# math_pipelined_downcounter

--- config.mk ---
export PLATFORM = sky130hd
export DESIGN_NAME = math_pipelined_downcounter
export DESIGN_NICKNAME = d
export VERILOG_FILES = /design/src/rtl/math_pipelined_downcounter_pkg.sv /design/src/rtl/math_downcounter_chunk.sv /design/src/rtl/math_pipelined_downcounter.sv
export SDC_FILE = /design/constraint.sdc
export NUM_CORES = 1
export LEC_CHECK = 0
export CAP_MARGIN = 20
export CORE_MARGIN = 2
export CORE_UTILIZATION = 30
export CTS_CLUSTER_DIAMETER = 60
export DETAILED_ROUTE_END_ITERATION = 12
export GPL_TIMING_DRIVEN = 0
export SKIP_LAST_GASP = 1
export SLEW_MARGIN = 20
export SYNTH_ARGS = -nofsm -noshare
export SYNTH_HDL_FRONTEND = slang
export SYNTH_SLANG_ARGS = --single-unit
--- constraint.sdc ---
create_clock -name clk -period 1.6 [get_ports clk]
set_input_delay 0.32 -clock clk [delete_from_list [all_inputs] [get_ports clk]]
set_output_delay 0.32 -clock clk [all_outputs]
set_load 0.01 [all_outputs]
--- src/rtl/math_pipelined_downcounter_pkg.sv ---
// Chunk geometry shared by the chunked counter and the pipelined ALU:
// how a WIDTH-bit value is split into pipeline chunks.
package math_pipelined_downcounter_pkg;

    function automatic int alu_width(input int width, input int latency);
        return (latency <= 1) ? width : (width + latency - 1) / latency;
    endfunction

    function automatic int chunk_count(input int width, input int latency);
        int aw;
        aw = alu_width(width, latency);
        return (width + aw - 1) / aw;
    endfunction

    function automatic int last_chunk_size(input int width, input int latency);
        return width - (chunk_count(width, latency) - 1) * alu_width(width, latency);
    endfunction

endpackage

--- src/rtl/math_downcounter_chunk.sv ---
// One SIZE-bit slice of the chunked down-counter: loads its slice, decrements on
// dec_in and registers a borrow for the next chunk when it passes through zero.
module math_downcounter_chunk #(
    parameter int SIZE = 4
) (
    input  logic            clk,
    input  logic            rst,
    input  logic            load,
    input  logic [SIZE-1:0] load_slice,
    input  logic            dec_in,
    output logic [SIZE-1:0] value,
    output logic            borrow_out,
    output logic            is_zero
);

    logic [SIZE-1:0] value_d, value_q;
    logic            borrow_d, borrow_q;
    logic            zero_d, zero_q;

    always_comb begin
        value_d  = value_q;
        borrow_d = 1'b0;
        if (load) begin
            value_d = load_slice;
        end else if (dec_in) begin
            value_d  = value_q - SIZE'(1);
            borrow_d = (value_q == '0);
        end
        zero_d = (value_d == '0);
    end

    // zero flag clears on reset so the top-level zero only asserts once a
    // post-reset cycle has actually observed a zero count.
    always_ff @(posedge clk) begin
        if (rst) begin
            value_q  <= '0;
            borrow_q <= 1'b0;
            zero_q   <= 1'b0;
        end else begin
            value_q  <= value_d;
            borrow_q <= borrow_d;
            zero_q   <= zero_d;
        end
    end

    assign value      = value_q;
    assign borrow_out = borrow_q;
    assign is_zero    = zero_q;

endmodule

--- src/rtl/math_pipelined_downcounter.sv ---
// Loadable WIDTH-bit down-counter built from chunks with registered borrows;
// upper chunks lag by one cycle per chunk and settled marks an exact count.
module math_pipelined_downcounter
    import math_pipelined_downcounter_pkg::*;
#(
    parameter int WIDTH   = 16,
    parameter int LATENCY = 4
) (
    input  logic             clk,
    input  logic             rst,
    input  logic             load,
    input  logic [WIDTH-1:0] load_value,
    input  logic             enable,
    output logic [WIDTH-1:0] count,
    output logic             settled,
    output logic             zero,
    output logic             wrap
);

    localparam int AW   = alu_width(WIDTH, LATENCY);
    localparam int CC   = chunk_count(WIDTH, LATENCY);
    localparam int LAST = last_chunk_size(WIDTH, LATENCY);

    logic [CC-1:0] borrow;
    logic [CC-1:0] is_zero;
    logic [CC-1:0] dec;
    logic          settled_d;
    logic          zero_d, zero_q;

    for (genvar i = 0; i < CC; i++) begin : g_chunk
        localparam int SZ = (i == CC - 1) ? LAST : AW;
        localparam int LO = i * AW;

        if (i == 0) begin : g_dec0
            assign dec[i] = enable;
        end else begin : g_deci
            assign dec[i] = borrow[i-1];
        end

        math_downcounter_chunk #(.SIZE(SZ)) u_chunk (
            .clk        (clk),
            .rst        (rst),
            .load       (load),
            .load_slice (load_value[LO+:SZ]),
            .dec_in     (dec[i]),
            .value      (count[LO+:SZ]),
            .borrow_out (borrow[i]),
            .is_zero    (is_zero[i])
        );
    end

    // Next borrow of chunk i is dec[i] & (chunk i currently zero) unless loading,
    // so next-settled comes straight from registered flags.
    if (CC == 1) begin : g_single
        assign settled   = 1'b1;
        assign settled_d = 1'b1;
    end else begin : g_multi
        assign settled   = ~|borrow[CC-2:0];
        assign settled_d = load | ~|(dec[CC-2:0] & is_zero[CC-2:0]);
    end

    always_comb begin
        zero_d = &is_zero & settled_d;
    end

    always_ff @(posedge clk) begin
        if (rst) zero_q <= 1'b0;
        else     zero_q <= zero_d;
    end

    assign zero = zero_q;
    assign wrap = borrow[CC-1];

endmodule

math_pipelined_downcounter, cells by drive strength:
Scale: 6 px per µm.
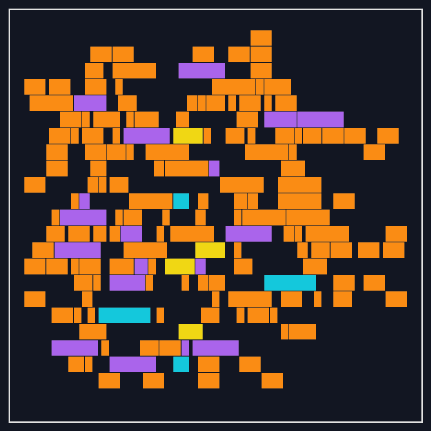
| color | size | cells |
|---|---|---|
| purple | _2 cells | 18 |
| orange | _0 and _1 cells | 143 |
| yellow | _6 and larger | 4 |
| cyan | _3 and _4 cells | 4 |
non-clock buffer count: 44
fin area: 1730 µm²

==> flow_metrics.py <==
# Metrics from the implementation run
metrics = {
    "setup_path": {
        "worst_setup_path_end_kind": "output port",
        "path_class": "reg -> out",
    },
    "yosys": {
        "edf_count": 0,
        "yosys.area_share.aoi": 0.0420,
        "synth_cells": 129,
        "yosysChipArea_um2": 1250,
        "syn_nets": 153,
    },
    "sta": {
        "worst_slew_pin_slew_ns": 0.504,
        "skew_ns": 0.00678,
        "setup-violations-final": 0,
        "hold_violations": 0,
        "whs_ns": 0.421,
    },
    "clock_network": {
        "cts_buffer_depth": 2,
        "root_buffer": "clkbuf_8",
        "cts_tree": "done",
        "hold_buffers": 0,
    },
    "placed_design": {
        "dp_hpwl_um": 2140,
        "place_area_um2": 1670,
        "io_buffers": 36,
        "gp_congestion": 0.806,
    },
    "global_routing": {
        "use_met1": 0.176,
    },
    "routing": {
        "firstDrtPassIters": 3,
        "avgViaCountPerCell": 4.61,
        "via_count": 1010,
    },
    "die": {
        "die_height_um": 68.6,
        "coreArea_um2": 4000,
        "fp-utilization": 0.313,
    },
    "outcome": {
        "run_status": "completed",
    },
    "power_and_ir_drop": {
        "switchingPower_mw": 0.365,
        "finalPower_mw": 1.36,
        "pwr-share-clk": 0.279,
    },
    "layout": {
        "drive_gt1_frac": 0.154,
        "final_cell_count_no_fill": 219,
        "area_growth_pct": 37.9,
    },
}
math_pipelined_downcounter, sequential cells colored by netlist name:
Scale: 6 px per µm. Other sequential cells in the stronger gray, the rest of the logic in the fainter gray.
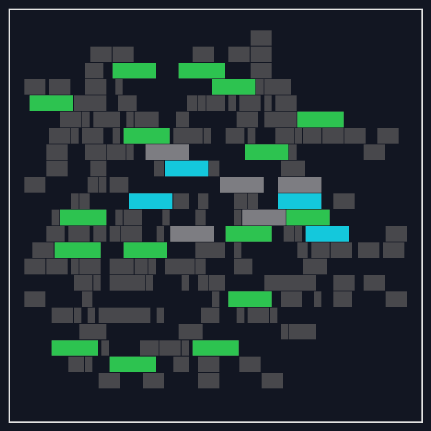
| color | name in the netlist | flops |
|---|---|---|
| cyan | `g_chunk.u_chunk.borrow_out` | 4 |
| green | `g_chunk.u_chunk.value` | 16 |
not colored: 5
P_seq: 0.698 mW
register area: 512 µm²

==> path summary, 6_finish.rpt <==
check	from	endpoint	slack [ns]	depth (start not counted)
worst max-delay path	g_chunk[3].u_chunk.value[1]	count[13]	0.05	1
worst min-delay path	rst	g_chunk[2].u_chunk.value[0]	0.42	2
worst max register to register	g_chunk[0].u_chunk.value[0]	g_chunk[0].u_chunk.is_zero	0.23	5
worst min register to register	g_chunk[0].u_chunk.is_zero	zero	0.46	2
==> cell usage after synthesis, types with 2 or more instances <==
cell type	instances	share of area
nand2_1	6	0.018
a211oi_1	3	0.018
nand4bb_1	4	0.036
nor3_1	7	0.028
nor4b_2	2	0.024
clkbuf_1	4	0.012
nor2_1	20	0.060
buf_4	2	0.012
a21oi_1	3	0.012
xnor2_1	8	0.056
inv_1	8	0.024
nor4b_4	2	0.038
xor2_1	4	0.028
mux2i_1	14	0.11
ha_1	4	0.040
dfxtp_1	25	0.40
and4_1	3	0.021
==> cell type report <==
class,instances,area (µm²),area share
plain buffers,8,46.3,0.0268
clock buffers,3,41.3,0.0239
clock inverters,1,5.00,0.00290
inverters,9,33.8,0.0196
multi-input cells,87,671,0.389
flip-flops and latches,25,512,0.297
well taps,50,62.6,0.0363
repair buffers,36,354,0.205

# sprite_fetch_flat

sprite_fetch_flat, placed standard cells:
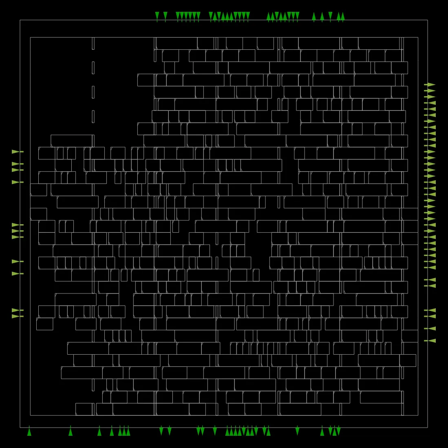
sprite_fetch_flat, placed cells, one color a class:
Scale: 4 px per µm.
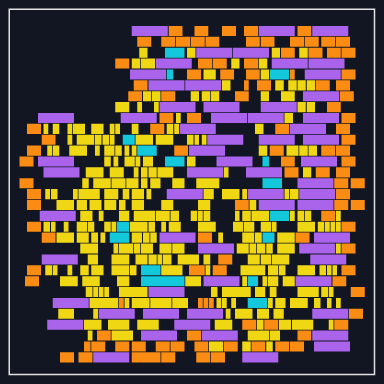
sprite_fetch_flat, M3 wires:
Scale: 3 px per µm. Cells faint in the background.
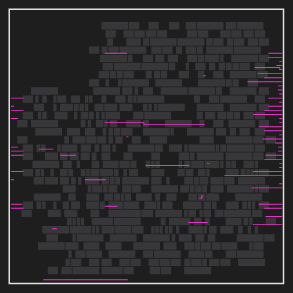
<file path="src/rtl/sprite_pkg.sv">
// Shared types and defaults for the sprite fetch pipeline.
package sprite_pkg;

  localparam int unsigned DEF_SPR_W = 32;
  localparam int unsigned DEF_SPR_H = 32;
  localparam int unsigned COORD_W   = 10;
  localparam int unsigned ADDR_W    = 11;

  typedef struct packed {
    logic [7:0] r;
    logic [7:0] g;
    logic [7:0] b;
  } rgb_t;

  localparam rgb_t DEF_TRANSP_KEY = rgb_t'(24'hFF00FF);

  typedef enum logic {
    WAIT_FRAME = 1'b0,
    ACTIVE     = 1'b1
  } state_e;

endpackage

</file>
<file path="src/rtl/sprite_fetch_if.sv">
// Pixel stream in, sprite RAM port, and pixel stream out of the sprite fetcher.
interface sprite_fetch_if;
  import sprite_pkg::*;

  logic [COORD_W-1:0] DrawX;
  logic [COORD_W-1:0] DrawY;
  logic               pix_valid;
  logic [ADDR_W-1:0]  read_address;
  rgb_t               ram_data;
  rgb_t               pix_rgb;
  logic               pix_hit;
  logic               pix_valid_out;

  // Fetcher side
  modport master (
    input  DrawX, DrawY, pix_valid, ram_data,
    output read_address, pix_rgb, pix_hit, pix_valid_out
  );

  // Display / RAM side
  modport slave (
    output DrawX, DrawY, pix_valid, ram_data,
    input  read_address, pix_rgb, pix_hit, pix_valid_out
  );

endinterface

</file>
<file path="src/rtl/sprite_fetch.sv">
// Sprite fetcher: per-pixel box test, sprite RAM addressing, transparency keying.
// Fixed 3-cycle latency from pix_valid to pix_valid_out, one pixel per cycle.
// Optional horizontal mirroring on face_left when SPRITE_MIRROR_EN is defined.
module sprite_fetch
  import sprite_pkg::*;
#(
  parameter int unsigned SPR_W      = DEF_SPR_W,
  parameter int unsigned SPR_H      = DEF_SPR_H,
  parameter rgb_t        TRANSP_KEY = DEF_TRANSP_KEY
) (
  input  logic               Clk,
  input  logic               Reset_n,
  input  logic               frame_start,
  input  logic [COORD_W-1:0] sprite_x,
  input  logic [COORD_W-1:0] sprite_y,
  input  logic               face_left,
  sprite_fetch_if.master     bus
);

  state_e state_q, state_d;
  logic   active_c;

  logic [COORD_W-1:0] sx_q, sx_d;
  logic [COORD_W-1:0] sy_q, sy_d;
  logic [ADDR_W-1:0]  addr_q, addr_d;
  logic               v1_q, v1_d, ib1_q, ib1_d;
  logic               v2_q, v2_d, ib2_q, ib2_d;
  rgb_t               rgb_q, rgb_d;
  logic               hit_q, hit_d;
  logic               vout_q, vout_d;

  logic [ADDR_W-1:0]  dx_c, dy_c, col_c, addr_c;
  logic               in_box_c, take_c, hit_c;

`ifdef SPRITE_MIRROR_EN
  logic face_q, face_d;
`else
  logic unused_face_c;
  assign unused_face_c = face_left;
`endif

  // State register
  always_ff @(posedge Clk or negedge Reset_n) begin
    if (!Reset_n) state_q <= WAIT_FRAME;
    else          state_q <= state_d;
  end

  // Next state: leave WAIT_FRAME on the first frame_start, then stay ACTIVE
  always_comb begin
    state_d = state_q;
    case (state_q)
      WAIT_FRAME: if (frame_start) state_d = ACTIVE;
      ACTIVE:     state_d = ACTIVE;
      default:    state_d = WAIT_FRAME;
    endcase
  end

  // FSM output decode
  always_comb begin
    active_c = 1'b0;
    if (state_q == ACTIVE) active_c = 1'b1;
  end

  // Stage 0: box test and address against the current (pre-update) shadows
  always_comb begin
    // 11-bit differences: a pixel left/above the sprite wraps to >= 1024, never in range
    dx_c     = {1'b0, bus.DrawX} - {1'b0, sx_q};
    dy_c     = {1'b0, bus.DrawY} - {1'b0, sy_q};
    in_box_c = (dx_c < ADDR_W'(SPR_W)) && (dy_c < ADDR_W'(SPR_H));
`ifdef SPRITE_MIRROR_EN
    col_c    = face_q ? (ADDR_W'(SPR_W - 1) - dx_c) : dx_c;
`else
    col_c    = dx_c;
`endif
    addr_c   = ADDR_W'(dy_c * ADDR_W'(SPR_W)) + col_c;
    take_c   = bus.pix_valid && active_c && in_box_c;
  end

  // Shadow updates and pipeline next values
  always_comb begin
    sx_d   = sx_q;
    sy_d   = sy_q;
    addr_d = addr_q;
    if (frame_start) begin
      sx_d = sprite_x;
      sy_d = sprite_y;
    end
    // Out-of-box pixels leave the RAM address untouched
    if (take_c) addr_d = addr_c;
    v1_d   = bus.pix_valid;
    ib1_d  = take_c;
    v2_d   = v1_q;
    ib2_d  = ib1_q;
    hit_c  = ib2_q && (bus.ram_data != TRANSP_KEY) && active_c;
    hit_d  = hit_c;
    rgb_d  = hit_c ? bus.ram_data : rgb_t'(24'h0);
    vout_d = v2_q;
  end

`ifdef SPRITE_MIRROR_EN
  // Facing direction shadow
  always_comb begin
    face_d = face_q;
    if (frame_start) face_d = face_left;
  end

  // Facing direction register
  always_ff @(posedge Clk or negedge Reset_n) begin
    if (!Reset_n) face_q <= 1'b0;
    else          face_q <= face_d;
  end
`endif

  // Shadow and pipeline registers
  always_ff @(posedge Clk or negedge Reset_n) begin
    if (!Reset_n) begin
      sx_q   <= '0;
      sy_q   <= '0;
      addr_q <= '0;
      v1_q   <= 1'b0;
      ib1_q  <= 1'b0;
      v2_q   <= 1'b0;
      ib2_q  <= 1'b0;
      rgb_q  <= rgb_t'(24'h0);
      hit_q  <= 1'b0;
      vout_q <= 1'b0;
    end else begin
      sx_q   <= sx_d;
      sy_q   <= sy_d;
      addr_q <= addr_d;
      v1_q   <= v1_d;
      ib1_q  <= ib1_d;
      v2_q   <= v2_d;
      ib2_q  <= ib2_d;
      rgb_q  <= rgb_d;
      hit_q  <= hit_d;
      vout_q <= vout_d;
    end
  end

  assign bus.read_address  = addr_q;
  assign bus.pix_rgb       = rgb_q;
  assign bus.pix_hit       = hit_q;
  assign bus.pix_valid_out = vout_q;

endmodule

</file>
<file path="src/flat_wrapper.sv">
// flat-port wrapper written by rule: the top's interface ports become plain ports
module sprite_fetch_flat import sprite_pkg::*;
#(
  parameter int unsigned SPR_W      = DEF_SPR_W,
  parameter int unsigned SPR_H      = DEF_SPR_H,
  parameter rgb_t        TRANSP_KEY = DEF_TRANSP_KEY
)
  (Clk, Reset_n, frame_start, sprite_x, sprite_y, face_left, bus_DrawX, bus_DrawY, bus_pix_valid, bus_ram_data, bus_read_address, bus_pix_rgb, bus_pix_hit, bus_pix_valid_out);
  sprite_fetch_if bus_i ();
  input  logic Clk;
  input  logic Reset_n;
  input  logic frame_start;
  input  logic [COORD_W-1:0] sprite_x;
  input  logic [COORD_W-1:0] sprite_y;
  input  logic face_left;
  input wire logic [$bits(bus_i.DrawX)-1:0] bus_DrawX;
  input wire logic [$bits(bus_i.DrawY)-1:0] bus_DrawY;
  input wire logic [$bits(bus_i.pix_valid)-1:0] bus_pix_valid;
  input wire logic [$bits(bus_i.ram_data)-1:0] bus_ram_data;
  output wire logic [$bits(bus_i.read_address)-1:0] bus_read_address;
  output wire logic [$bits(bus_i.pix_rgb)-1:0] bus_pix_rgb;
  output wire logic [$bits(bus_i.pix_hit)-1:0] bus_pix_hit;
  output wire logic [$bits(bus_i.pix_valid_out)-1:0] bus_pix_valid_out;
  assign bus_i.DrawX = bus_DrawX;
  assign bus_i.DrawY = bus_DrawY;
  assign bus_i.pix_valid = bus_pix_valid;
  assign bus_i.ram_data = bus_ram_data;
  assign bus_read_address = bus_i.read_address;
  assign bus_pix_rgb = bus_i.pix_rgb;
  assign bus_pix_hit = bus_i.pix_hit;
  assign bus_pix_valid_out = bus_i.pix_valid_out;
  sprite_fetch #(.SPR_W(SPR_W), .SPR_H(SPR_H), .TRANSP_KEY(TRANSP_KEY)) u_core (.Clk(Clk), .Reset_n(Reset_n), .frame_start(frame_start), .sprite_x(sprite_x), .sprite_y(sprite_y), .face_left(face_left), .bus(bus_i));
endmodule
</file>
<file path="config.mk">
export PLATFORM = sky130hd
export DESIGN_NAME = sprite_fetch_flat
export DESIGN_NICKNAME = d
export VERILOG_FILES = /design/src/rtl/sprite_pkg.sv /design/src/rtl/sprite_fetch_if.sv /design/src/rtl/sprite_fetch.sv /design/src/flat_wrapper.sv
export SDC_FILE = /design/constraint.sdc
export NUM_CORES = 1
export LEC_CHECK = 0
export CAP_MARGIN = 20
export CORE_MARGIN = 2
export CORE_UTILIZATION = 45
export DETAILED_ROUTE_END_ITERATION = 12
export GPL_TIMING_DRIVEN = 0
export PLACE_DENSITY = 0.79
export SYNTH_ARGS = -nofsm -noshare
export SYNTH_HDL_FRONTEND = slang
export SYNTH_SLANG_ARGS = --single-unit
export TNS_END_PERCENT = 1
</file>
<file path="constraint.sdc">
create_clock -name Clk -period 8.05 [get_ports Clk]
set_input_delay 1.61 -clock Clk [delete_from_list [all_inputs] [get_ports Clk]]
set_output_delay 1.61 -clock Clk [all_outputs]
set_load 0.005 [all_outputs]
</file>
==> flow_metrics.py <==
# Metrics from the implementation run
metrics = {
    "outcome": {
        "run_status": "completed",
    },
    "setup_path": {
        "crit_buf_inv": 3,
        "crit_required_ns": 8.29,
        "r2r_cells": 15,
        "crit_slowest_cell": "fa_1",
        "r2r_slack_ns": 4.50,
        "worst_setup_path_end_kind": "register",
    },
    "global_routing": {
        "antenna_found_initial": 0,
        "grt_pass1_vias": 2780,
        "use_met2": 0.340,
        "grt_usage": 0.201,
    },
    "layout": {
        "lay_top_count": "clkdlybuf4s50_1",
        "drive_gt1_frac": 0.0982,
        "largest_reg_flops": 24,
        "layout_top_cells": "clkdlybuf4s50_1, dfrtp_1, inv_1, o21ai_0",
        "nets": 529,
    },
    "die": {
        "die_height_um": 90.9,
    },
    "yosys": {
        "synth_adder_area_share": 0.109,
        "ff_type": "dfrtp_1",
        "ys_types": 60,
        "postSynthSeqShare": 0.456,
        "simple_gate_share": 0.140,
        "top_area_frac": 0.456,
        "yosysChipArea_um2": 3400,
        "largest_area_cell": "dfrtp_1",
        "edf_count": 0,
    },
    "placed_design": {
        "io_buffers": 103,
        "dp.cells": 521,
        "pre_cts_slack_ns": 2.84,
    },
    "routing": {
        "drt_iter0_markers": 116,
        "firstDrtPassIters": 4,
        "wl_met2_um": 3890,
        "wl_met1_um": 3520,
        "drcViolationCount": 0,
    },
    "clock_network": {
        "clk_latency_ns": 0.35,
        "numClockSinks": 62,
    },
    "sta": {
        "setup-violations-final": 0,
        "maxSlewViolCount": 0,
        "skew_ns": 0.00917,
        "finalCritPeriodShare": 0.609,
        "relSlewSlack": 0.618,
    },
    "power_and_ir_drop": {
        "p_per_area_nw_per_um2": 179,
    },
    "min_path": {
        "min-delay-start": "u_core.v2_q",
        "hold_depth": 0,
    },
}
About 'placed standard cells' of sprite_fetch_flat:
TAP cells: 99
seq_cells: 62
core area: 7290 µm²

About 'placed cells, one color a class' of sprite_fetch_flat:
| color | class | cells | share of their area |
|---|---|---|---|
| purple | flops | 62 | 33% |
| cyan | clock drivers and dummy loads | 16 | 4.3% |
| yellow | combinational and other logic | 249 | 39% |
| orange | other buffers and delay cells | 111 | 23% |
Rows: 31
fin area: 4770 µm²

About 'M3 wires' of sprite_fetch_flat:
wire length on this layer: 324 µm
main direction: horizontal
share of all routed wire: 4.1%
nets with wire on the layer: 54
WL final: 7900 µm
M3 GR Usage: 0.0367
Via Count: 2,702

[area by class of cell]
class | count | area (µm²) | area share
Buffer | 7 | 33.8 | 0.00709
Inverter | 31 | 116 | 0.0244
Sequential cell | 62 | 1550 | 0.325
Timing Repair Buffer | 104 | 1050 | 0.219
Clock buffer | 9 | 124 | 0.0260
Tap cell | 99 | 124 | 0.0260
Clock inverter | 7 | 73.8 | 0.0155
Multi-Input combinational cell | 218 | 1700 | 0.356
[worst max path at each step]
stage | startpoint | to | slack [ns] | cells after the start
2_1_floorplan | bus_DrawX[0] | u_core.bus.read_address[10] | 3.62 | 16
3_3_place_gp | bus_DrawX[1] | u_core.bus.read_address[10] | 2.92 | 15
3_5_place_dp | bus_DrawX[0] | u_core.bus.read_address[10] | 2.84 | 17
4_1_cts | bus_DrawX[0] | u_core.bus.read_address[10] | 3.17 | 17
5_1_grt | bus_DrawX[1] | u_core.bus.read_address[10] | 2.91 | 15
6_report | bus_DrawX[0] | u_core.bus.read_address[10] | 3.15 | 17
[power breakdown]
group / internal, mW / total (mW) / switching [mW]
clock: 0.144 / 0.278 / 0.135
sequential: 0.321 / 0.325 / 0.00329
combinational: 0.125 / 0.251 / 0.126

# fft_agu_seq

File: src/rtl/fft_pkg.sv
// Shared widths, mode encodings and FSM state constants for the FFT address path.
// Latency: none (declarations only).
// Backpressure: not applicable.
package fft_pkg;

    // Address width: log2(N)
    function automatic int aw_f(input int n);
        return $clog2(n);
    endfunction

    // Twiddle ROM index width: log2(N) - 1
    function automatic int tw_f(input int n);
        return $clog2(n) - 1;
    endfunction

    // Pair index width: log2(N/2)
    function automatic int pw_f(input int n);
        return $clog2(n / 2);
    endfunction

    // Stage index width: log2(log2(N)), never narrower than one bit
    function automatic int sw_f(input int n);
        int c;
        c = $clog2($clog2(n));
        return (c < 1) ? 1 : c;
    endfunction

    localparam logic MODE_DIT = 1'b0;
    localparam logic MODE_DIF = 1'b1;

    localparam logic [1:0] ST_IDLE = 2'd0;
    localparam logic [1:0] ST_RUN  = 2'd1;
    localparam logic [1:0] ST_GAP  = 2'd2;

endpackage

File: src/rtl/fft_agu_lane.sv
// Maps (mode, stage, pair) to one butterfly's operand addresses and twiddle index.
// Latency: purely combinational.
// Backpressure: none; the caller registers and holds the inputs.
module fft_agu_lane
    import fft_pkg::*;
#(
    parameter  int N  = 32,
    localparam int AW = aw_f(N),
    localparam int TW = tw_f(N),
    localparam int SW = sw_f(N),
    localparam int PW = pw_f(N)
) (
    input  logic [0:0]    i_mode,
    input  logic [SW-1:0] i_stage,
    input  logic [PW-1:0] i_pair,
    output logic [AW-1:0] o_addr1,
    output logic [AW-1:0] o_addr2,
    output logic [TW-1:0] o_twiddle
);

    localparam logic [AW-1:0] ONES = '1;

    logic [AW-1:0] w_j;
    logic [AW-1:0] w_mask;
    int            w_s;

    assign w_j = {1'b0, i_pair};

    // Lower operand is the pair index with a zero bit inserted at the butterfly span position;
    // w_mask is span-1, so the upper operand is always lower + span.
    always_comb begin
        w_s       = int'(i_stage);
        w_mask    = '0;
        o_addr1   = '0;
        o_twiddle = '0;
        if (i_mode == MODE_DIT) begin
            w_mask    = ~(ONES << w_s);
            o_addr1   = ((w_j >> w_s) << (w_s + 1)) | (w_j & w_mask);
            o_twiddle = TW'(w_j & w_mask) << (AW - 1 - w_s);
        end else begin
            w_mask    = ONES >> (w_s + 1);
            o_addr1   = ((w_j >> (AW - 1 - w_s)) << (AW - w_s)) | (w_j & w_mask);
            o_twiddle = TW'(w_j & w_mask) << w_s;
        end
    end

    assign o_addr2 = o_addr1 + w_mask + AW'(1);

endmodule

File: src/rtl/fft_agu_seq.sv
// Self-sequencing radix-2 FFT address generator: walks all stages, LANES butterflies per beat.
// Latency: first beat valid the cycle after start is sampled; one beat per cycle thereafter.
// Backpressure: valid/ready; all outputs hold while out_ready is low; optional bubbles between stages.
module fft_agu_seq
    import fft_pkg::*;
#(
    parameter  int N         = 32,
    parameter  int LANES     = 1,
    parameter  int STAGE_GAP = 0,
    localparam int AW        = aw_f(N),
    localparam int TW        = tw_f(N),
    localparam int SW        = sw_f(N),
    localparam int PW        = pw_f(N)
) (
    input  logic                  clk,
    input  logic                  reset,
    input  logic                  start,
    input  logic                  mode,
    input  logic                  out_ready,
    output logic                  out_valid,
    output logic [LANES*AW-1:0]   addr1,
    output logic [LANES*AW-1:0]   addr2,
    output logic [LANES*TW-1:0]   twiddle_addr,
    output logic [SW-1:0]         stage,
    output logic                  last_in_stage,
    output logic                  busy,
    output logic                  done
);

    localparam logic [PW-1:0] LAST_BASE   = PW'(N / 2 - LANES);
    localparam logic [PW-1:0] BASE_STEP   = PW'(LANES);
    localparam logic [SW-1:0] FINAL_STAGE = SW'(AW - 1);
    localparam logic [3:0]    GAP_LAST    = 4'(STAGE_GAP - 1);

    logic [1:0]          r_state;
    logic                r_mode;
    logic [SW-1:0]       r_stage;
    logic [PW-1:0]       r_base;
    logic [3:0]          r_gap;
    logic                r_valid;
    logic                r_last;
    logic                r_busy;
    logic                r_done;
    logic [LANES*AW-1:0] r_addr1;
    logic [LANES*AW-1:0] r_addr2;
    logic [LANES*TW-1:0] r_tw;

    logic                w_accept;
    logic                w_load;
    logic                w_ld_mode;
    logic [SW-1:0]       w_ld_stage;
    logic [PW-1:0]       w_ld_base;
    logic [LANES*AW-1:0] w_addr1;
    logic [LANES*AW-1:0] w_addr2;
    logic [LANES*TW-1:0] w_tw;

    assign w_accept = r_valid & out_ready;

    // Pick the beat to present next cycle; the lane mappers see it a cycle early so outputs are registered.
    always_comb begin
        w_load     = 1'b0;
        w_ld_mode  = r_mode;
        w_ld_stage = r_stage;
        w_ld_base  = r_base;
        case (r_state)
            ST_IDLE: begin
                if (start) begin
                    w_load     = 1'b1;
                    w_ld_mode  = mode;
                    w_ld_stage = '0;
                    w_ld_base  = '0;
                end
            end
            ST_RUN: begin
                if (w_accept) begin
                    if (!r_last) begin
                        w_load    = 1'b1;
                        w_ld_base = r_base + BASE_STEP;
                    end else if (r_stage != FINAL_STAGE && STAGE_GAP == 0) begin
                        w_load     = 1'b1;
                        w_ld_stage = r_stage + SW'(1);
                        w_ld_base  = '0;
                    end
                end
            end
            ST_GAP: begin
                if (r_gap == GAP_LAST) begin
                    w_load     = 1'b1;
                    w_ld_stage = r_stage + SW'(1);
                    w_ld_base  = '0;
                end
            end
            default: ;
        endcase
    end

    genvar l;
    generate
        for (l = 0; l < LANES; l++) begin : g_lane
            fft_agu_lane #(.N(N)) u_lane (
                .i_mode    (w_ld_mode),
                .i_stage   (w_ld_stage),
                .i_pair    (w_ld_base + PW'(l)),
                .o_addr1   (w_addr1[l*AW +: AW]),
                .o_addr2   (w_addr2[l*AW +: AW]),
                .o_twiddle (w_tw[l*TW +: TW])
            );
        end
    endgenerate

    // FSM, counters, gap timer and output registers; reset aborts any transform without a done pulse.
    always_ff @(posedge clk or negedge reset) begin
        if (!reset) begin
            r_state <= ST_IDLE;
            r_mode  <= MODE_DIT;
            r_stage <= '0;
            r_base  <= '0;
            r_gap   <= '0;
            r_valid <= 1'b0;
            r_last  <= 1'b0;
            r_busy  <= 1'b0;
            r_done  <= 1'b0;
            r_addr1 <= '0;
            r_addr2 <= '0;
            r_tw    <= '0;
        end else begin
            r_done <= 1'b0;
            if (w_load) begin
                r_state <= ST_RUN;
                r_mode  <= w_ld_mode;
                r_stage <= w_ld_stage;
                r_base  <= w_ld_base;
                r_gap   <= '0;
                r_valid <= 1'b1;
                r_busy  <= 1'b1;
                r_last  <= (w_ld_base == LAST_BASE);
                r_addr1 <= w_addr1;
                r_addr2 <= w_addr2;
                r_tw    <= w_tw;
            end else if (r_state == ST_RUN && w_accept) begin
                // Only a stage-final beat reaches here without a follow-on load.
                r_valid <= 1'b0;
                r_last  <= 1'b0;
                if (r_stage == FINAL_STAGE) begin
                    r_state <= ST_IDLE;
                    r_busy  <= 1'b0;
                    r_done  <= 1'b1;
                end else begin
                    r_state <= ST_GAP;
                    r_gap   <= '0;
                end
            end else if (r_state == ST_GAP) begin
                r_gap <= r_gap + 4'd1;
            end
        end
    end

    assign out_valid     = r_valid;
    assign addr1         = r_addr1;
    assign addr2         = r_addr2;
    assign twiddle_addr  = r_tw;
    assign stage         = r_stage;
    assign last_in_stage = r_last;
    assign busy          = r_busy;
    assign done          = r_done;

endmodule

File: config.mk
export PLATFORM = sky130hd
export DESIGN_NAME = fft_agu_seq
export DESIGN_NICKNAME = d
export VERILOG_FILES = /design/src/rtl/fft_pkg.sv /design/src/rtl/fft_agu_lane.sv /design/src/rtl/fft_agu_seq.sv
export SDC_FILE = /design/constraint.sdc
export NUM_CORES = 1
export LEC_CHECK = 0
export CAP_MARGIN = 0
export CELL_PAD_IN_SITES_DETAIL_PLACEMENT = 1
export CELL_PAD_IN_SITES_GLOBAL_PLACEMENT = 1
export CORE_ASPECT_RATIO = 1.5
export CORE_MARGIN = 1.5
export CORE_UTILIZATION = 44
export CTS_CLUSTER_SIZE = 28
export DETAILED_ROUTE_END_ITERATION = 10
export GPL_TIMING_DRIVEN = 0
export PLACE_DENSITY_LB_ADDON = 0.3
export SETUP_SLACK_MARGIN = 0.05
export SYNTH_ARGS = -nofsm -noshare
export SYNTH_HDL_FRONTEND = slang
export SYNTH_SLANG_ARGS = --single-unit
File: constraint.sdc
create_clock -name clk -period 4.8 [get_ports clk]
set_input_delay 0.72 -clock clk [delete_from_list [all_inputs] [get_ports clk]]
set_output_delay 0.72 -clock clk [all_outputs]
set_load 0.01 [all_outputs]
fft_agu_seq, sequential cells colored by netlist name:
Scale: 4 px per µm. Other sequential cells in the stronger gray, the rest of the logic in the fainter gray.
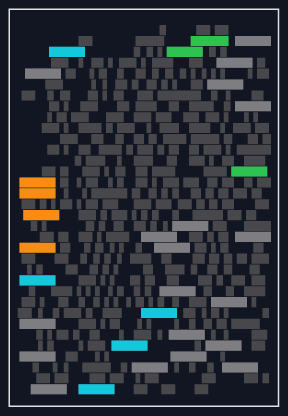
| color | name in the netlist | flops |
|---|---|---|
| orange | `twiddle_addr` | 4 |
| cyan | `addr1` | 5 |
| green | `stage` | 3 |
not colored: 19
P_seq: 0.407 mW
flop share of the area: 0.231

fft_agu_seq, placed cells, one color a class:
Scale: 4 px per µm.
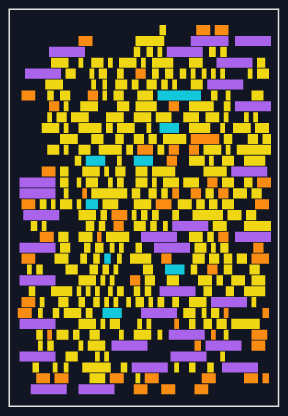
| color | class | cells | share of their area |
|---|---|---|---|
| purple | flops | 31 | 24% |
| orange | other buffers and delay cells | 54 | 14% |
| yellow | combinational and other logic | 260 | 59% |
| cyan | clock drivers and dummy loads | 8 | 3.4% |
Rows: 34
core area: 5870 µm²
fin area: 3360 µm²
final core occ: 0.573

==> flow_metrics.py <==
# Metrics from the implementation run
metrics = {
    "placed_design": {
        "gp_congestion": 0.902,
    },
    "sta": {
        "setup-violations-final": 0,
        "rsz0062_at_grt": "no",
        "maxSlewViolCount": 0,
        "finalCritPeriodShare": 0.949,
        "worst_slew_pin_slew_ns": 0.794,
        "setup_ws_ns": 0.244,
    },
    "global_routing": {
        "top_usage_layer": "met2",
        "antenna_found_initial": 0,
    },
    "layout": {
        "lay_top_count": "nand2_1",
        "area_share_nonclk_buffers": 0.137,
        "nets": 375,
    },
    "outcome": {
        "run_status": "completed",
    },
    "setup_path": {
        "arrival_ns": 4.73,
        "crit_slowest_cell": "dfrtp_2",
        "path_max_fanout": 10,
    },
    "yosys": {
        "netlist_top_cells_count": "nand2_1, dfrtp_1, o21ai_0, nor2_1",
    },
}
kinds of logic after synthesis:
| group | after synthesis | share of synthesized area |
|---|---|---|
| buffers and inverters | 37 | 0.0650 |
| adder cells (fa/ha/maj) | 18 | 0.0863 |
| AND-OR/OR-AND | 91 | 0.263 |
| flip-flops | 31 | 0.288 |
| AND/OR/NAND/NOR | 121 | 0.263 |
| multiplexers | 4 | 0.0158 |
| XOR/XNOR | 6 | 0.0195 |
critical path: cells and delay by family (launching register included):
family,cells,cell delay (ns)
AOI/OAI and AO/OA,7,1.54
and+or+nand+nor,7,0.98
adders and majority gates,3,0.89
DFF,1,0.45
buffers and inverters,4,0.42
xor gates and xnor gates,1,0.13
sequential cells by signal (all words and copies together) (netlist names):
register / cells
addr1: 5
addr2: 5
busy: 1
done: 1
last_in_stage: 1
r_base: 4
r_gap: 4
r_mode: 1
r_state: 2
stage: 3
twiddle_addr: 4
metal layers:
| layer | share of wire | wire, µm | vias to the layer above |
|---|---|---|---|
| li1 | - | - | 1221 |
| met1 | 0.39 | 3420 | 1311 |
| met2 | 0.54 | 4660 | 66 |
| met3 | 0.030 | 262 | 31 |
| met4 | 0.040 | 348 | 0 |
| met5 | 0 | 0 | - |

# instruction_fetch

===== src/rtl/mips_pkg.sv =====
// Shared MIPS datapath types and constants used by the fetch stage.
package mips_pkg;

  localparam int WORD_W = 32;
  localparam logic [WORD_W-1:0] PC_INCR  = 32'd4;
  localparam logic [WORD_W-1:0] INST_NOP = 32'h0000_0000;

  typedef struct packed {
    logic [WORD_W-1:0] pc;
    logic [WORD_W-1:0] word;
  } fetch_entry_t;

  function automatic logic [WORD_W-1:0] align_pc(input logic [WORD_W-1:0] addr);
    return {addr[WORD_W-1:2], 2'b00};
  endfunction

endpackage


===== src/rtl/fetch_fifo.sv =====
// Small synchronous FIFO of {pc, word} fetch entries with a flush input.
module fetch_fifo
  import mips_pkg::*;
#(
  parameter int DEPTH = 2,
  parameter int PTR_W = $clog2(DEPTH),
  parameter int CNT_W = $clog2(DEPTH + 1)
) (
  input  logic             clk,
  input  logic             reset,
  input  logic             clear,
  input  logic             push,
  input  fetch_entry_t     push_data,
  input  logic             pop,
  output fetch_entry_t     head,
  output logic [CNT_W-1:0] count
);

  fetch_entry_t     mem_reg [DEPTH];
  logic [PTR_W-1:0] wr_ptr_reg;
  logic [PTR_W-1:0] rd_ptr_reg;
  logic [CNT_W-1:0] count_reg;

  // Wrap explicitly so non-power-of-two depths also work.
  function automatic logic [PTR_W-1:0] ptr_inc(input logic [PTR_W-1:0] ptr);
    return (ptr == PTR_W'(DEPTH - 1)) ? '0 : ptr + PTR_W'(1);
  endfunction

  always_ff @(posedge clk) begin
    if (reset || clear) begin
      wr_ptr_reg <= '0;
      rd_ptr_reg <= '0;
      count_reg  <= '0;
    end else begin
      if (push) wr_ptr_reg <= ptr_inc(wr_ptr_reg);
      if (pop)  rd_ptr_reg <= ptr_inc(rd_ptr_reg);
      count_reg <= count_reg + CNT_W'(push) - CNT_W'(pop);
    end
  end

  always_ff @(posedge clk) begin
    if (push && !clear) mem_reg[wr_ptr_reg] <= push_data;
  end

  assign head  = mem_reg[rd_ptr_reg];
  assign count = count_reg;

endmodule


===== src/rtl/instruction_fetch.sv =====
// Fetch stage: PC generation, credit-limited instruction memory requests,
// response buffering and redirect flushing of wrong-path work.
module instruction_fetch
  import mips_pkg::*;
#(
  parameter logic [WORD_W-1:0] RESET_PC = 32'h0000_0000,
  parameter int                DEPTH    = 2
) (
  input  logic              clk,
  input  logic              reset,
  output logic              imem_req,
  output logic [WORD_W-1:0] imem_addr,
  input  logic              imem_gnt,
  input  logic              imem_rvalid,
  input  logic [WORD_W-1:0] imem_rdata,
  input  logic              redirect_valid,
  input  logic [WORD_W-1:0] redirect_pc,
  output logic              inst_valid,
  input  logic              inst_ready,
  output logic [WORD_W-1:0] instruction,
  output logic [WORD_W-1:0] inst_pc,
  output logic [WORD_W-1:0] inst_pc_plus4
);

  localparam int              CNT_W      = $clog2(DEPTH + 1);
  localparam logic [CNT_W:0]  CREDIT_MAX = (CNT_W + 1)'(DEPTH);

  logic [WORD_W-1:0] fetch_pc_reg;
  logic [WORD_W-1:0] resp_pc_reg;
  logic [CNT_W-1:0]  outstanding_reg;
  logic [CNT_W-1:0]  drop_reg;
  logic [CNT_W-1:0]  fifo_count;
  logic [CNT_W:0]    credit_used;
  logic              transfer;
  logic              pop;
  logic              push;
  fetch_entry_t      push_entry;
  fetch_entry_t      head_entry;

  assign pop = inst_valid & inst_ready;

  // A slot freed by this cycle's pop can be re-requested immediately.
  assign credit_used = {1'b0, outstanding_reg} + {1'b0, fifo_count} - {{CNT_W{1'b0}}, pop};
  assign imem_req    = !reset && !redirect_valid && (credit_used < CREDIT_MAX);
  assign imem_addr   = fetch_pc_reg;
  assign transfer    = imem_req & imem_gnt;

  assign push       = imem_rvalid && !redirect_valid && (drop_reg == '0);
  assign push_entry = {resp_pc_reg, imem_rdata};

  always_ff @(posedge clk) begin
    if (reset) begin
      fetch_pc_reg    <= RESET_PC;
      resp_pc_reg     <= RESET_PC;
      outstanding_reg <= '0;
      drop_reg        <= '0;
    end else begin
      outstanding_reg <= outstanding_reg + CNT_W'(transfer) - CNT_W'(imem_rvalid);
      if (redirect_valid) begin
        fetch_pc_reg <= align_pc(redirect_pc);
        resp_pc_reg  <= align_pc(redirect_pc);
        // Every response still in flight belongs to the wrong path.
        drop_reg     <= outstanding_reg - CNT_W'(imem_rvalid);
      end else begin
        if (transfer) fetch_pc_reg <= fetch_pc_reg + PC_INCR;
        if (imem_rvalid) begin
          if (drop_reg != '0) drop_reg <= drop_reg - CNT_W'(1);
          else                resp_pc_reg <= resp_pc_reg + PC_INCR;
        end
      end
    end
  end

  fetch_fifo #(
    .DEPTH (DEPTH)
  ) u_fetch_fifo (
    .clk       (clk),
    .reset     (reset),
    .clear     (redirect_valid),
    .push      (push),
    .push_data (push_entry),
    .pop       (pop),
    .head      (head_entry),
    .count     (fifo_count)
  );

  assign inst_valid    = !reset && (fifo_count != '0);
  assign instruction   = inst_valid ? head_entry.word : INST_NOP;
  assign inst_pc       = inst_valid ? head_entry.pc : '0;
  assign inst_pc_plus4 = inst_pc + PC_INCR;

endmodule

===== config.mk =====
export PLATFORM = sky130hd
export DESIGN_NAME = instruction_fetch
export DESIGN_NICKNAME = d
export VERILOG_FILES = /design/src/rtl/mips_pkg.sv /design/src/rtl/fetch_fifo.sv /design/src/rtl/instruction_fetch.sv
export SDC_FILE = /design/constraint.sdc
export NUM_CORES = 1
export LEC_CHECK = 0
export CORE_MARGIN = 4
export CORE_UTILIZATION = 30
export DETAILED_ROUTE_END_ITERATION = 10
export PLACE_DENSITY = 0.56
export SETUP_SLACK_MARGIN = 0.02
export SYNTH_ARGS = -nofsm -noshare
export SYNTH_HDL_FRONTEND = slang
export SYNTH_SLANG_ARGS = --single-unit

===== constraint.sdc =====
create_clock -name clk -period 9.15 [get_ports clk]
set_clock_uncertainty 0.15 [all_clocks]
set_input_delay 0.915 -clock clk [delete_from_list [all_inputs] [get_ports clk]]
set_output_delay 0.915 -clock clk [all_outputs]
set_load 0.01 [all_outputs]

instruction_fetch, cells by drive strength:
Scale: 2 px per µm.
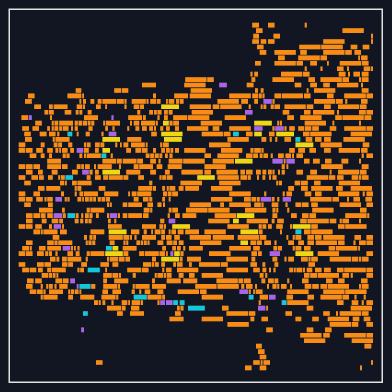
| color | size | cells | most used |
|---|---|---|---|
| cyan | _3 and _4 cells | 17 | buf_4 |
| purple | _2 cells | 30 | mux2_2 |
| yellow | _6 and larger | 25 | clkbuf_16 |
| orange | _0 and _1 cells | 975 | clkdlybuf4s50_1 |
non-clock buffer count: 197
final setup margin: 3.55 ns
Synth-to-Final Area Change: 28.9%

instruction_fetch, M3 wires:
Scale: 1.5 px per µm. Cells faint in the background.
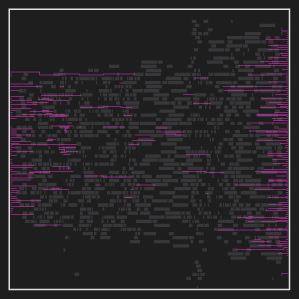
longest straight run: 46.5 µm
nets with wire on the layer: 212
wire length on this layer: 2,190 µm
main direction: horizontal
share of all routed wire: 8.4%
Via Count: 7,146
M3 GR Usage: 0.0426
WL final: 26,200 µm

==> flow_metrics.py <==
# Metrics from the implementation run
metrics = {
    "clock_network": {
        "clk_pin_slew_ns": 0.07,
        "clk_latency_ns": 0.43,
        "post-cts-setup-buffers": 0,
        "cts_tree": "done",
    },
    "yosys": {
        "edf_count": 124,
        "async_reset_ff_frac": 0,
        "topCellsByArea": "edfxtp_1, dfxtp_1, mux2i_1",
        "ys_sh_xor": 0.0610,
        "syn_avg_cell_area_um2": 11.0,
        "top_area_frac": 0.393,
        "yosysChipArea_um2": 9480,
        "synth_cells": 865,
        "postSynthSeqShare": 0.539,
    },
    "setup_path": {
        "r2r_cells": 14,
        "slowest_delay_ns": 0.58,
        "cp_top_family": "buffers and inverters",
        "cp.depth": 12,
    },
    "sta": {
        "whs_ns": 0.332,
        "worst_slew_pin_slew_ns": 1.03,
        "rsz0062_at_grt": "no",
    },
    "layout": {
        "fill_cells": 3038,
        "largest_reg_flops": 124,
        "final_util": 0.395,
        "dominant_cells": "flip-flops and latches",
        "area_share_nonclk_buffers": 0.159,
        "seq_area_frac": 0.418,
    },
    "placed_design": {
        "gp_congestion": 0.806,
        "pre_cts_slack_ns": 3.50,
    },
    "power_and_ir_drop": {
        "pwr-share-clk": 0.376,
        "ir_worst_vdd_v": 0.000138,
        "p_per_area_nw_per_um2": 161,
        "pwr-share-seq": 0.515,
        "internal_power_mw": 1.46,
    },
    "routing": {
        "firstDrtPassIters": 5,
        "drt_iter0_markers": 454,
        "avgViaCountPerCell": 4.95,
        "drcViolationCount": 0,
    },
    "global_routing": {
        "grt_pass1_wl_um": 39800,
    },
    "die": {
        "fp-utilization": 0.307,
        "rows": 64,
    },
    "outcome": {
        "run_status": "completed",
    },
    "flow_run": {
        "drv_cap": 0,
    },
}
per-layer routing:
layer  wire length (µm)  part of all wire  global-route usage
met1              13300              0.51               0.224
met2              10500              0.40               0.210
met3               2190             0.083              0.0426
met4                217            0.0083              0.0283
met5                  0                 0                   0
stage by stage:
stage	instance area [µm²]	std cells
finish	12200	1443
global route	12200	1443
CTS	12200	1443
detailed placement	11600	1411
global placement	11600	1411
floorplan	9500	870
final timing paths:
check,slack (ns),to,from
worst min register to register,0.33,u_fetch_fifo.mem_reg[1][63],resp_pc_reg[31]
worst max-delay path,3.55,inst_pc_plus4[28],reset
worst min-delay path,0.33,u_fetch_fifo.mem_reg[1][63],resp_pc_reg[31]
worst max register to register,4.92,outstanding_reg[0],u_fetch_fifo.count[1]
power groups by stage:
stage	clock network (mW)	logic [mW]	registers [mW]
CTS	0.756	0.216	1.01
floorplan	0	0.119	1.02
finish	0.737	0.213	1.01
global route	0.792	0.236	1.02
detailed placement	0	0.214	1.03
global placement	0	0.212	1.03

# mem_access

[src/rtl/mem_access.sv]
`default_nettype none
// ============================================================================
//  Module   : mem_access
//  Purpose  : Memory stage of the in-order pipeline. Takes execute's
//             registered outputs and performs LOAD/STORE over a req/ack
//             data-memory port. Load data is sign/zero-extended and a
//             registered writeback packet is forwarded. Execute is stalled
//             while a memory access is outstanding.
//  Config   : MISALIGN_CHECK_EN - when defined, misaligned H/HU/SH and W/SW
//             accesses raise EXC_LD_MIS / EXC_ST_MIS instead of accessing
//             memory. When undefined, the offending low address bits are
//             forced to zero and the access proceeds.
//  Ports    : clk, reset (async, active-high)
//             pipeline_in_valid, opcode_in, funct_in, nop_instr_in,
//             exception_in, exception_in_valid, result_in, addr_in,
//             rd_addr_in                          - from execute
//             stall_out                           - hold execute outputs
//             dmem_req/we/addr/wdata/be, dmem_ack/rdata - data memory port
//             pipeline_out_valid, rd_addr_out, wb_data, wb_en,
//             exception_out, exception_out_valid  - writeback packet
//  Revision : 1.0 - initial release
// ============================================================================
module mem_access #(
    parameter int                ADDR_W     = 32,
    parameter int                EX_W       = 4,
    parameter logic [EX_W-1:0]   EXC_LD_MIS = 4,
    parameter logic [EX_W-1:0]   EXC_ST_MIS = 6
) (
    input  logic              clk,
    input  logic              reset,
    // execute side
    input  logic              pipeline_in_valid,
    input  logic [4:0]        opcode_in,
    input  logic [2:0]        funct_in,
    input  logic              nop_instr_in,
    input  logic [EX_W-1:0]   exception_in,
    input  logic              exception_in_valid,
    input  logic [31:0]       result_in,
    input  logic [ADDR_W-1:0] addr_in,
    input  logic [4:0]        rd_addr_in,
    output logic              stall_out,
    // data memory port
    output logic              dmem_req,
    output logic              dmem_we,
    output logic [ADDR_W-1:0] dmem_addr,
    output logic [31:0]       dmem_wdata,
    output logic [3:0]        dmem_be,
    input  logic              dmem_ack,
    input  logic [31:0]       dmem_rdata,
    // writeback packet
    output logic              pipeline_out_valid,
    output logic [4:0]        rd_addr_out,
    output logic [31:0]       wb_data,
    output logic              wb_en,
    output logic [EX_W-1:0]   exception_out,
    output logic              exception_out_valid
);

    localparam logic [4:0] c_op_load  = 5'b00000;
    localparam logic [4:0] c_op_store = 5'b01000;

    localparam logic [1:0] c_sz_byte  = 2'd0;
    localparam logic [1:0] c_sz_half  = 2'd1;
    localparam logic [1:0] c_sz_word  = 2'd2;

`ifdef MISALIGN_CHECK_EN
    localparam logic c_mis_chk_en = 1'b1;
`else
    localparam logic c_mis_chk_en = 1'b0;
`endif

    typedef enum logic [0:0] {
        S_IDLE = 1'b0,
        S_BUSY = 1'b1
    } state_t;

    state_t      r_state;

    // Access context latched at accept, used when the ack returns
    logic [1:0]  r_off;
    logic [1:0]  r_size;
    logic        r_unsigned;
    logic        r_is_load;
    logic [4:0]  r_rd;
    logic [31:0] r_result;

    // Request decode of the execute-side inputs
    logic        w_is_load;
    logic        w_is_store;
    logic        w_is_mem;
    logic [1:0]  w_size;
    logic [1:0]  w_off;
    logic        w_misaligned;
    logic [3:0]  w_be;
    logic [31:0] w_wdata;

    // Load data path
    logic [31:0] w_lane;
    logic [31:0] w_load_data;

    assign stall_out = (r_state == S_BUSY);

    always_comb begin
        w_is_load    = (opcode_in == c_op_load);
        w_is_store   = (opcode_in == c_op_store);
        w_is_mem     = w_is_load || w_is_store;

        // funct[1:0] selects width; anything that is not B or H (including
        // undefined encodings) is handled as a full word.
        if (funct_in[1:0] == 2'b00)
            w_size = c_sz_byte;
        else if (funct_in[1:0] == 2'b01)
            w_size = c_sz_half;
        else
            w_size = c_sz_word;

        // Low address bits that don't fit the access width are dropped, so
        // a misaligned access (when allowed through) hits the aligned lane.
        w_off        = 2'b00;
        w_misaligned = 1'b0;
        w_be         = 4'b1111;
        w_wdata      = result_in;
        case (w_size)
            c_sz_byte: begin
                w_off   = addr_in[1:0];
                w_be    = 4'b0001 << w_off;
                w_wdata = {4{result_in[7:0]}};
            end
            c_sz_half: begin
                w_off        = {addr_in[1], 1'b0};
                w_misaligned = addr_in[0];
                w_be         = 4'b0011 << w_off;
                w_wdata      = {2{result_in[15:0]}};
            end
            default: begin
                w_off        = 2'b00;
                w_misaligned = (addr_in[1:0] != 2'b00);
                w_be         = 4'b1111;
                w_wdata      = result_in;
            end
        endcase
    end

    always_comb begin
        w_lane      = dmem_rdata >> {r_off, 3'b000};
        w_load_data = w_lane;
        case (r_size)
            c_sz_byte: w_load_data = r_unsigned ? {24'd0, w_lane[7:0]}
                                                : {{24{w_lane[7]}}, w_lane[7:0]};
            c_sz_half: w_load_data = r_unsigned ? {16'd0, w_lane[15:0]}
                                                : {{16{w_lane[15]}}, w_lane[15:0]};
            default:   w_load_data = w_lane;
        endcase
    end

    always_ff @(posedge clk or posedge reset) begin
        if (reset) begin
            r_state             <= S_IDLE;
            r_off               <= 2'b00;
            r_size              <= c_sz_word;
            r_unsigned          <= 1'b0;
            r_is_load           <= 1'b0;
            r_rd                <= 5'd0;
            r_result            <= 32'd0;
            dmem_req            <= 1'b0;
            dmem_we             <= 1'b0;
            dmem_addr           <= '0;
            dmem_wdata          <= 32'd0;
            dmem_be             <= 4'b0000;
            pipeline_out_valid  <= 1'b0;
            rd_addr_out         <= 5'd0;
            wb_data             <= 32'd0;
            wb_en               <= 1'b0;
            exception_out       <= '0;
            exception_out_valid <= 1'b0;
        end else begin
            // Packet valid is a single-cycle pulse per instruction
            pipeline_out_valid <= 1'b0;
            case (r_state)
                S_IDLE: begin
                    if (pipeline_in_valid) begin
                        if (nop_instr_in || exception_in_valid || !w_is_mem) begin
                            pipeline_out_valid  <= 1'b1;
                            rd_addr_out         <= rd_addr_in;
                            wb_data             <= result_in;
                            wb_en               <= !nop_instr_in && !exception_in_valid
                                                   && (rd_addr_in != 5'd0);
                            exception_out       <= exception_in_valid ? exception_in : '0;
                            exception_out_valid <= exception_in_valid;
                        end else if (c_mis_chk_en && w_misaligned) begin
                            pipeline_out_valid  <= 1'b1;
                            rd_addr_out         <= rd_addr_in;
                            wb_data             <= result_in;
                            wb_en               <= 1'b0;
                            exception_out       <= w_is_load ? EXC_LD_MIS : EXC_ST_MIS;
                            exception_out_valid <= 1'b1;
                        end else begin
                            r_state    <= S_BUSY;
                            dmem_req   <= 1'b1;
                            dmem_we    <= w_is_store;
                            dmem_addr  <= {addr_in[ADDR_W-1:2], 2'b00};
                            dmem_be    <= w_be;
                            dmem_wdata <= w_wdata;
                            r_off      <= w_off;
                            r_size     <= w_size;
                            r_unsigned <= funct_in[2];
                            r_is_load  <= w_is_load;
                            r_rd       <= rd_addr_in;
                            r_result   <= result_in;
                        end
                    end
                end
                S_BUSY: begin
                    // Request fields are held untouched until the ack edge
                    if (dmem_ack) begin
                        r_state             <= S_IDLE;
                        dmem_req            <= 1'b0;
                        dmem_we             <= 1'b0;
                        pipeline_out_valid  <= 1'b1;
                        rd_addr_out         <= r_rd;
                        wb_data             <= r_is_load ? w_load_data : r_result;
                        wb_en               <= r_is_load && (r_rd != 5'd0);
                        exception_out       <= '0;
                        exception_out_valid <= 1'b0;
                    end
                end
                default: begin
                    r_state <= S_IDLE;
                end
            endcase
        end
    end

endmodule
`default_nettype wire

[config.mk]
export PLATFORM = sky130hd
export DESIGN_NAME = mem_access
export DESIGN_NICKNAME = d
export VERILOG_FILES = /design/src/rtl/mem_access.sv
export SDC_FILE = /design/constraint.sdc
export NUM_CORES = 1
export LEC_CHECK = 0
export ABC_AREA = 1
export CORE_UTILIZATION = 30
export CTS_BUF_LIST = sky130_fd_sc_hd__clkbuf_4 sky130_fd_sc_hd__clkbuf_8 sky130_fd_sc_hd__clkbuf_16
export DETAILED_ROUTE_END_ITERATION = 8
export SLEW_MARGIN = 20
export SYNTH_ARGS = -nofsm -noshare
export SYNTH_HDL_FRONTEND = slang
export SYNTH_SLANG_ARGS = --single-unit
[constraint.sdc]
create_clock -name clk -period 5.3 [get_ports clk]
set_input_delay 0.795 -clock clk [delete_from_list [all_inputs] [get_ports clk]]
set_output_delay 0.795 -clock clk [all_outputs]
set_load 0.02 [all_outputs]
mem_access, placed cells, one color a class:
Scale: 3 px per µm.
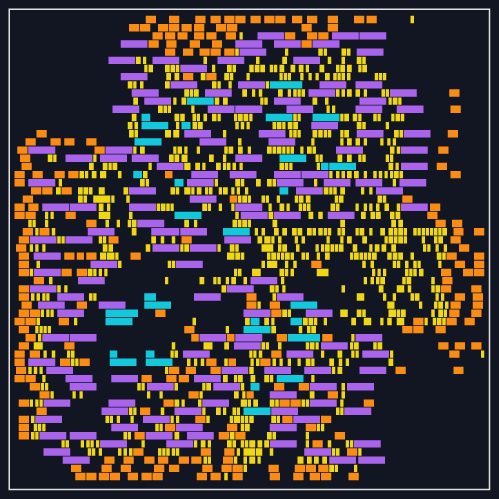
| color | class | cells | share of their area |
|---|---|---|---|
| yellow | combinational and other logic | 783 | 33% |
| purple | flops | 148 | 37% |
| orange | other buffers and delay cells | 238 | 24% |
| cyan | clock drivers and dummy loads | 32 | 6.2% |
Rows: 57
fin area: 10,500 µm²
flop share of the area: 0.354
final core occ: 0.430
core area: 24,300 µm²

==> flow_metrics.py <==
# Metrics from the implementation run
metrics = {
    "layout": {
        "area_growth_pct": 40.5,
        "final_cell_count_no_fill": 1525,
        "clockNetworkAreaShare": 0.0595,
    },
    "sta": {
        "setup_ws_ns": 2.20,
        "setup-violations-final": 0,
    },
    "yosys": {
        "topCellsByArea": "dfrtp_1, nand2_1, nor2_1",
        "yosysCellCount": 1001,
        "netlist_top_cells_count": "nand2_1, dfrtp_1, nor2_1, a21oi_1, nand3_1",
    },
    "global_routing": {
        "use_met2": 0.308,
        "use_met1": 0.277,
    },
    "clock_network": {
        "clk_pin_slew_ns": 0.06,
        "hold_buffers": 0,
    },
    "routing": {
        "drcViolationCount": 0,
        "routedWlPerCell_um": 16.5,
    },
    "power_and_ir_drop": {
        "pwr-share-seq": 0.380,
        "pwr-share-clk": 0.356,
    },
    "outcome": {
        "run_status": "completed",
    },
}
[final timing paths]
path | from | endpoint
max in group asynchronous | reset | r_result[10]
worst min-delay path | exception_out[1] | exception_out[1]
worst max register to register | stall_out | dmem_be[1]
min in group asynchronous | reset | dmem_addr[24]
worst max-delay path | exception_in_valid | dmem_be[1]
worst min register to register | exception_out[1] | exception_out[1]
[cells by family after synthesis]
family          after synthesis  share of synthesized area
simple gates                535                      0.288
compound gates              189                      0.134
buf+inv                     128                     0.0808
other cells                   1                   0.000503
flops                       148                      0.497
[through the flow]
stage / utilization / power (mW) / instance area (µm²)
5_1_grt: 0.430 / 3.80 / 10500
2_1_floorplan: - / 1.90 / 7450
6_report: 0.430 / 3.62 / 10500
4_1_cts: 0.430 / 3.66 / 10500
3_5_place_dp: 0.405 / 2.35 / 9840
3_3_place_gp: 0.405 / 2.35 / 9840
[registers in the layout, summed over array words and instances, names as in the netlist, 4 cells and up]
| name | cells |
|---|---|
| r_rd | 5 |
| wb_data | 32 |
| rd_addr_out | 5 |
| exception_out | 4 |
| dmem_addr | 30 |
| dmem_wdata | 32 |
| r_result | 24 |
| dmem_be | 4 |

# queue_arbiter

File: src/rtl/queue_arbiter_pkg.sv
// Shared types for the queue arbiter and its round-robin picker.
//   arb_state_t : IDLE arbitrates every cycle; LOCKED holds the grant on one
//                 owner until that owner's last beat is accepted.
package queue_arb_pkg;
  typedef enum logic {ARB_IDLE, ARB_LOCKED} arb_state_t;
endpackage

File: src/rtl/queue_arbiter_rr_pick.sv
// rr_pick: combinational round-robin picker.
//   cand [NREQ] : candidate vector
//   ptr  [IDW]  : highest-priority index (must be < NREQ)
//   sel  [IDW]  : first candidate at or after ptr, wrapping NREQ-1 -> 0
//   any         : at least one candidate present (sel is 0 otherwise)
module rr_pick #(
  parameter int NREQ = 4,
  parameter int IDW  = $clog2(NREQ)
) (
  input  logic [NREQ-1:0] cand,
  input  logic [IDW-1:0]  ptr,
  output logic [IDW-1:0]  sel,
  output logic            any
);
  int             idx;
  logic [IDW-1:0] idx_w;

  // Scan from the far end back toward ptr so the closest candidate is the
  // last one written and therefore wins. Wrap is modulo NREQ, which need
  // not be a power of two.
  always_comb begin
    sel   = '0;
    any   = 1'b0;
    idx   = 0;
    idx_w = '0;
    for (int k = NREQ - 1; k >= 0; k--) begin
      idx = int'(ptr) + k;
      if (idx >= NREQ) idx = idx - NREQ;
      idx_w = IDW'(idx);
      if (cand[idx_w]) begin
        sel = idx_w;
        any = 1'b1;
      end
    end
  end
endmodule

File: src/rtl/queue_arbiter.sv
// queue_arbiter: round-robin, packet-locking arbiter in front of one queue.
//   clk, reset              : clock, async active-high reset
//   req_msg/val/last/mask   : per-requester message, valid, last flag, eligibility
//   req_rdy                 : per-requester ready (only the granted one can be 1)
//   send_msg/src/last/val   : winning beat, zero latency, tagged with source index
//   send_rdy                : downstream ready
//   busy                    : a multi-beat packet currently holds the grant
module queue_arbiter
  import queue_arb_pkg::*;
#(
  parameter int NREQ  = 4,
  parameter int WIDTH = 8,
  parameter int IDW   = $clog2(NREQ)
) (
  input  logic                       clk,
  input  logic                       reset,
  input  logic [NREQ-1:0][WIDTH-1:0] req_msg,
  input  logic [NREQ-1:0]            req_val,
  input  logic [NREQ-1:0]            req_last,
  output logic [NREQ-1:0]            req_rdy,
  input  logic [NREQ-1:0]            req_mask,
  output logic [WIDTH-1:0]           send_msg,
  output logic [IDW-1:0]             send_src,
  output logic                       send_last,
  output logic                       send_val,
  input  logic                       send_rdy,
  output logic                       busy
);
  arb_state_t      state;
  logic [IDW-1:0]  owner, rr_ptr, pick_sel, sel;
  logic [NREQ-1:0] cand;
  logic            pick_any, locked, grant_active, xfer;

  function automatic logic [IDW-1:0] ptr_inc(input logic [IDW-1:0] p);
    return (p == IDW'(NREQ - 1)) ? '0 : p + 1'b1;
  endfunction

  assign cand = req_val & req_mask;

  rr_pick #(.NREQ(NREQ), .IDW(IDW)) u_pick (
    .cand (cand),
    .ptr  (rr_ptr),
    .sel  (pick_sel),
    .any  (pick_any)
  );

  assign locked       = (state == ARB_LOCKED);
  // Owner keeps the grant through bubbles, independent of mask and others.
  assign sel          = locked ? owner : pick_sel;
  assign grant_active = locked | pick_any;

  assign send_msg  = req_msg[sel];
  assign send_src  = sel;
  assign send_last = req_last[sel];
  assign send_val  = !reset && (locked ? req_val[owner] : pick_any);
  assign busy      = locked && !reset;
  assign xfer      = send_val && send_rdy;

  always_comb begin
    req_rdy = '0;
    if (!reset && grant_active && send_rdy) req_rdy[sel] = 1'b1;
  end

  always_ff @(posedge clk or posedge reset) begin
    if (reset) begin
      state  <= ARB_IDLE;
      owner  <= '0;
      rr_ptr <= '0;
    end else if (xfer) begin
      case (state)
        ARB_IDLE: begin
          if (send_last) rr_ptr <= ptr_inc(sel);
          else begin
            state <= ARB_LOCKED;
            owner <= sel;
          end
        end
        ARB_LOCKED: begin
          if (send_last) begin
            state  <= ARB_IDLE;
            rr_ptr <= ptr_inc(owner);
          end
        end
        default: state <= ARB_IDLE;
      endcase
    end
  end
endmodule

File: config.mk
export PLATFORM = sky130hd
export DESIGN_NAME = queue_arbiter
export DESIGN_NICKNAME = d
export VERILOG_FILES = /design/src/rtl/queue_arbiter_pkg.sv /design/src/rtl/queue_arbiter_rr_pick.sv /design/src/rtl/queue_arbiter.sv
export SDC_FILE = /design/constraint.sdc
export NUM_CORES = 1
export LEC_CHECK = 0
export CAP_MARGIN = 20
export CORE_MARGIN = 4
export CORE_UTILIZATION = 36
export DETAILED_ROUTE_END_ITERATION = 7
export PLACE_DENSITY = 0.83
export SYNTH_ARGS = -nofsm -noshare
export SYNTH_HDL_FRONTEND = slang
export SYNTH_HIERARCHICAL = 1
export SYNTH_SLANG_ARGS = --single-unit
File: constraint.sdc
create_clock -name clk -period 3.5 [get_ports clk]
set_input_delay 0.525 -clock clk [delete_from_list [all_inputs] [get_ports clk]]
set_output_delay 0.525 -clock clk [all_outputs]
set_load 0.02 [all_outputs]
queue_arbiter, cells by drive strength:
Scale: 6 px per µm.
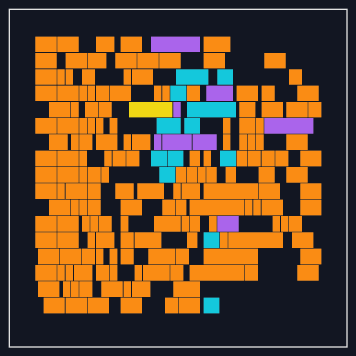
| color | size | cells |
|---|---|---|
| cyan | _3 and _4 cells | 12 |
| orange | _0 and _1 cells | 167 |
| purple | _2 cells | 8 |
| yellow | _6 and larger | 1 |
fin area: 1550 µm²
non-clock buffer count: 70
final setup margin: 0.152 ns
Synth-to-Final Area Change: 86.6%

queue_arbiter, routed metal per tile:
Scale: 6 px per µm. The die is cut into 11 by 11 equal tiles; white is low, dark blue is high, scaled to the fullest tile. Values are wire area over tile area, all layers added.
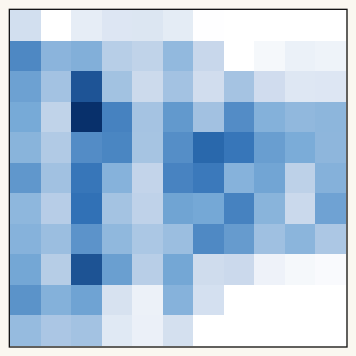
emptiest ninth of the die: lower right
mean over tiles: 0.15
tiles over half the peak: 27%
fullest tile: 0.42
nearly empty tiles: 13%
GR Util All Layers: 0.175
WL final: 2700 µm

==> flow_metrics.py <==
# Metrics from the implementation run
metrics = {
    "outcome": {
        "run_status": "completed",
    },
    "yosys": {
        "postSynthSeqShare": 0.151,
        "synth-seq-cells": 5,
        "synth_area_um2": 831,
        "ff_type": "dfrtp_1",
        "ys_types": 32,
        "yosysChipArea_um2": 831,
        "netlist_top_cells_count": "nand2_1, a31oi_1, and2_1, and3_1, nor2_1",
        "edf_count": 0,
    },
    "sta": {
        "finalCritPeriodShare": 0.956,
        "setup-violations-final": 0,
        "fmax_mhz": 299,
    },
    "clock_network": {
        "root_buffer": "clkbuf_4",
        "numClockSinks": 5,
    },
    "global_routing": {
        "grt_overflow": 0,
        "grt_pass1_wl_um": 4480,
        "grt_max_degree": 20,
    },
    "setup_path": {
        "r2r_end": "owner[0]",
        "cp_top_family": "buffers and inverters",
        "path_max_fanout": 13,
    },
    "layout": {
        "nets": 240,
        "design.seq.count": 5,
        "regArea_um2": 125,
        "drive_gt1_frac": 0.112,
        "fill_cells": 180,
        "seq_area_frac": 0.0807,
        "diodes": 0,
    },
    "die": {
        "rows": 17,
        "die_x_um": 56.0,
        "tap_cells": 28,
    },
    "placed_design": {
        "pre_cts_slack_ns": -0.0401,
    },
    "flow_run": {
        "drv_cap": 0,
    },
    "routing": {
        "routedWlPerCell_um": 12.5,
    },
}
[where the power goes]
| part | total [mW] | switching (mW) | internal, mW | leakage [nW] |
|---|---|---|---|---|
| Sequential | 0.145 | 0.0612 | 0.0842 | 0.0621 |
| Clock | 0.0695 | 0.0262 | 0.0433 | 0.0150 |
| Combinational | 0.848 | 0.436 | 0.413 | 0.658 |
[repair_timing]
item                       CTS  global route
setup buffers                0             0
setup endpoints to repair    8             4
pin swaps                    0             1
gates resized                8             3
hold buffers                 0             0
[per-layer routing]
metal | track usage | wire length (µm)
met5 | 0 | 0
met4 | 0.0610 | 28
met3 | 0.0858 | 354
met2 | 0.311 | 1280
met1 | 0.177 | 1050
[stage by stage]
step	setup TNS, ns	instances	util	hold slack [ns]
detailed placement	-0.154	212	0.690	0.575
floorplan	0	119	-	0.320
global route	0	216	0.701	0.597
finish	0	216	0.701	0.554
CTS	0	216	0.697	0.553
global placement	0	212	0.690	0.542
[kinds of logic after synthesis]
family	count (synthesis)	share of synthesized area
compound gates	20	0.154
xor+xnor	1	0.0105
fa+ha+maj	4	0.0602
buf+inv	8	0.0557
flops	5	0.151
mux	8	0.154
simple gates	73	0.416

# mem_arbiter

--- config.mk ---
export PLATFORM = sky130hd
export DESIGN_NAME = mem_arbiter
export DESIGN_NICKNAME = d
export VERILOG_FILES = /design/src/rtl/mem_arb_pkg.sv /design/src/rtl/mem_arb_grant.sv /design/src/rtl/mem_arbiter.sv
export SDC_FILE = /design/constraint.sdc
export NUM_CORES = 1
export LEC_CHECK = 0
export CORE_AREA = 2 2 297 299
export DETAILED_ROUTE_END_ITERATION = 6
export DIE_AREA = 0 0 299 301
export PLACE_DENSITY_LB_ADDON = 0.08
export REMOVE_ABC_BUFFERS = 1
export SETUP_SLACK_MARGIN = 0.2
export SLEW_MARGIN = 20
export SYNTH_ARGS = -nofsm -noshare
export SYNTH_HDL_FRONTEND = slang
export SYNTH_SLANG_ARGS = --single-unit
--- constraint.sdc ---
create_clock -name clk -period 1.8 [get_ports clk]
set_input_delay 0.36 -clock clk [delete_from_list [all_inputs] [get_ports clk]]
set_output_delay 0.36 -clock clk [all_outputs]
set_load 0.01 [all_outputs]
--- src/rtl/mem_arb_pkg.sv ---
// Shared state/owner encodings and default widths for the memory arbiter.
package mem_arb_pkg;

    localparam int ADDR_W_DEF = 26;
    localparam int LINE_W_DEF = 128;

    typedef enum logic [1:0] {IDLE, BUSY, DONE} state_t;

    typedef enum logic [1:0] {OWN_I, OWN_DR, OWN_DW} owner_t;

endpackage

--- src/rtl/mem_arb_grant.sv ---
// Combinational grant select: d_wreq > d_req > i_req, or round-robin icache vs dcache
// when MEM_ARB_RR_EN is defined (d_wreq still beats d_req inside the dcache side).
module mem_arb_grant
    import mem_arb_pkg::*;
(
    input  logic       i_req,
    input  logic       d_req,
    input  logic       d_wreq,
    input  logic       last_i,
    output logic       any_req,
    output logic [1:0] owner
);

    logic d_side;

    assign any_req = i_req | d_req | d_wreq;

`ifdef MEM_ARB_RR_EN
    // last_i set means the icache won the previous grant, so a tie goes to the dcache
    assign d_side = (d_req | d_wreq) & (~i_req | last_i);
`else
    logic unused_last_i;
    assign unused_last_i = last_i;
    assign d_side        = d_req | d_wreq;
`endif

    always_comb begin
        owner = OWN_I;
        if (d_side) begin
            owner = d_wreq ? OWN_DW : OWN_DR;
        end
    end

endmodule

--- src/rtl/mem_arbiter.sv ---
// Single-port memory arbiter for icache reads, dcache reads and dcache write-backs.
// Request to m_req 1 cycle, m_ack to done pulse 1 cycle; MEM_ARB_RR_EN enables round-robin I/D.
module mem_arbiter
    import mem_arb_pkg::*;
#(
    parameter int ADDR_W = ADDR_W_DEF,
    parameter int LINE_W = LINE_W_DEF
) (
    input  logic              clk,
    input  logic              reset,
    input  logic              i_req,
    input  logic [ADDR_W-1:0] i_addr,
    output logic [LINE_W-1:0] i_data,
    output logic              i_ready,
    input  logic              d_req,
    input  logic [ADDR_W-1:0] d_addr,
    output logic [LINE_W-1:0] d_data,
    output logic              d_ready,
    input  logic              d_wreq,
    input  logic [ADDR_W-1:0] d_waddr,
    input  logic [LINE_W-1:0] d_wdata,
    output logic              d_wack,
    output logic              m_req,
    output logic              m_we,
    output logic [ADDR_W-1:0] m_addr,
    output logic [LINE_W-1:0] m_wdata,
    input  logic [LINE_W-1:0] m_rdata,
    input  logic              m_ack,
    output logic              i_stall,
    output logic              d_stall
);

    state_t            state;
    state_t            state_nxt;
    owner_t            owner_q;
    logic              we_q;
    logic              latch;
    logic              any_req;
    logic              last_i;
    logic [1:0]        grant_owner;
    logic [ADDR_W-1:0] sel_addr;

    mem_arb_grant u_grant (
        .i_req   (i_req),
        .d_req   (d_req),
        .d_wreq  (d_wreq),
        .last_i  (last_i),
        .any_req (any_req),
        .owner   (grant_owner)
    );

`ifdef MEM_ARB_RR_EN
    always_ff @(posedge clk) begin
        if (reset) begin
            last_i <= 1'b1;
        end else if (latch) begin
            last_i <= (grant_owner == OWN_I);
        end
    end
`else
    assign last_i = 1'b0;
`endif

    always_ff @(posedge clk) begin
        if (reset) begin
            state <= IDLE;
        end else begin
            state <= state_nxt;
        end
    end

    always_comb begin
        state_nxt = state;
        latch     = 1'b0;
        m_req     = 1'b0;
        i_ready   = 1'b0;
        d_ready   = 1'b0;
        d_wack    = 1'b0;
        case (state)
            IDLE: begin
                if (any_req) begin
                    latch     = 1'b1;
                    state_nxt = BUSY;
                end
            end
            BUSY: begin
                m_req = 1'b1;
                if (m_ack) begin
                    state_nxt = DONE;
                end
            end
            DONE: begin
                i_ready   = (owner_q == OWN_I);
                d_ready   = (owner_q == OWN_DR);
                d_wack    = (owner_q == OWN_DW);
                state_nxt = IDLE;
            end
            default: state_nxt = IDLE;
        endcase
    end

    always_comb begin
        sel_addr = d_waddr;
        if (grant_owner == OWN_I) begin
            sel_addr = i_addr;
        end else if (grant_owner == OWN_DR) begin
            sel_addr = d_addr;
        end
    end

    always_ff @(posedge clk) begin
        if (reset) begin
            owner_q <= OWN_I;
            we_q    <= 1'b0;
            m_addr  <= '0;
            m_wdata <= '0;
            i_data  <= '0;
            d_data  <= '0;
        end else begin
            if (latch) begin
                owner_q <= owner_t'(grant_owner);
                we_q    <= (grant_owner == OWN_DW);
                m_addr  <= sel_addr;
                m_wdata <= d_wdata;
            end
            // only a read owner keeps the returned line; write acks leave both lines untouched
            if (state == BUSY && m_ack) begin
                if (owner_q == OWN_I) begin
                    i_data <= m_rdata;
                end else if (owner_q == OWN_DR) begin
                    d_data <= m_rdata;
                end
            end
        end
    end

    assign m_we    = m_req & we_q;
    assign i_stall = i_req & ~i_ready;
    assign d_stall = (d_req & ~d_ready) | (d_wreq & ~d_wack);

endmodule

==> flow_metrics.py <==
# Metrics from the implementation run
metrics = {
    "outcome": {
        "run_status": "finished, violations left",
        "failed_checks": "setup timing",
    },
    "setup_path": {
        "worst_setup_path_end_kind": "output port",
        "path_max_fanout": 4,
    },
    "sta": {
        "setup_ws_ns": -0.117,
        "hold_violations": 0,
        "setup-violations-final": 16,
    },
    "die": {
        "die-area_um2": 90000,
    },
    "layout": {
        "layout_top_cells": "dfxtp_1, clkdlybuf4s50_1, a21oi_1, nand3_1, o21ai_0",
        "drive_gt1_frac": 0.369,
        "final_cell_count_no_fill": 3968,
    },
    "flow_run": {
        "warning_count": 27,
        "drv_cap": 0,
    },
    "yosys": {
        "netlist_top_cells_count": "dfxtp_1, o21ai_0, a21oi_1, nand3_1, clkbuf_1",
        "yosysChipArea_um2": 16100,
    },
    "placed_design": {
        "gp_congestion": 0.794,
    },
    "routing": {
        "avgViaCountPerCell": 4.72,
    },
    "global_routing": {
        "grt_pass1_vias": 18186,
    },
    "clock_network": {
        "root_buffer": "clkbuf_16",
    },
}
worst paths after layout:
path	slack (ns)	from	cells after the start	to
setup / recovery	-0.12	state[0]	4	d_stall
hold / removal	0.06	reset	2	d_data[56]
setup reg to reg	-0.02	state[0]	7	m_addr[3]
hold reg to reg	0.45	d_data[44]	2	d_data[44]
routing by layer:
layer | share of wire | vias to the layer above | GRT usage
met2 | 0.50 | 682 | 0.313
met5 | 0.00072 | - | 0
met3 | 0.083 | 137 | 0.0688
met1 | 0.39 | 9220 | 0.210
li1 | - | 8696 | -
met4 | 0.028 | 12 | 0.0482
flip-flops by register name, indices dropped and copies added, names as in the netlist:
signal   count
d_data     128
i_data     128
m_addr      26
m_wdata    128
owner_q      2
state        2
kinds of logic (layout without fill, tap and decap cells):
group	Yosys count	count (layout)	synth area share
AOI/OAI and AO/OA	801	801	0.258
buffers and inverters	227	1104	0.0556
other	0	7	0
muxes	52	52	0.0343
and+or+nand+nor	435	435	0.138
DFF	414	414	0.514
power breakdown:
group	total [mW]	switching [mW]	leakage, nW	internal [mW]
Sequential	9.93	0.283	3.38	9.64
Clock	10.6	4.34	0.822	6.22
Combinational	6.80	3.43	7.49	3.37
mem_arbiter, M3 wires:
Scale: 1 px per µm. Cells faint in the background.
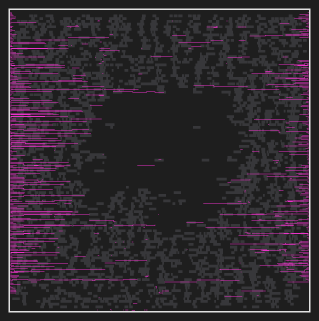
longest straight run: 91.3 µm
wire length on this layer: 7,930 µm
nets with wire on the layer: 477
share of all routed wire: 8.3%
main direction: horizontal
Via Count: 18,747
WL final: 95,600 µm
M3 GR Usage: 0.0688

mem_arbiter, sequential cells colored by netlist name:
Scale: 1 px per µm. Other sequential cells in the stronger gray, the rest of the logic in the fainter gray.
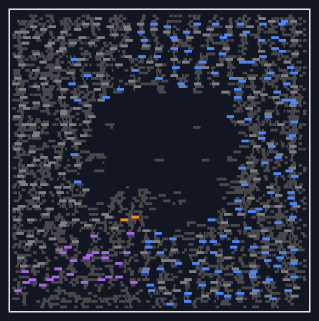
| color | name in the netlist | flops |
|---|---|---|
| orange | `state` | 2 |
| purple | `m_addr` | 26 |
| blue | `d_data` | 128 |
not colored: 258
P_seq: 9.93 mW
register area: 8300 µm²
final core occ: 0.379
flop share of the area: 0.253

mem_arbiter, placed cells, one color a class:
Scale: 1.5 px per µm.
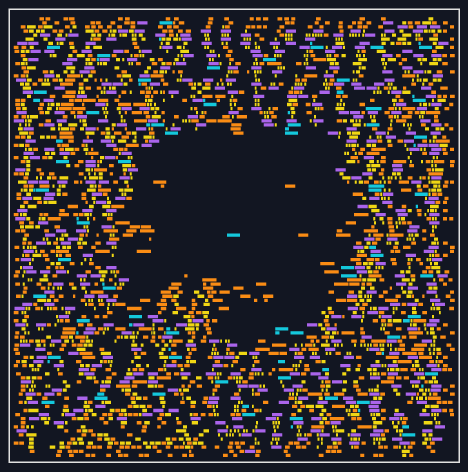
| color | class | cells | share of their area |
|---|---|---|---|
| cyan | clock drivers and dummy loads | 91 | 5.4% |
| purple | flops | 414 | 26% |
| orange | other buffers and delay cells | 1,012 | 38% |
| yellow | combinational and other logic | 1,289 | 30% |
core area: 86,500 µm²
fin area: 32,800 µm²
Rows: 108


# svc_axi_rd_resp

svc_axi_rd_resp, placed cells, one color a class:
Scale: 2 px per µm.
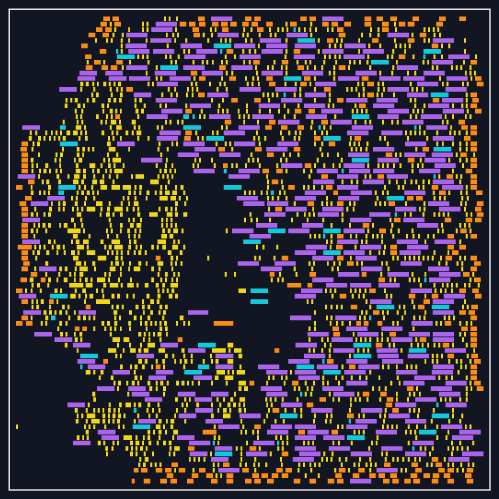
svc_axi_rd_resp, placed standard cells:
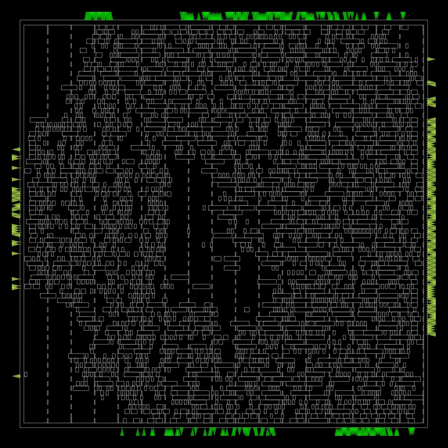
===== src/rtl/svc_axi_pkg.sv =====
// svc_axi_pkg: AXI burst and response encodings shared by the AXI slave blocks,
// plus the state type of the read responder.
package svc_axi_pkg;

  typedef enum logic [1:0] {
    BURST_FIXED = 2'b00,
    BURST_INCR  = 2'b01,
    BURST_WRAP  = 2'b10,
    BURST_RSVD  = 2'b11
  } axi_burst_e;

  localparam logic [1:0] RESP_OKAY   = 2'b00;
  localparam logic [1:0] RESP_SLVERR = 2'b10;

  typedef enum logic {
    RD_IDLE  = 1'b0,
    RD_BURST = 1'b1
  } rd_state_e;

  // Only 2, 4, 8 and 16 beat wrapping bursts are legal on AXI.
  function automatic logic wrap_len_ok(input logic [7:0] len);
    return (len == 8'd1) || (len == 8'd3) || (len == 8'd7) || (len == 8'd15);
  endfunction

endpackage


===== src/rtl/svc_axi_burst_addr.sv =====
// svc_axi_burst_addr: combinational AXI beat-address stepper and 4 KB page check.
// WRAP stepping exists only when SVC_AXI_RD_RESP_WRAP_EN is defined; otherwise a
// WRAP burst simply holds its address (the caller flags it as an error).
module svc_axi_burst_addr
  import svc_axi_pkg::*;
#(
  parameter int AXI_ADDR_WIDTH = 16
) (
  input  logic [AXI_ADDR_WIDTH-1:0] addr,
  input  logic [2:0]                size,
  input  logic [7:0]                len,
  input  logic [1:0]                burst,
  output logic [AXI_ADDR_WIDTH-1:0] next_addr,
  output logic                      cross_4k
);

  localparam logic [AXI_ADDR_WIDTH-1:0] ONE = AXI_ADDR_WIDTH'(1);

  logic [AXI_ADDR_WIDTH-1:0] beat_bytes;
  logic [AXI_ADDR_WIDTH-1:0] aligned;
  logic [AXI_ADDR_WIDTH-1:0] incr_addr;
  logic [19:0]               burst_bytes;
  logic [19:0]               burst_end;
`ifdef SVC_AXI_RD_RESP_WRAP_EN
  logic [AXI_ADDR_WIDTH-1:0] wrap_mask;
`endif

  // Step the address by one beat and measure the whole burst against its 4 KB page.
  always_comb begin
    beat_bytes  = ONE << size;
    aligned     = addr & ~(beat_bytes - ONE);
    incr_addr   = aligned + beat_bytes;
    burst_bytes = (20'(len) + 20'd1) << size;
    burst_end   = 20'(12'(aligned)) + burst_bytes;
    cross_4k    = (burst == BURST_INCR) && (burst_end > 20'h01000);
`ifdef SVC_AXI_RD_RESP_WRAP_EN
    wrap_mask   = AXI_ADDR_WIDTH'(burst_bytes) - ONE;
`endif
    next_addr   = addr;
    case (burst)
      BURST_INCR: next_addr = incr_addr;
`ifdef SVC_AXI_RD_RESP_WRAP_EN
      BURST_WRAP: next_addr = (aligned & ~wrap_mask) | (incr_addr & wrap_mask);
`endif
      default:    next_addr = addr;
    endcase
  end

endmodule


===== src/rtl/svc_axi_rd_resp.sv =====
// svc_axi_rd_resp: AXI read-response slave in front of a 1-cycle-latency BRAM.
// One burst at a time; reads are issued ahead into a 2-entry skid buffer so full
// throughput survives backpressure. Define SVC_AXI_RD_RESP_WRAP_EN to support
// WRAP bursts; without it WRAP is answered with SLVERR.
module svc_axi_rd_resp
  import svc_axi_pkg::*;
#(
  parameter  int AXI_ADDR_WIDTH = 16,
  parameter  int AXI_DATA_WIDTH = 128,
  parameter  int AXI_ID_WIDTH   = 4,
  localparam int LANE_BITS      = $clog2(AXI_DATA_WIDTH / 8),
  localparam int MEM_AW         = AXI_ADDR_WIDTH - LANE_BITS
) (
  input  logic                      clk,
  input  logic                      rst_n,
  input  logic                      s_axi_arvalid,
  output logic                      s_axi_arready,
  input  logic [AXI_ID_WIDTH-1:0]   s_axi_arid,
  input  logic [AXI_ADDR_WIDTH-1:0] s_axi_araddr,
  input  logic [7:0]                s_axi_arlen,
  input  logic [2:0]                s_axi_arsize,
  input  logic [1:0]                s_axi_arburst,
  output logic                      s_axi_rvalid,
  output logic [AXI_ID_WIDTH-1:0]   s_axi_rid,
  output logic [AXI_DATA_WIDTH-1:0] s_axi_rdata,
  output logic [1:0]                s_axi_rresp,
  output logic                      s_axi_rlast,
  input  logic                      s_axi_rready,
  output logic                      mem_ren,
  output logic [MEM_AW-1:0]         mem_raddr,
  input  logic [AXI_DATA_WIDTH-1:0] mem_rdata
);

  rd_state_e state, state_next;
  logic      init_done;

  logic [AXI_ID_WIDTH-1:0]   id_q;
  logic [AXI_ADDR_WIDTH-1:0] beat_addr;
  logic [7:0]                len_q;
  logic [2:0]                size_q;
  logic [1:0]                burst_q;
  logic                      err_q;
  logic [8:0]                issue_left;

  logic                      pend_valid;
  logic                      pend_last;
  logic [AXI_DATA_WIDTH-1:0] skid_data [2];
  logic [1:0]                skid_last;
  logic [1:0]                skid_cnt;

  logic                      ar_hs;
  logic                      ar_err;
  logic                      r_pop;
  logic                      skid_has;
  logic                      skid_pop;
  logic                      push;
  logic                      push_idx;
  logic [2:0]                occupancy;
  logic                      issue;
  logic [AXI_DATA_WIDTH-1:0] in_data;

  logic [AXI_ADDR_WIDTH-1:0] ba_addr;
  logic [2:0]                ba_size;
  logic [7:0]                ba_len;
  logic [1:0]                ba_burst;
  logic [AXI_ADDR_WIDTH-1:0] next_addr;
  logic                      cross_4k;

  // The stepper sees the AR request while idle (page check) and the live burst otherwise.
  assign ba_addr  = (state == RD_IDLE) ? s_axi_araddr  : beat_addr;
  assign ba_size  = (state == RD_IDLE) ? s_axi_arsize  : size_q;
  assign ba_len   = (state == RD_IDLE) ? s_axi_arlen   : len_q;
  assign ba_burst = (state == RD_IDLE) ? s_axi_arburst : burst_q;

  svc_axi_burst_addr #(
    .AXI_ADDR_WIDTH(AXI_ADDR_WIDTH)
  ) u_burst_addr (
    .addr     (ba_addr),
    .size     (ba_size),
    .len      (ba_len),
    .burst    (ba_burst),
    .next_addr(next_addr),
    .cross_4k (cross_4k)
  );

  // Classify the incoming request; an error burst is still answered beat by beat.
  always_comb begin
    ar_err = 1'b0;
    if (s_axi_arburst == BURST_RSVD) ar_err = 1'b1;
    if (s_axi_arsize > 3'(LANE_BITS)) ar_err = 1'b1;
`ifdef SVC_AXI_RD_RESP_WRAP_EN
    if ((s_axi_arburst == BURST_WRAP) && !wrap_len_ok(s_axi_arlen)) ar_err = 1'b1;
`else
    if (s_axi_arburst == BURST_WRAP) ar_err = 1'b1;
`endif
    if (cross_4k) ar_err = 1'b1;
  end

  // Next-state and AR ready: accept a request only when idle and out of reset.
  always_comb begin
    state_next    = state;
    s_axi_arready = 1'b0;
    case (state)
      RD_IDLE: begin
        s_axi_arready = init_done;
        if (s_axi_arvalid && init_done) state_next = RD_BURST;
      end
      RD_BURST: begin
        if (r_pop && s_axi_rlast) state_next = RD_IDLE;
      end
      default: state_next = RD_IDLE;
    endcase
  end

  assign ar_hs = s_axi_arvalid && s_axi_arready;

  // The head of the skid buffer is older than the read in flight, so it is shown first.
  assign skid_has     = (skid_cnt != 2'd0);
  assign in_data      = err_q ? '0 : mem_rdata;
  assign s_axi_rvalid = skid_has || pend_valid;
  assign s_axi_rdata  = skid_has ? skid_data[0] : in_data;
  assign s_axi_rlast  = skid_has ? skid_last[0] : (pend_valid && pend_last);
  assign s_axi_rresp  = err_q ? RESP_SLVERR : RESP_OKAY;
  assign s_axi_rid    = id_q;

  assign r_pop     = s_axi_rvalid && s_axi_rready;
  assign skid_pop  = r_pop && skid_has;
  assign push      = pend_valid && !(r_pop && !skid_has);
  assign push_idx  = (skid_cnt == 2'd2) || ((skid_cnt == 2'd1) && !skid_pop);
  assign occupancy = {1'b0, skid_cnt} + {2'b00, pend_valid} - {2'b00, r_pop};
  assign issue     = (state == RD_BURST) && (issue_left != 9'd0) && (occupancy < 3'd2);
  assign mem_ren   = issue && !err_q;
  assign mem_raddr = MEM_AW'(beat_addr >> LANE_BITS);

  // State register; arready stays low until the first edge after reset release.
  always_ff @(posedge clk or negedge rst_n) begin
    if (!rst_n) begin
      state     <= RD_IDLE;
      init_done <= 1'b0;
    end else begin
      state     <= state_next;
      init_done <= 1'b1;
    end
  end

  // Burst context: latched on AR handshake, address and beat count advance per issued read.
  always_ff @(posedge clk or negedge rst_n) begin
    if (!rst_n) begin
      id_q       <= '0;
      beat_addr  <= '0;
      len_q      <= '0;
      size_q     <= '0;
      burst_q    <= '0;
      err_q      <= 1'b0;
      issue_left <= '0;
    end else if (ar_hs) begin
      id_q       <= s_axi_arid;
      beat_addr  <= s_axi_araddr;
      len_q      <= s_axi_arlen;
      size_q     <= s_axi_arsize;
      burst_q    <= s_axi_arburst;
      err_q      <= ar_err;
      issue_left <= {1'b0, s_axi_arlen} + 9'd1;
    end else if (issue) begin
      beat_addr  <= next_addr;
      issue_left <= issue_left - 9'd1;
    end
  end

  // Read-in-flight flag and skid buffer occupancy/last flags.
  always_ff @(posedge clk or negedge rst_n) begin
    if (!rst_n) begin
      pend_valid <= 1'b0;
      pend_last  <= 1'b0;
      skid_cnt   <= 2'd0;
      skid_last  <= 2'b00;
    end else begin
      pend_valid <= issue;
      if (issue) pend_last <= (issue_left == 9'd1);
      if (skid_pop) skid_last[0] <= skid_last[1];
      if (push) skid_last[push_idx] <= pend_last;
      skid_cnt <= skid_cnt + {1'b0, push} - {1'b0, skid_pop};
    end
  end

  // Skid data storage; only meaningful where the occupancy count says so.
  always_ff @(posedge clk) begin
    if (skid_pop) skid_data[0] <= skid_data[1];
    if (push) skid_data[push_idx] <= in_data;
  end

endmodule


===== config.mk =====
export PLATFORM = sky130hd
export DESIGN_NAME = svc_axi_rd_resp
export DESIGN_NICKNAME = d
export VERILOG_FILES = /design/src/rtl/svc_axi_pkg.sv /design/src/rtl/svc_axi_burst_addr.sv /design/src/rtl/svc_axi_rd_resp.sv
export SDC_FILE = /design/constraint.sdc
export NUM_CORES = 1
export LEC_CHECK = 0
export ABC_AREA = 1
export ABC_CLOCK_PERIOD_IN_PS = 7900
export CELL_PAD_IN_SITES_DETAIL_PLACEMENT = 1
export CELL_PAD_IN_SITES_GLOBAL_PLACEMENT = 2
export CORE_MARGIN = 2
export CORE_UTILIZATION = 31
export DETAILED_ROUTE_END_ITERATION = 12
export GPL_ROUTABILITY_DRIVEN = 0
export GPL_TIMING_DRIVEN = 1
export HOLD_SLACK_MARGIN = 0.08
export PLACE_DENSITY = 0.81
export SLEW_MARGIN = 25
export SYNTH_ARGS = -nofsm -noshare
export SYNTH_HDL_FRONTEND = slang
export SYNTH_HIERARCHICAL = 1
export SYNTH_SLANG_ARGS = --single-unit

===== constraint.sdc =====
create_clock -name clk -period 7.9 [get_ports clk]
set_input_delay 2.37 -clock clk [delete_from_list [all_inputs] [get_ports clk]]
set_output_delay 2.37 -clock clk [all_outputs]
set_load 0.05 [all_outputs]

==> flow_metrics.py <==
# Metrics from the implementation run
metrics = {
    "global_routing": {
        "grt_overflow": 0,
        "grt_max_degree": 127,
        "grt_pass1_wl_um": 87500,
        "grt_pass1_vias": 15454,
    },
    "yosys": {
        "ys.warnings.count": 6,
        "edf_count": 256,
        "yosysChipArea_um2": 17200,
        "synth_area_um2": 17200,
    },
    "clock_network": {
        "htree_levels": 2,
        "clk_latency_ns": 0.56,
        "cts_tree": "done",
        "numClockSinks": 307,
    },
    "power_and_ir_drop": {
        "pwr-share-clk": 0.167,
        "switchingPower_mw": 5.03,
        "internal_power_mw": 4.97,
    },
    "setup_path": {
        "crit_buf_inv": 3,
        "worstReg2RegStart": "state",
        "path_cells": "clkdlybuf4s50_1 -> inv_1 -> a21oi_1 -> ha_1 -> or2_2 -> fa_1 -> nand3_1 -> nor2_1 -> nand2_1 -> nor2_1 -> buf_12",
        "cp-startpoint": "s_axi_rready",
        "slowest_delay_ns": 0.49,
        "cp_top_family": "simple AND/OR/NAND/NOR gates",
        "crit_required_ns": 5.53,
    },
    "layout": {
        "area_growth_pct": 28.6,
        "largest-register": "skid_data",
        "regArea_um2": 8970,
    },
    "sta": {
        "rsz0062_at_grt": "no",
        "period_needed_ns": 7.41,
        "fmax_mhz": 135,
        "maxSlewViolCount": 0,
        "fin_tns_setup_ns": 0,
    },
    "outcome": {
        "run_status": "completed",
    },
}
Notes on 'placed cells, one color a class' of svc_axi_rd_resp above:
| color | class | cells | share of their area |
|---|---|---|---|
| yellow | combinational and other logic | 1,808 | 36% |
| orange | other buffers and delay cells | 337 | 16% |
| cyan | clock drivers and dummy loads | 71 | 5.5% |
| purple | flops | 307 | 42% |
final core occ: 0.403
Rows: 86
flop share of the area: 0.405
fin area: 22,100 µm²

Notes on 'placed standard cells' of svc_axi_rd_resp above:
core area: 55,000 µm²
Finished Layout Cells: 3,276
seq_cells: 307

-- layout make-up --
cell class / count / share of cell area
timing repair buffer: 337 / 0.152
tap: 748 / 0.0423
inverter: 257 / 0.0440
multi-input combinational: 1551 / 0.303
sequential: 307 / 0.405
clock inverter: 16 / 0.00430
antenna: 5 / 0.000565
clock buffer: 55 / 0.0487
-- cell usage after synthesis (11+ instances only) --
master    number
o21ai_0       94
dfrtp_1       51
nand3_1       79
inv_2         11
buf_4         24
ha_1          25
edfxtp_1     256
nor2_1       183
a21oi_1       14
inv_1        242
buf_2         33
xor2_1        12
nand2_1     1057
clkbuf_1      54
-- metrics by stage --
stage          setup slack [ns]  hold WS (ns)  cell area (µm²)  std cells   util
2_1_floorplan             0.828         0.453            17200       2235      -
3_3_place_gp              0.423         0.467            20900       3199  0.380
3_5_place_dp              0.466         0.473            20900       3200  0.381
4_1_cts                   0.443         0.489            22100       3271  0.402
5_1_grt                   0.279         0.507            22100       3274  0.402
6_report                  0.486         0.483            22100       3276  0.403
-- layer usage --
metal  track usage  wire, µm  up-vias
li1              -         -     7465
met1         0.249     25000     7302
met2         0.331     27200      272
met3        0.0340      2380       81
met4        0.0595      1470        4
met5             0        23        -

# debug_controller

debug_controller, cells by drive strength:
Scale: 3 px per µm.
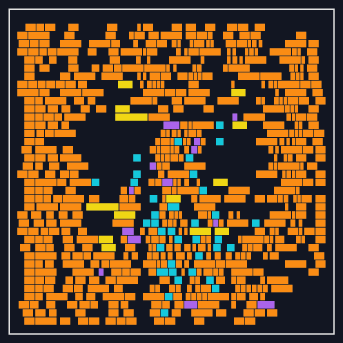
debug_controller, sequential cells colored by netlist name:
Scale: 3 px per µm. Other sequential cells in the stronger gray, the rest of the logic in the fainter gray.
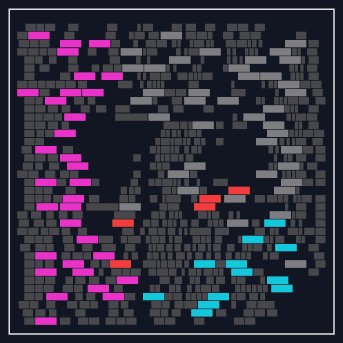
<file path="src/rtl/debug_controller_pkg.sv">
`default_nettype none
// ============================================================================
//  Module      : debug_controller_pkg
//  Description : Shared types and constants for the debug controller:
//                controller state encoding, debug address-map regions and
//                the optional drain-timeout length.
//  Revision    : 1.0 - initial release
// ============================================================================
package debug_controller_pkg;

    typedef enum logic [2:0] {
        RUN      = 3'd0,
        DRAIN    = 3'd1,
        IDLE     = 3'd2,
        RD_RF    = 3'd3,
        RD_MEM   = 3'd4,
        MEM_WAIT = 3'd5
    } dbg_state_t;

    typedef enum logic [1:0] {
        REGION_RF       = 2'd0,
        REGION_MEM      = 2'd1,
        REGION_UNMAPPED = 2'd2
    } dbg_region_t;

    // Debug address map: registers first, then 1024 data-memory words.
    localparam logic [11:0] RF_BASE  = 12'h000;
    localparam logic [11:0] MEM_BASE = 12'h020;
    localparam logic [11:0] MEM_END  = 12'h41F;

    // DRAIN cycles without a retired instruction before a forced halt.
    localparam int DRAIN_TIMEOUT = 16;

endpackage
`default_nettype wire

</file>
<file path="src/rtl/debug_addr_decode.sv">
`default_nettype none
// ============================================================================
//  Module      : debug_addr_decode
//  Description : Splits a 12-bit debug address into a region (register file,
//                data memory, unmapped) and a 10-bit offset inside it.
//  Ports       : addr   - debug address
//                region - decoded region
//                offset - register index / memory word address
//  Revision    : 1.0 - initial release
// ============================================================================
module debug_addr_decode
    import debug_controller_pkg::*;
(
    input  logic [11:0] addr,
    output dbg_region_t region,
    output logic [9:0]  offset
);

    // Offsets are computed modulo 1024; within a mapped region the true
    // offset always fits in 10 bits, so the upper address bits are not needed.
    always_comb begin
        region = REGION_UNMAPPED;
        offset = addr[9:0] - RF_BASE[9:0];
        if (addr < MEM_BASE) begin
            region = REGION_RF;
            offset = addr[9:0] - RF_BASE[9:0];
        end else if (addr <= MEM_END) begin
            region = REGION_MEM;
            offset = addr[9:0] - MEM_BASE[9:0];
        end
    end

endmodule
`default_nettype wire

</file>
<file path="src/rtl/debug_controller.sv">
`default_nettype none
// ============================================================================
//  Module      : debug_controller
//  Description : Halts the CPU at an instruction boundary on host request and
//                serves debug reads of the register file and data memory
//                while halted.
//  Ports       : CLK, RST      - clock, synchronous active-high reset
//                HLT           - halt request from the debug host
//                DBG_ADDR      - debug read address
//                instr_done    - CPU retired an instruction this cycle
//                pc_in         - current CPU PC
//                rf_addr       - register-file debug read address
//                rf_rdata      - register-file data (combinational)
//                mem_rd_en     - data-memory debug read strobe
//                mem_addr      - data-memory word address
//                mem_rdata     - memory data, valid cycle after mem_rd_en
//                cpu_stall     - freezes CPU fetch/commit
//                HALTED        - CPU frozen at instruction boundary
//                DATA          - last debug read result
//                DATA_VALID    - DATA matches the latched address
//                DBG_PC        - PC captured at halt
//  Config      : DBG_DRAIN_TIMEOUT_EN - when defined, DRAIN forces a halt
//                after DRAIN_TIMEOUT cycles without a retired instruction.
//  Revision    : 1.0 - initial release
// ============================================================================
module debug_controller
    import debug_controller_pkg::*;
(
    input  logic        CLK,
    input  logic        RST,
    input  logic        HLT,
    input  logic [11:0] DBG_ADDR,
    input  logic        instr_done,
    input  logic [31:0] pc_in,
    output logic [4:0]  rf_addr,
    input  logic [31:0] rf_rdata,
    output logic        mem_rd_en,
    output logic [9:0]  mem_addr,
    input  logic [31:0] mem_rdata,
    output logic        cpu_stall,
    output logic        HALTED,
    output logic [31:0] DATA,
    output logic        DATA_VALID,
    output logic [31:0] DBG_PC
);

    dbg_state_t  r_state;
    logic [11:0] r_lat_addr;
    logic [9:0]  r_lat_offset;   // decoded offset captured with r_lat_addr
    logic        r_entry_read;   // first IDLE cycle after a halt reads unconditionally
    logic        r_cpu_stall;
    logic        r_halted;
    logic        r_mem_rd_en;
    logic        r_data_valid;
    logic [31:0] r_data;
    logic [31:0] r_dbg_pc;

    dbg_region_t w_region;
    logic [9:0]  w_offset;
    logic        w_addr_changed;
    logic        w_drain_done;

    debug_addr_decode u_addr_decode (
        .addr   (DBG_ADDR),
        .region (w_region),
        .offset (w_offset)
    );

    assign w_addr_changed = (DBG_ADDR != r_lat_addr);

`ifdef DBG_DRAIN_TIMEOUT_EN
    logic [3:0] r_drain_cnt;
    logic       w_drain_timeout;

    assign w_drain_timeout = (r_drain_cnt == 4'(DRAIN_TIMEOUT - 1));
    // A retired instruction wins; a dropped HLT beats the timeout.
    assign w_drain_done    = instr_done || (HLT && w_drain_timeout);
`else
    assign w_drain_done    = instr_done;
`endif

    always_ff @(posedge CLK) begin
        if (RST) begin
            r_state      <= RUN;
            r_lat_addr   <= 12'd0;
            r_lat_offset <= 10'd0;
            r_entry_read <= 1'b0;
            r_cpu_stall  <= 1'b0;
            r_halted     <= 1'b0;
            r_mem_rd_en  <= 1'b0;
            r_data_valid <= 1'b0;
            r_data       <= 32'd0;
            r_dbg_pc     <= 32'd0;
`ifdef DBG_DRAIN_TIMEOUT_EN
            r_drain_cnt  <= 4'd0;
`endif
        end else begin
            r_mem_rd_en <= 1'b0;
            case (r_state)
                RUN: begin
                    if (HLT) begin
                        r_state     <= DRAIN;
                        r_cpu_stall <= 1'b1;
`ifdef DBG_DRAIN_TIMEOUT_EN
                        r_drain_cnt <= 4'd0;
`endif
                    end
                end
                DRAIN: begin
                    if (w_drain_done) begin
                        r_state      <= IDLE;
                        r_halted     <= 1'b1;
                        r_dbg_pc     <= pc_in;
                        r_entry_read <= 1'b1;
                    end else if (!HLT) begin
                        r_state     <= RUN;
                        r_cpu_stall <= 1'b0;
                    end
`ifdef DBG_DRAIN_TIMEOUT_EN
                    else begin
                        r_drain_cnt <= r_drain_cnt + 4'd1;
                    end
`endif
                end
                IDLE: begin
                    if (!HLT) begin
                        r_state     <= RUN;
                        r_halted    <= 1'b0;
                        r_cpu_stall <= 1'b0;
                    end else if (r_entry_read || w_addr_changed) begin
                        r_entry_read <= 1'b0;
                        r_lat_addr   <= DBG_ADDR;
                        r_lat_offset <= w_offset;
                        r_data_valid <= 1'b0;
                        case (w_region)
                            REGION_RF: r_state <= RD_RF;
                            REGION_MEM: begin
                                r_state     <= RD_MEM;
                                // Registered strobe: high exactly during RD_MEM.
                                r_mem_rd_en <= 1'b1;
                            end
                            default: begin
                                // Unmapped addresses complete immediately.
                                r_data       <= 32'd0;
                                r_data_valid <= 1'b1;
                            end
                        endcase
                    end
                end
                RD_RF: begin
                    r_data       <= rf_rdata;
                    r_data_valid <= 1'b1;
                    r_state      <= IDLE;
                end
                RD_MEM: begin
                    r_state <= MEM_WAIT;
                end
                MEM_WAIT: begin
                    r_data       <= mem_rdata;
                    r_data_valid <= 1'b1;
                    r_state      <= IDLE;
                end
                default: begin
                    r_state <= RUN;
                end
            endcase
        end
    end

    // Read-port addresses come only from the latched copy of DBG_ADDR.
    assign rf_addr    = r_lat_offset[4:0];
    assign mem_addr   = r_lat_offset;
    assign mem_rd_en  = r_mem_rd_en;
    assign cpu_stall  = r_cpu_stall;
    assign HALTED     = r_halted;
    assign DATA       = r_data;
    assign DATA_VALID = r_data_valid;
    assign DBG_PC     = r_dbg_pc;

endmodule
`default_nettype wire

</file>
<file path="config.mk">
export PLATFORM = sky130hd
export DESIGN_NAME = debug_controller
export DESIGN_NICKNAME = d
export VERILOG_FILES = /design/src/rtl/debug_controller_pkg.sv /design/src/rtl/debug_addr_decode.sv /design/src/rtl/debug_controller.sv
export SDC_FILE = /design/constraint.sdc
export NUM_CORES = 1
export LEC_CHECK = 0
export CAP_MARGIN = 20
export CORE_MARGIN = 2
export CORE_UTILIZATION = 36
export DETAILED_ROUTE_END_ITERATION = 8
export GPL_ROUTABILITY_DRIVEN = 0
export PLACE_DENSITY = 0.76
export SLEW_MARGIN = 10
export SYNTH_ARGS = -nofsm -noshare
export SYNTH_HDL_FRONTEND = slang
export SYNTH_SLANG_ARGS = --single-unit
</file>
<file path="constraint.sdc">
create_clock -name CLK -period 2.8 [get_ports CLK]
set_clock_uncertainty 0.2 [all_clocks]
set_input_delay 0.84 -clock CLK [delete_from_list [all_inputs] [get_ports CLK]]
set_output_delay 0.84 -clock CLK [all_outputs]
set_load 0.01 [all_outputs]
</file>
==> flow_metrics.py <==
# Metrics from the implementation run
metrics = {
    "global_routing": {
        "grt_overflow": 0,
    },
    "yosys": {
        "synth_cells": 460,
        "yosysChipArea_um2": 3880,
        "topCellsByArea": "dfxtp_1, nand2_1, o2bb2ai_1",
        "edf_count": 0,
        "netlist_top_cells_count": "dfxtp_1, nand2_1, a21oi_1, clkbuf_1",
        "top_cell": "dfxtp_1",
        "yosysCellCount": 460,
    },
    "layout": {
        "n_all_inverters": 5,
        "multi_input_comb_cells": 313,
        "final_util": 0.603,
        "nets": 760,
        "dominant_cells": "non-clock buffers",
        "comb_share": 0.295,
    },
    "power_and_ir_drop": {
        "p_per_area_nw_per_um2": 447,
        "combinationalPower_mw": 0.506,
    },
    "flow_run": {
        "drv_cap": 0,
    },
    "clock_network": {
        "htree_levels": 3,
        "hold_buffers": 0,
        "root_buffer": "clkbuf_8",
    },
    "die": {
        "fp-utilization": 0.374,
    },
    "min_path": {
        "min-delay-start": "DBG_PC[14]",
        "hold_depth": 2,
    },
    "sta": {
        "relSlewSlack": 0.533,
    },
    "routing": {
        "avgViaCountPerCell": 5.15,
        "drcViolationCount": 0,
    },
    "placed_design": {
        "place_area_um2": 6020,
    },
    "setup_path": {
        "crit_slowest_cell": "or4_4",
        "start_kind": "input port",
    },
    "outcome": {
        "run_status": "completed",
    },
}
About 'cells by drive strength' of debug_controller:
| color | size | cells | most used |
|---|---|---|---|
| yellow | _6 and larger | 13 | clkbuf_8 |
| orange | _0 and _1 cells | 590 | clkdlybuf4s50_1 |
| cyan | _3 and _4 cells | 36 | buf_4 |
| purple | _2 cells | 13 | clkinv_2 |
Synth-to-Final Area Change: 61.2%
final setup margin: 0.00991 ns
non-clock buffer count: 229

About 'sequential cells colored by netlist name' of debug_controller:
| color | name in the netlist | flops |
|---|---|---|
| cyan | `r_lat_addr` | 12 |
| magenta | `DATA` | 32 |
| red | `mem_addr` | 5 |
P_seq: 1.35 mW
register area: 1780 µm²

## worst min-delay path, stage by stage, from the launching register on
cell     delay (ns)
dfxtp_1        0.31
nand2_1        0.05
a21oi_1        0.05
## sequential cells by signal (all words and copies together) (netlist names)
name,cells
mem_rd_en,1
DBG_PC,32
mem_addr,5
DATA_VALID,1
cpu_stall,1
r_state,3
DATA,32
r_entry_read,1
HALTED,1
r_lat_addr,12
## layout by cell type, fill, tap and decap left out, types with 2 or more instances in the layout
master           count
clkbuf_8             9
clkdlybuf4s50_1    193
buf_12               2
o21ai_0             19
o2bb2ai_1           32
clkinv_2             3
nand3_1             12
nor4_1               5
a22oi_1             32
xor2_1              12
nor3_1              10
a211oi_1             3
inv_1                5
dfxtp_1             89
nand2b_1             7
nor2_2               2
nor2b_1              2
a21oi_1             54
o32ai_1              2
a31oi_1              3
bufinv_16            2
nand2_1             76
nor2_1              15
buf_4               33
or4_1                2
## per-layer routing
metal | GRT usage | vias up | wire length [µm]
met4 | 0.0540 | 0 | 124
met3 | 0.0745 | 15 | 1190
met1 | 0.235 | 1841 | 4840
li1 | - | 2004 | -
met2 | 0.349 | 197 | 5860
met5 | 0 | - | 0

# sjr_method_caller

sjr_method_caller, placed cells, one color a class:
Scale: 4 px per µm.
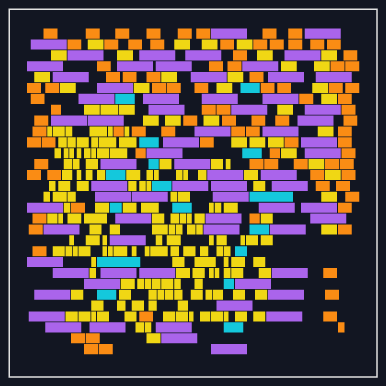
sjr_method_caller, sequential cells colored by netlist name:
Scale: 4 px per µm. Other sequential cells in the stronger gray, the rest of the logic in the fainter gray.
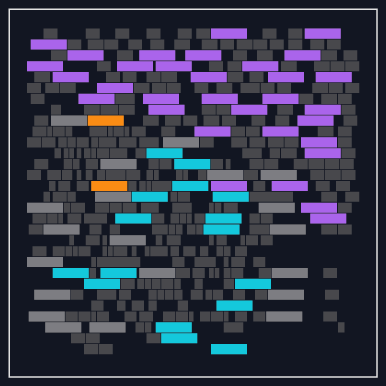
$ cat config.mk
export PLATFORM = sky130hd
export DESIGN_NAME = sjr_method_caller
export DESIGN_NICKNAME = d
export VERILOG_FILES = /design/src/rtl/sjr_call_pkg.sv /design/src/rtl/sjr_call_timer.sv /design/src/rtl/sjr_method_caller.sv
export SDC_FILE = /design/constraint.sdc
export NUM_CORES = 1
export LEC_CHECK = 0
export CAP_MARGIN = 10
export CORE_MARGIN = 4
export CORE_UTILIZATION = 48
export CTS_BUF_LIST = sky130_fd_sc_hd__clkbuf_4 sky130_fd_sc_hd__clkbuf_8
export DETAILED_ROUTE_END_ITERATION = 10
export PLACE_DENSITY_LB_ADDON = 0.25
export SLEW_MARGIN = 20
export SYNTH_ARGS = -nofsm -noshare
export SYNTH_HDL_FRONTEND = slang
export SYNTH_SLANG_ARGS = --single-unit
$ cat constraint.sdc
create_clock -name clk -period 3.2 [get_ports clk]
set_input_delay 0.64 -clock clk [delete_from_list [all_inputs] [get_ports clk]]
set_output_delay 0.64 -clock clk [all_outputs]
set_load 0.01 [all_outputs]
$ cat src/rtl/sjr_call_pkg.sv
// Shared types and defaults for the req/busy/return method-call initiator.
package sjr_call_pkg;

  typedef enum logic [1:0] {
    IDLE,
    REQ,
    RUN,
    RSP
  } call_state_t;

  localparam int unsigned DEF_TIMEOUT = 10000;
  localparam int          DEF_CNT_W   = 16;

endpackage

$ cat src/rtl/sjr_call_timer.sv
// Clear/enable cycle counter with a terminal-count flag one cycle before the abort limit.
module sjr_call_timer
  import sjr_call_pkg::*;
#(
  parameter int unsigned TIMEOUT = DEF_TIMEOUT,
  parameter int          CNT_W   = DEF_CNT_W
) (
  input  logic             clk,
  input  logic             reset,
  input  logic             clear,
  input  logic             enable,
  output logic [CNT_W-1:0] count,
  output logic             tc
);

  always_ff @(posedge clk or negedge reset) begin
    if (!reset) begin
      count <= '0;
    end else if (clear) begin
      count <= '0;
    end else if (enable) begin
      count <= count + 1'b1;
    end
  end

  assign tc = (count == CNT_W'(TIMEOUT - 1));

endmodule

$ cat src/rtl/sjr_method_caller.sv
// Hardware initiator for one req/busy/return method call at a time, with timeout abort
// and a registered valid/ready response carrying return value, status and cycle count.
module sjr_method_caller
  import sjr_call_pkg::*;
#(
  parameter int          ARG_W   = 32,
  parameter int          RET_W   = 1,
  parameter int unsigned TIMEOUT = DEF_TIMEOUT,
  parameter int          CNT_W   = DEF_CNT_W
) (
  input  logic             clk,
  input  logic             reset,
  input  logic             cmd_valid,
  output logic             cmd_ready,
  input  logic [ARG_W-1:0] cmd_arg,
  output logic [ARG_W-1:0] callee_arg,
  output logic             callee_req,
  input  logic             callee_busy,
  input  logic [RET_W-1:0] callee_return,
  output logic             rsp_valid,
  input  logic             rsp_ready,
  output logic [RET_W-1:0] rsp_ret,
  output logic             rsp_timeout,
  output logic [CNT_W-1:0] rsp_cycles
);

  call_state_t      state, state_d;
  logic [CNT_W-1:0] count;
  logic             tc;

  logic [ARG_W-1:0] callee_arg_d;
  logic             callee_req_d;
  logic             rsp_valid_d;
  logic [RET_W-1:0] rsp_ret_d;
  logic             rsp_timeout_d;
  logic [CNT_W-1:0] rsp_cycles_d;

  assign cmd_ready = (state == IDLE) && !callee_busy;

  sjr_call_timer #(
    .TIMEOUT (TIMEOUT),
    .CNT_W   (CNT_W)
  ) u_timer (
    .clk    (clk),
    .reset  (reset),
    .clear  (state == IDLE),
    .enable ((state == REQ) || (state == RUN)),
    .count  (count),
    .tc     (tc)
  );

  always_ff @(posedge clk or negedge reset) begin
    if (!reset) begin
      state       <= IDLE;
      callee_arg  <= '0;
      callee_req  <= 1'b0;
      rsp_valid   <= 1'b0;
      rsp_ret     <= '0;
      rsp_timeout <= 1'b0;
      rsp_cycles  <= '0;
    end else begin
      state       <= state_d;
      callee_arg  <= callee_arg_d;
      callee_req  <= callee_req_d;
      rsp_valid   <= rsp_valid_d;
      rsp_ret     <= rsp_ret_d;
      rsp_timeout <= rsp_timeout_d;
      rsp_cycles  <= rsp_cycles_d;
    end
  end

  // Busy sampled on the limit cycle is tested first, so completion beats the abort.
  always_comb begin
    state_d = state;
    case (state)
      IDLE:    if (cmd_valid && cmd_ready) state_d = REQ;
      REQ:     if (callee_busy) state_d = RUN;
               else if (tc)     state_d = RSP;
      RUN:     if (!callee_busy || tc) state_d = RSP;
      RSP:     if (rsp_ready) state_d = IDLE;
      default: state_d = IDLE;
    endcase
  end

  always_comb begin
    callee_arg_d  = callee_arg;
    callee_req_d  = callee_req;
    rsp_valid_d   = rsp_valid;
    rsp_ret_d     = rsp_ret;
    rsp_timeout_d = rsp_timeout;
    rsp_cycles_d  = rsp_cycles;
    case (state)
      IDLE: begin
        if (cmd_valid && cmd_ready) begin
          callee_arg_d = cmd_arg;
          callee_req_d = 1'b1;
        end
      end
      REQ: begin
        if (callee_busy) begin
          callee_req_d = 1'b0;
        end else if (tc) begin
          callee_req_d  = 1'b0;
          rsp_ret_d     = '0;
          rsp_timeout_d = 1'b1;
          rsp_cycles_d  = CNT_W'(TIMEOUT);
          rsp_valid_d   = 1'b1;
        end
      end
      RUN: begin
        if (!callee_busy) begin
          rsp_ret_d     = callee_return;
          rsp_timeout_d = 1'b0;
          rsp_cycles_d  = count + 1'b1;
          rsp_valid_d   = 1'b1;
        end else if (tc) begin
          rsp_ret_d     = '0;
          rsp_timeout_d = 1'b1;
          rsp_cycles_d  = CNT_W'(TIMEOUT);
          rsp_valid_d   = 1'b1;
        end
      end
      RSP: begin
        if (rsp_ready) rsp_valid_d = 1'b0;
      end
      default: ;
    endcase
  end

endmodule

==> flow_metrics.py <==
# Metrics from the implementation run
metrics = {
    "outcome": {
        "run_status": "completed",
    },
    "yosys": {
        "top_area_frac": 0.522,
        "ff_type": "dfrtp_1",
        "synth-seq-cells": 70,
        "topCellsByArea": "dfrtp_1, mux2_2, ha_1",
    },
    "setup_path": {
        "crit_required_ns": 2.56,
        "path_max_fanout": 10,
    },
    "routing": {
        "wl_met1_um": 3370,
        "top_layer_used": "met4",
    },
    "power_and_ir_drop": {
        "ir_worst_vdd_v": 0.000455,
    },
    "die": {
        "die_x_um": 91.6,
    },
    "layout": {
        "largest-register": "callee_arg",
        "diodes": 0,
        "lay_top_count": "clkdlybuf4s50_1",
        "reg_top3": "callee_arg x32, rsp_cycles x16, u_timer.count x16",
    },
    "global_routing": {
        "antenna_found_initial": 0,
        "grt_max_degree": 33,
    },
    "clock_network": {
        "root_buffer": "clkbuf_8",
    },
    "sta": {
        "worst_slew_pin_slew_ns": 0.417,
    },
}
About 'placed cells, one color a class' of sjr_method_caller:
| color | class | cells | share of their area |
|---|---|---|---|
| purple | flops | 70 | 40% |
| orange | other buffers and delay cells | 95 | 21% |
| cyan | clock drivers and dummy loads | 16 | 5.3% |
| yellow | combinational and other logic | 185 | 33% |
flop share of the area: 0.392
fin area: 4470 µm²

About 'sequential cells colored by netlist name' of sjr_method_caller:
| color | name in the netlist | flops |
|---|---|---|
| purple | `callee_arg` | 32 |
| orange | `state` | 2 |
| cyan | `u_timer.count` | 16 |
not colored: 20
P_seq: 1.39 mW
final core occ: 0.658
register area: 1750 µm²

cell type report:
cell class | instances | area, µm²
clock buffers | 10 | 138
clock inverters | 6 | 92.6
fillers | 528 | 2320
inverters | 3 | 11.3
multi-input cells | 182 | 1430
flip-flops and latches | 70 | 1750
well taps | 96 | 120
repair buffers | 95 | 933
cell families (layout without fill, tap and decap cells):
kind of cell / after synthesis / in the layout / synth area share
AND/OR/NAND/NOR: 72 / 72 / 0.124
flip-flops: 70 / 70 / 0.522
AND-OR/OR-AND: 53 / 53 / 0.120
multiplexers: 38 / 38 / 0.126
buffers and inverters: 27 / 114 / 0.0522
XOR/XNOR: 13 / 13 / 0.0340
adder cells (fa/ha/maj): 6 / 6 / 0.0224
stage by stage:
stage / setup WS (ns) / hold WS (ns) / instances
after floorplan: 1.32 / 0.344 / 279
after global placement: 0.595 / 0.475 / 446
after detailed placement: 0.570 / 0.476 / 446
after CTS: 0.555 / 0.208 / 462
after global routing: 0.479 / 0.227 / 462
final: 0.545 / 0.200 / 462
power breakdown:
group          total (mW)  switching, mW  internal [mW]  leakage [nW]
Sequential           1.39          0.190           1.20         0.886
Clock               0.823          0.357          0.466         0.110
Combinational        1.61          0.693          0.913         0.894
Total                3.82           1.24           2.58          1.89

# vram_arbiter

**src/rtl/vram_arbiter.sv**
```systemverilog
// vram_arbiter: shares one single-port synchronous RAM between the video
// fetch path and two game-logic requesters (A, B).
//   clk, rst                 pixel clock, synchronous active-high reset
//   hpos, active             timing generator position / visible flag
//   vid_addr -> vid_data     tile fetch address, last fetched word
//   vid_valid                pulse: vid_data just updated
//   x_req/we/addr/wdata      requester A/B access (level, held until x_gnt)
//   x_gnt                    pulse: access issued to RAM this cycle
//   x_rvalid, x_rdata        pulse + registered read data
//   mem_en/we/addr/wdata     registered RAM command, mem_rdata returns a cycle later
// Video slots (active && hpos mod VID_PERIOD == 0) always win; other cycles
// go round-robin between A and B. A tag travels with each access so read data
// is steered to the right result register two edges after the grant.
module vram_arbiter #(
  parameter int ADDR_W     = 8,
  parameter int DATA_W     = 8,
  parameter int VID_PERIOD = 8
) (
  input  logic              clk,
  input  logic              rst,
  input  logic [9:0]        hpos,
  input  logic              active,
  input  logic [ADDR_W-1:0] vid_addr,
  output logic [DATA_W-1:0] vid_data,
  output logic              vid_valid,
  input  logic              a_req,
  input  logic              a_we,
  input  logic [ADDR_W-1:0] a_addr,
  input  logic [DATA_W-1:0] a_wdata,
  output logic              a_gnt,
  output logic              a_rvalid,
  output logic [DATA_W-1:0] a_rdata,
  input  logic              b_req,
  input  logic              b_we,
  input  logic [ADDR_W-1:0] b_addr,
  input  logic [DATA_W-1:0] b_wdata,
  output logic              b_gnt,
  output logic              b_rvalid,
  output logic [DATA_W-1:0] b_rdata,
  output logic              mem_en,
  output logic              mem_we,
  output logic [ADDR_W-1:0] mem_addr,
  output logic [DATA_W-1:0] mem_wdata,
  input  logic [DATA_W-1:0] mem_rdata
);
  localparam int SLOT_W = $clog2(VID_PERIOD);

  // Destination of read data; writes travel as TAG_NONE.
  typedef enum logic [1:0] {TAG_NONE, TAG_VID, TAG_A, TAG_B} tag_e;

  logic              mem_en_q, mem_en_d, mem_we_q, mem_we_d;
  logic [ADDR_W-1:0] mem_addr_q, mem_addr_d;
  logic [DATA_W-1:0] mem_wdata_q, mem_wdata_d;
  logic              a_gnt_q, a_gnt_d, b_gnt_q, b_gnt_d;
  logic              last_a_q, last_a_d;   // 1: last A/B grant went to A
  // tag_pipe_q[0]: command on mem_* now; [1]: RAM returning its data now
  tag_e              tag_pipe_q [2];
  tag_e              tag_pipe_d [2];
  logic              vid_valid_q, vid_valid_d, a_rvalid_q, a_rvalid_d, b_rvalid_q, b_rvalid_d;
  logic [DATA_W-1:0] vid_data_q, vid_data_d, a_rdata_q, a_rdata_d, b_rdata_q, b_rdata_d;

  logic slot, a_elig, b_elig, pick_a, pick_b;
  logic unused_hpos;

  assign unused_hpos = ^hpos[9:SLOT_W];

  always_comb begin
    slot   = active && (hpos[SLOT_W-1:0] == '0);
    // A requester whose grant is showing this cycle is still holding req
    // for that same access; masking it prevents a double grant.
    a_elig = a_req && !a_gnt_q;
    b_elig = b_req && !b_gnt_q;
    pick_a = a_elig && (!b_elig || !last_a_q);
    pick_b = b_elig && !pick_a;

    mem_en_d      = 1'b0;
    mem_we_d      = 1'b0;
    mem_addr_d    = mem_addr_q;
    mem_wdata_d   = mem_wdata_q;
    a_gnt_d       = 1'b0;
    b_gnt_d       = 1'b0;
    last_a_d      = last_a_q;
    tag_pipe_d[0] = TAG_NONE;
    tag_pipe_d[1] = tag_pipe_q[0];

    if (slot) begin
      mem_en_d      = 1'b1;
      mem_addr_d    = vid_addr;
      tag_pipe_d[0] = TAG_VID;
    end else if (pick_a) begin
      mem_en_d      = 1'b1;
      mem_we_d      = a_we;
      mem_addr_d    = a_addr;
      if (a_we) mem_wdata_d = a_wdata;
      a_gnt_d       = 1'b1;
      last_a_d      = 1'b1;
      tag_pipe_d[0] = a_we ? TAG_NONE : TAG_A;
    end else if (pick_b) begin
      mem_en_d      = 1'b1;
      mem_we_d      = b_we;
      mem_addr_d    = b_addr;
      if (b_we) mem_wdata_d = b_wdata;
      b_gnt_d       = 1'b1;
      last_a_d      = 1'b0;
      tag_pipe_d[0] = b_we ? TAG_NONE : TAG_B;
    end

    // Result stage: each register loads only for its own tag.
    vid_valid_d = (tag_pipe_q[1] == TAG_VID);
    a_rvalid_d  = (tag_pipe_q[1] == TAG_A);
    b_rvalid_d  = (tag_pipe_q[1] == TAG_B);
    vid_data_d  = vid_valid_d ? mem_rdata : vid_data_q;
    a_rdata_d   = a_rvalid_d  ? mem_rdata : a_rdata_q;
    b_rdata_d   = b_rvalid_d  ? mem_rdata : b_rdata_q;
  end

  always_ff @(posedge clk) begin
    if (rst) begin
      mem_en_q      <= 1'b0;
      mem_we_q      <= 1'b0;
      mem_addr_q    <= '0;
      mem_wdata_q   <= '0;
      a_gnt_q       <= 1'b0;
      b_gnt_q       <= 1'b0;
      last_a_q      <= 1'b0;
      tag_pipe_q[0] <= TAG_NONE;
      tag_pipe_q[1] <= TAG_NONE;
      vid_valid_q   <= 1'b0;
      a_rvalid_q    <= 1'b0;
      b_rvalid_q    <= 1'b0;
      vid_data_q    <= '0;
      a_rdata_q     <= '0;
      b_rdata_q     <= '0;
    end else begin
      mem_en_q      <= mem_en_d;
      mem_we_q      <= mem_we_d;
      mem_addr_q    <= mem_addr_d;
      mem_wdata_q   <= mem_wdata_d;
      a_gnt_q       <= a_gnt_d;
      b_gnt_q       <= b_gnt_d;
      last_a_q      <= last_a_d;
      tag_pipe_q[0] <= tag_pipe_d[0];
      tag_pipe_q[1] <= tag_pipe_d[1];
      vid_valid_q   <= vid_valid_d;
      a_rvalid_q    <= a_rvalid_d;
      b_rvalid_q    <= b_rvalid_d;
      vid_data_q    <= vid_data_d;
      a_rdata_q     <= a_rdata_d;
      b_rdata_q     <= b_rdata_d;
    end
  end

  assign mem_en    = mem_en_q;
  assign mem_we    = mem_we_q;
  assign mem_addr  = mem_addr_q;
  assign mem_wdata = mem_wdata_q;
  assign a_gnt     = a_gnt_q;
  assign b_gnt     = b_gnt_q;
  assign vid_valid = vid_valid_q;
  assign vid_data  = vid_data_q;
  assign a_rvalid  = a_rvalid_q;
  assign a_rdata   = a_rdata_q;
  assign b_rvalid  = b_rvalid_q;
  assign b_rdata   = b_rdata_q;
endmodule

```
**config.mk**
```make
export PLATFORM = sky130hd
export DESIGN_NAME = vram_arbiter
export DESIGN_NICKNAME = d
export VERILOG_FILES = /design/src/rtl/vram_arbiter.sv
export SDC_FILE = /design/constraint.sdc
export NUM_CORES = 1
export LEC_CHECK = 0
export ABC_AREA = 1
export CORE_UTILIZATION = 36
export DETAILED_ROUTE_END_ITERATION = 12
export GPL_TIMING_DRIVEN = 0
export PLACE_DENSITY_LB_ADDON = 0.3
export SYNTH_ARGS = -nofsm -noshare
export SYNTH_HDL_FRONTEND = slang
export SYNTH_SLANG_ARGS = --single-unit
```
**constraint.sdc**
```tcl
create_clock -name clk -period 1.4 [get_ports clk]
set_clock_uncertainty 0.2 [all_clocks]
set_input_delay 0.14 -clock clk [delete_from_list [all_inputs] [get_ports clk]]
set_output_delay 0.14 -clock clk [all_outputs]
set_load 0.01 [all_outputs]
```
==> flow_metrics.py <==
# Metrics from the implementation run
metrics = {
    "setup_path": {
        "arrival_ns": 1.44,
        "cp_top_family": "simple AND/OR/NAND/NOR gates",
        "start_kind": "register",
        "path_class": "reg -> reg",
    },
    "clock_network": {
        "clk_latency_ns": 0.30,
        "htree_levels": 2,
        "ctsResizeCount": 73,
        "cts_buffers": 5,
        "cts_tree": "done",
    },
    "sta": {
        "whs_ns": 0.205,
        "fin_tns_setup_ns": -0.234,
        "rsz0062_at_grt": "yes",
        "fmax_mhz": 695,
        "maxSlewViolCount": 0,
        "setup-violations-final": 10,
        "setup_ws_ns": -0.0396,
        "worst_slew_pin_slew_ns": 0.475,
    },
    "global_routing": {
        "antenna_found_initial": 0,
        "grt_pass1_wl_um": 9600,
    },
    "routing": {
        "avgViaCountPerCell": 4.54,
        "firstDrtPassIters": 4,
    },
    "outcome": {
        "failed_checks": "setup timing",
        "run_status": "finished, violations left",
    },
    "yosys": {
        "syn_nets": 383,
        "topCombFamilyByArea": "simple AND/OR/NAND/NOR gates",
        "yosysChipArea_um2": 2230,
        "simple_gate_share": 0.346,
    },
    "placed_design": {
        "gp_congestion": 0.822,
        "dp.cells": 497,
    },
    "layout": {
        "dominant_cells": "non-clock buffers",
        "seq_area_frac": 0.292,
        "drive_gt1_frac": 0.141,
        "logic_area_um2": 1060,
        "nets": 503,
        "area_growth_pct": 61.1,
        "diodes": 0,
        "area_share_nonclk_buffers": 0.315,
    },
    "die": {
        "die-area_um2": 6510,
        "die_x_um": 80.7,
        "tap_cells": 75,
    },
    "power_and_ir_drop": {
        "pg_seq_mw": 1.61,
        "pwr-share-seq": 0.496,
        "power-top-group": "sequential cells",
        "leakage_nw": 1.79,
    },
}
cell usage after synthesis:
cell type	count	area (µm²)
buf_8	1	15.0
a31o_2	1	8.76
inv_1	37	139
nand2_1	71	267
buf_2	3	15.0
a21oi_1	13	65.1
o21ai_0	26	130
nand2_2	4	25.0
nand3_1	15	75.1
nor2_8	1	20.0
inv_2	2	7.51
nand3_4	2	35.0
dfxtp_1	52	1040
nor3_1	1	5.00
clkinv_1	2	7.51
clkbuf_1	3	11.3
nor2_2	2	12.5
nand3b_1	6	45.0
nor2_1	73	274
buf_6	1	11.3
nand2_4	1	11.3
inv_4	1	6.26
layer usage:
| metal | GRT usage | up-vias | share of wire |
|---|---|---|---|
| met5 | 0 | - | 0 |
| met3 | 0.0455 | 4 | 0.068 |
| li1 | - | 1220 | - |
| met2 | 0.349 | 73 | 0.50 |
| met1 | 0.222 | 1036 | 0.42 |
| met4 | 0.0482 | 0 | 0.0064 |
registers in the layout, summed over array words and instances, names as in the netlist:
register    flops
a_rdata         8
b_rdata         8
mem_addr        8
mem_wdata       8
vid_data        8
tag_pipe_q      4
a_gnt           1
a_rvalid        1
b_gnt           1
b_rvalid        1
last_a_q        1
mem_en          1
mem_we          1
vid_valid       1
vram_arbiter, routed metal per tile:
Scale: 4 px per µm. The die is cut into 16 by 16 equal tiles; white is low, dark blue is high, scaled to the fullest tile. Values are wire area over tile area, all layers added.
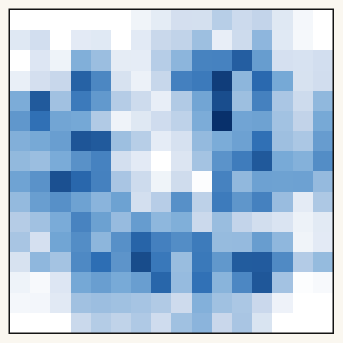
fullest tile: 0.39
emptiest ninth of the die: upper left
nearly empty tiles: 8.6%
tiles over half the peak: 32%
WL final: 5910 µm
GR Util All Layers: 0.192
wire per inst: 11.5 µm
Via Count: 2,333



==> notes/layouts.md <==
Pictures saved along the way, in no particular order.

Placed standard cells.
(a)
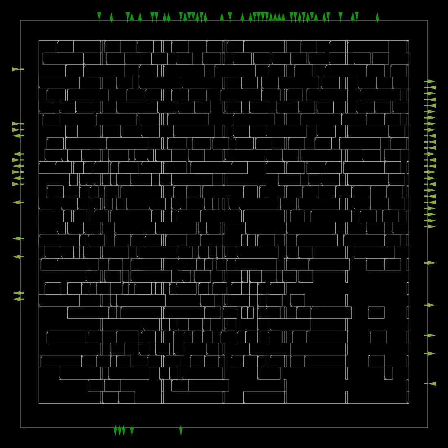
(b)
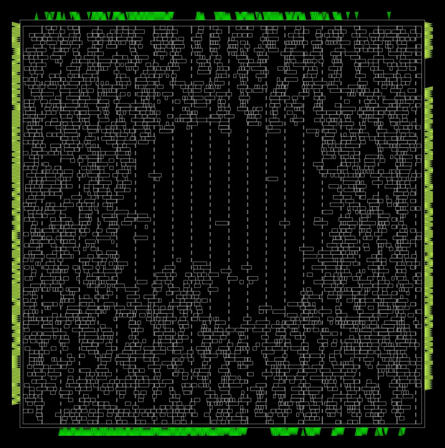
(c)
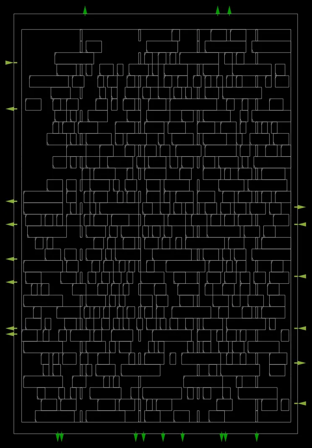
(d)
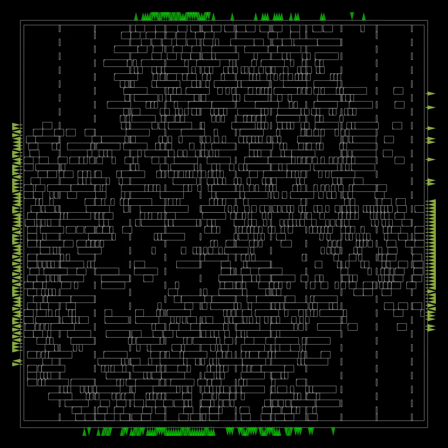
(e)
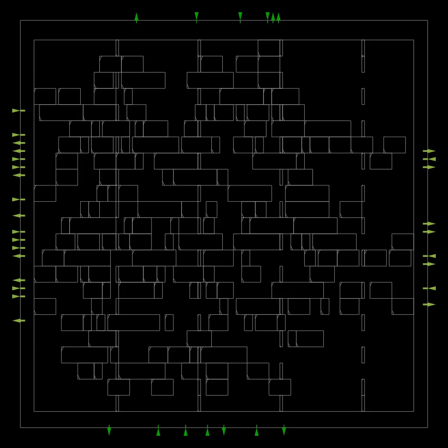
(f)
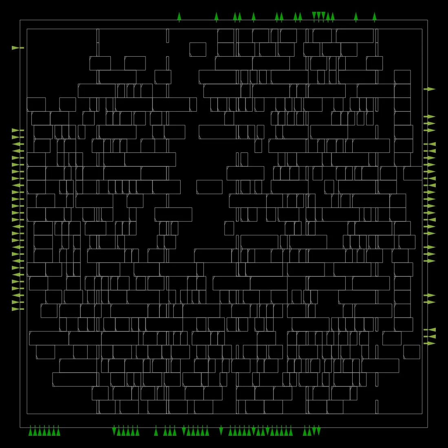
fft_agu_seq: (c)
math_pipelined_downcounter: (e)
vram_arbiter: (f)
sjr_method_caller: (a)
mem_access: (d)
mem_arbiter: (b)
The one with the fewest cells is (e).
The one with the most sequential cells is (b).


==> notes/layouts.md <==
Pictures saved along the way, in no particular order.

Placed standard cells.
image #1
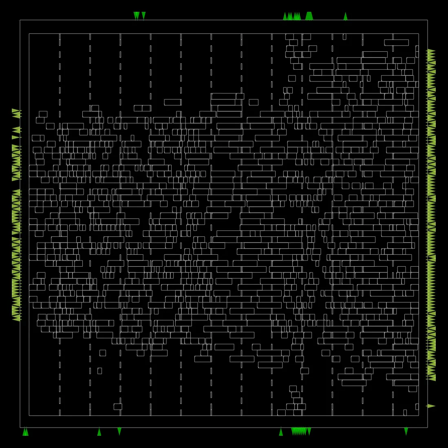
image #2
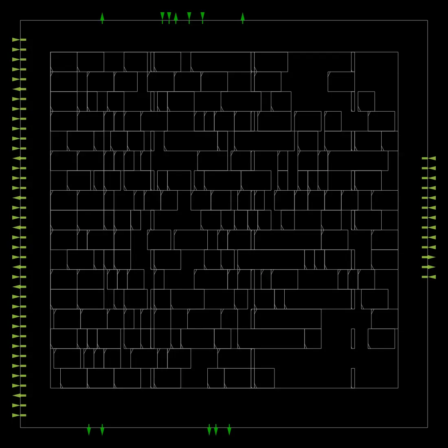
image #3
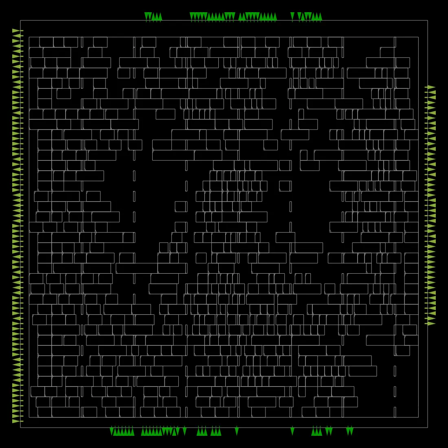
Image #3 comes from debug_controller.
Image #2 comes from queue_arbiter.
Image #1 comes from instruction_fetch.
The one with the highest utilization is image #2.

Power is estimated from default activity; no workload was simulated.
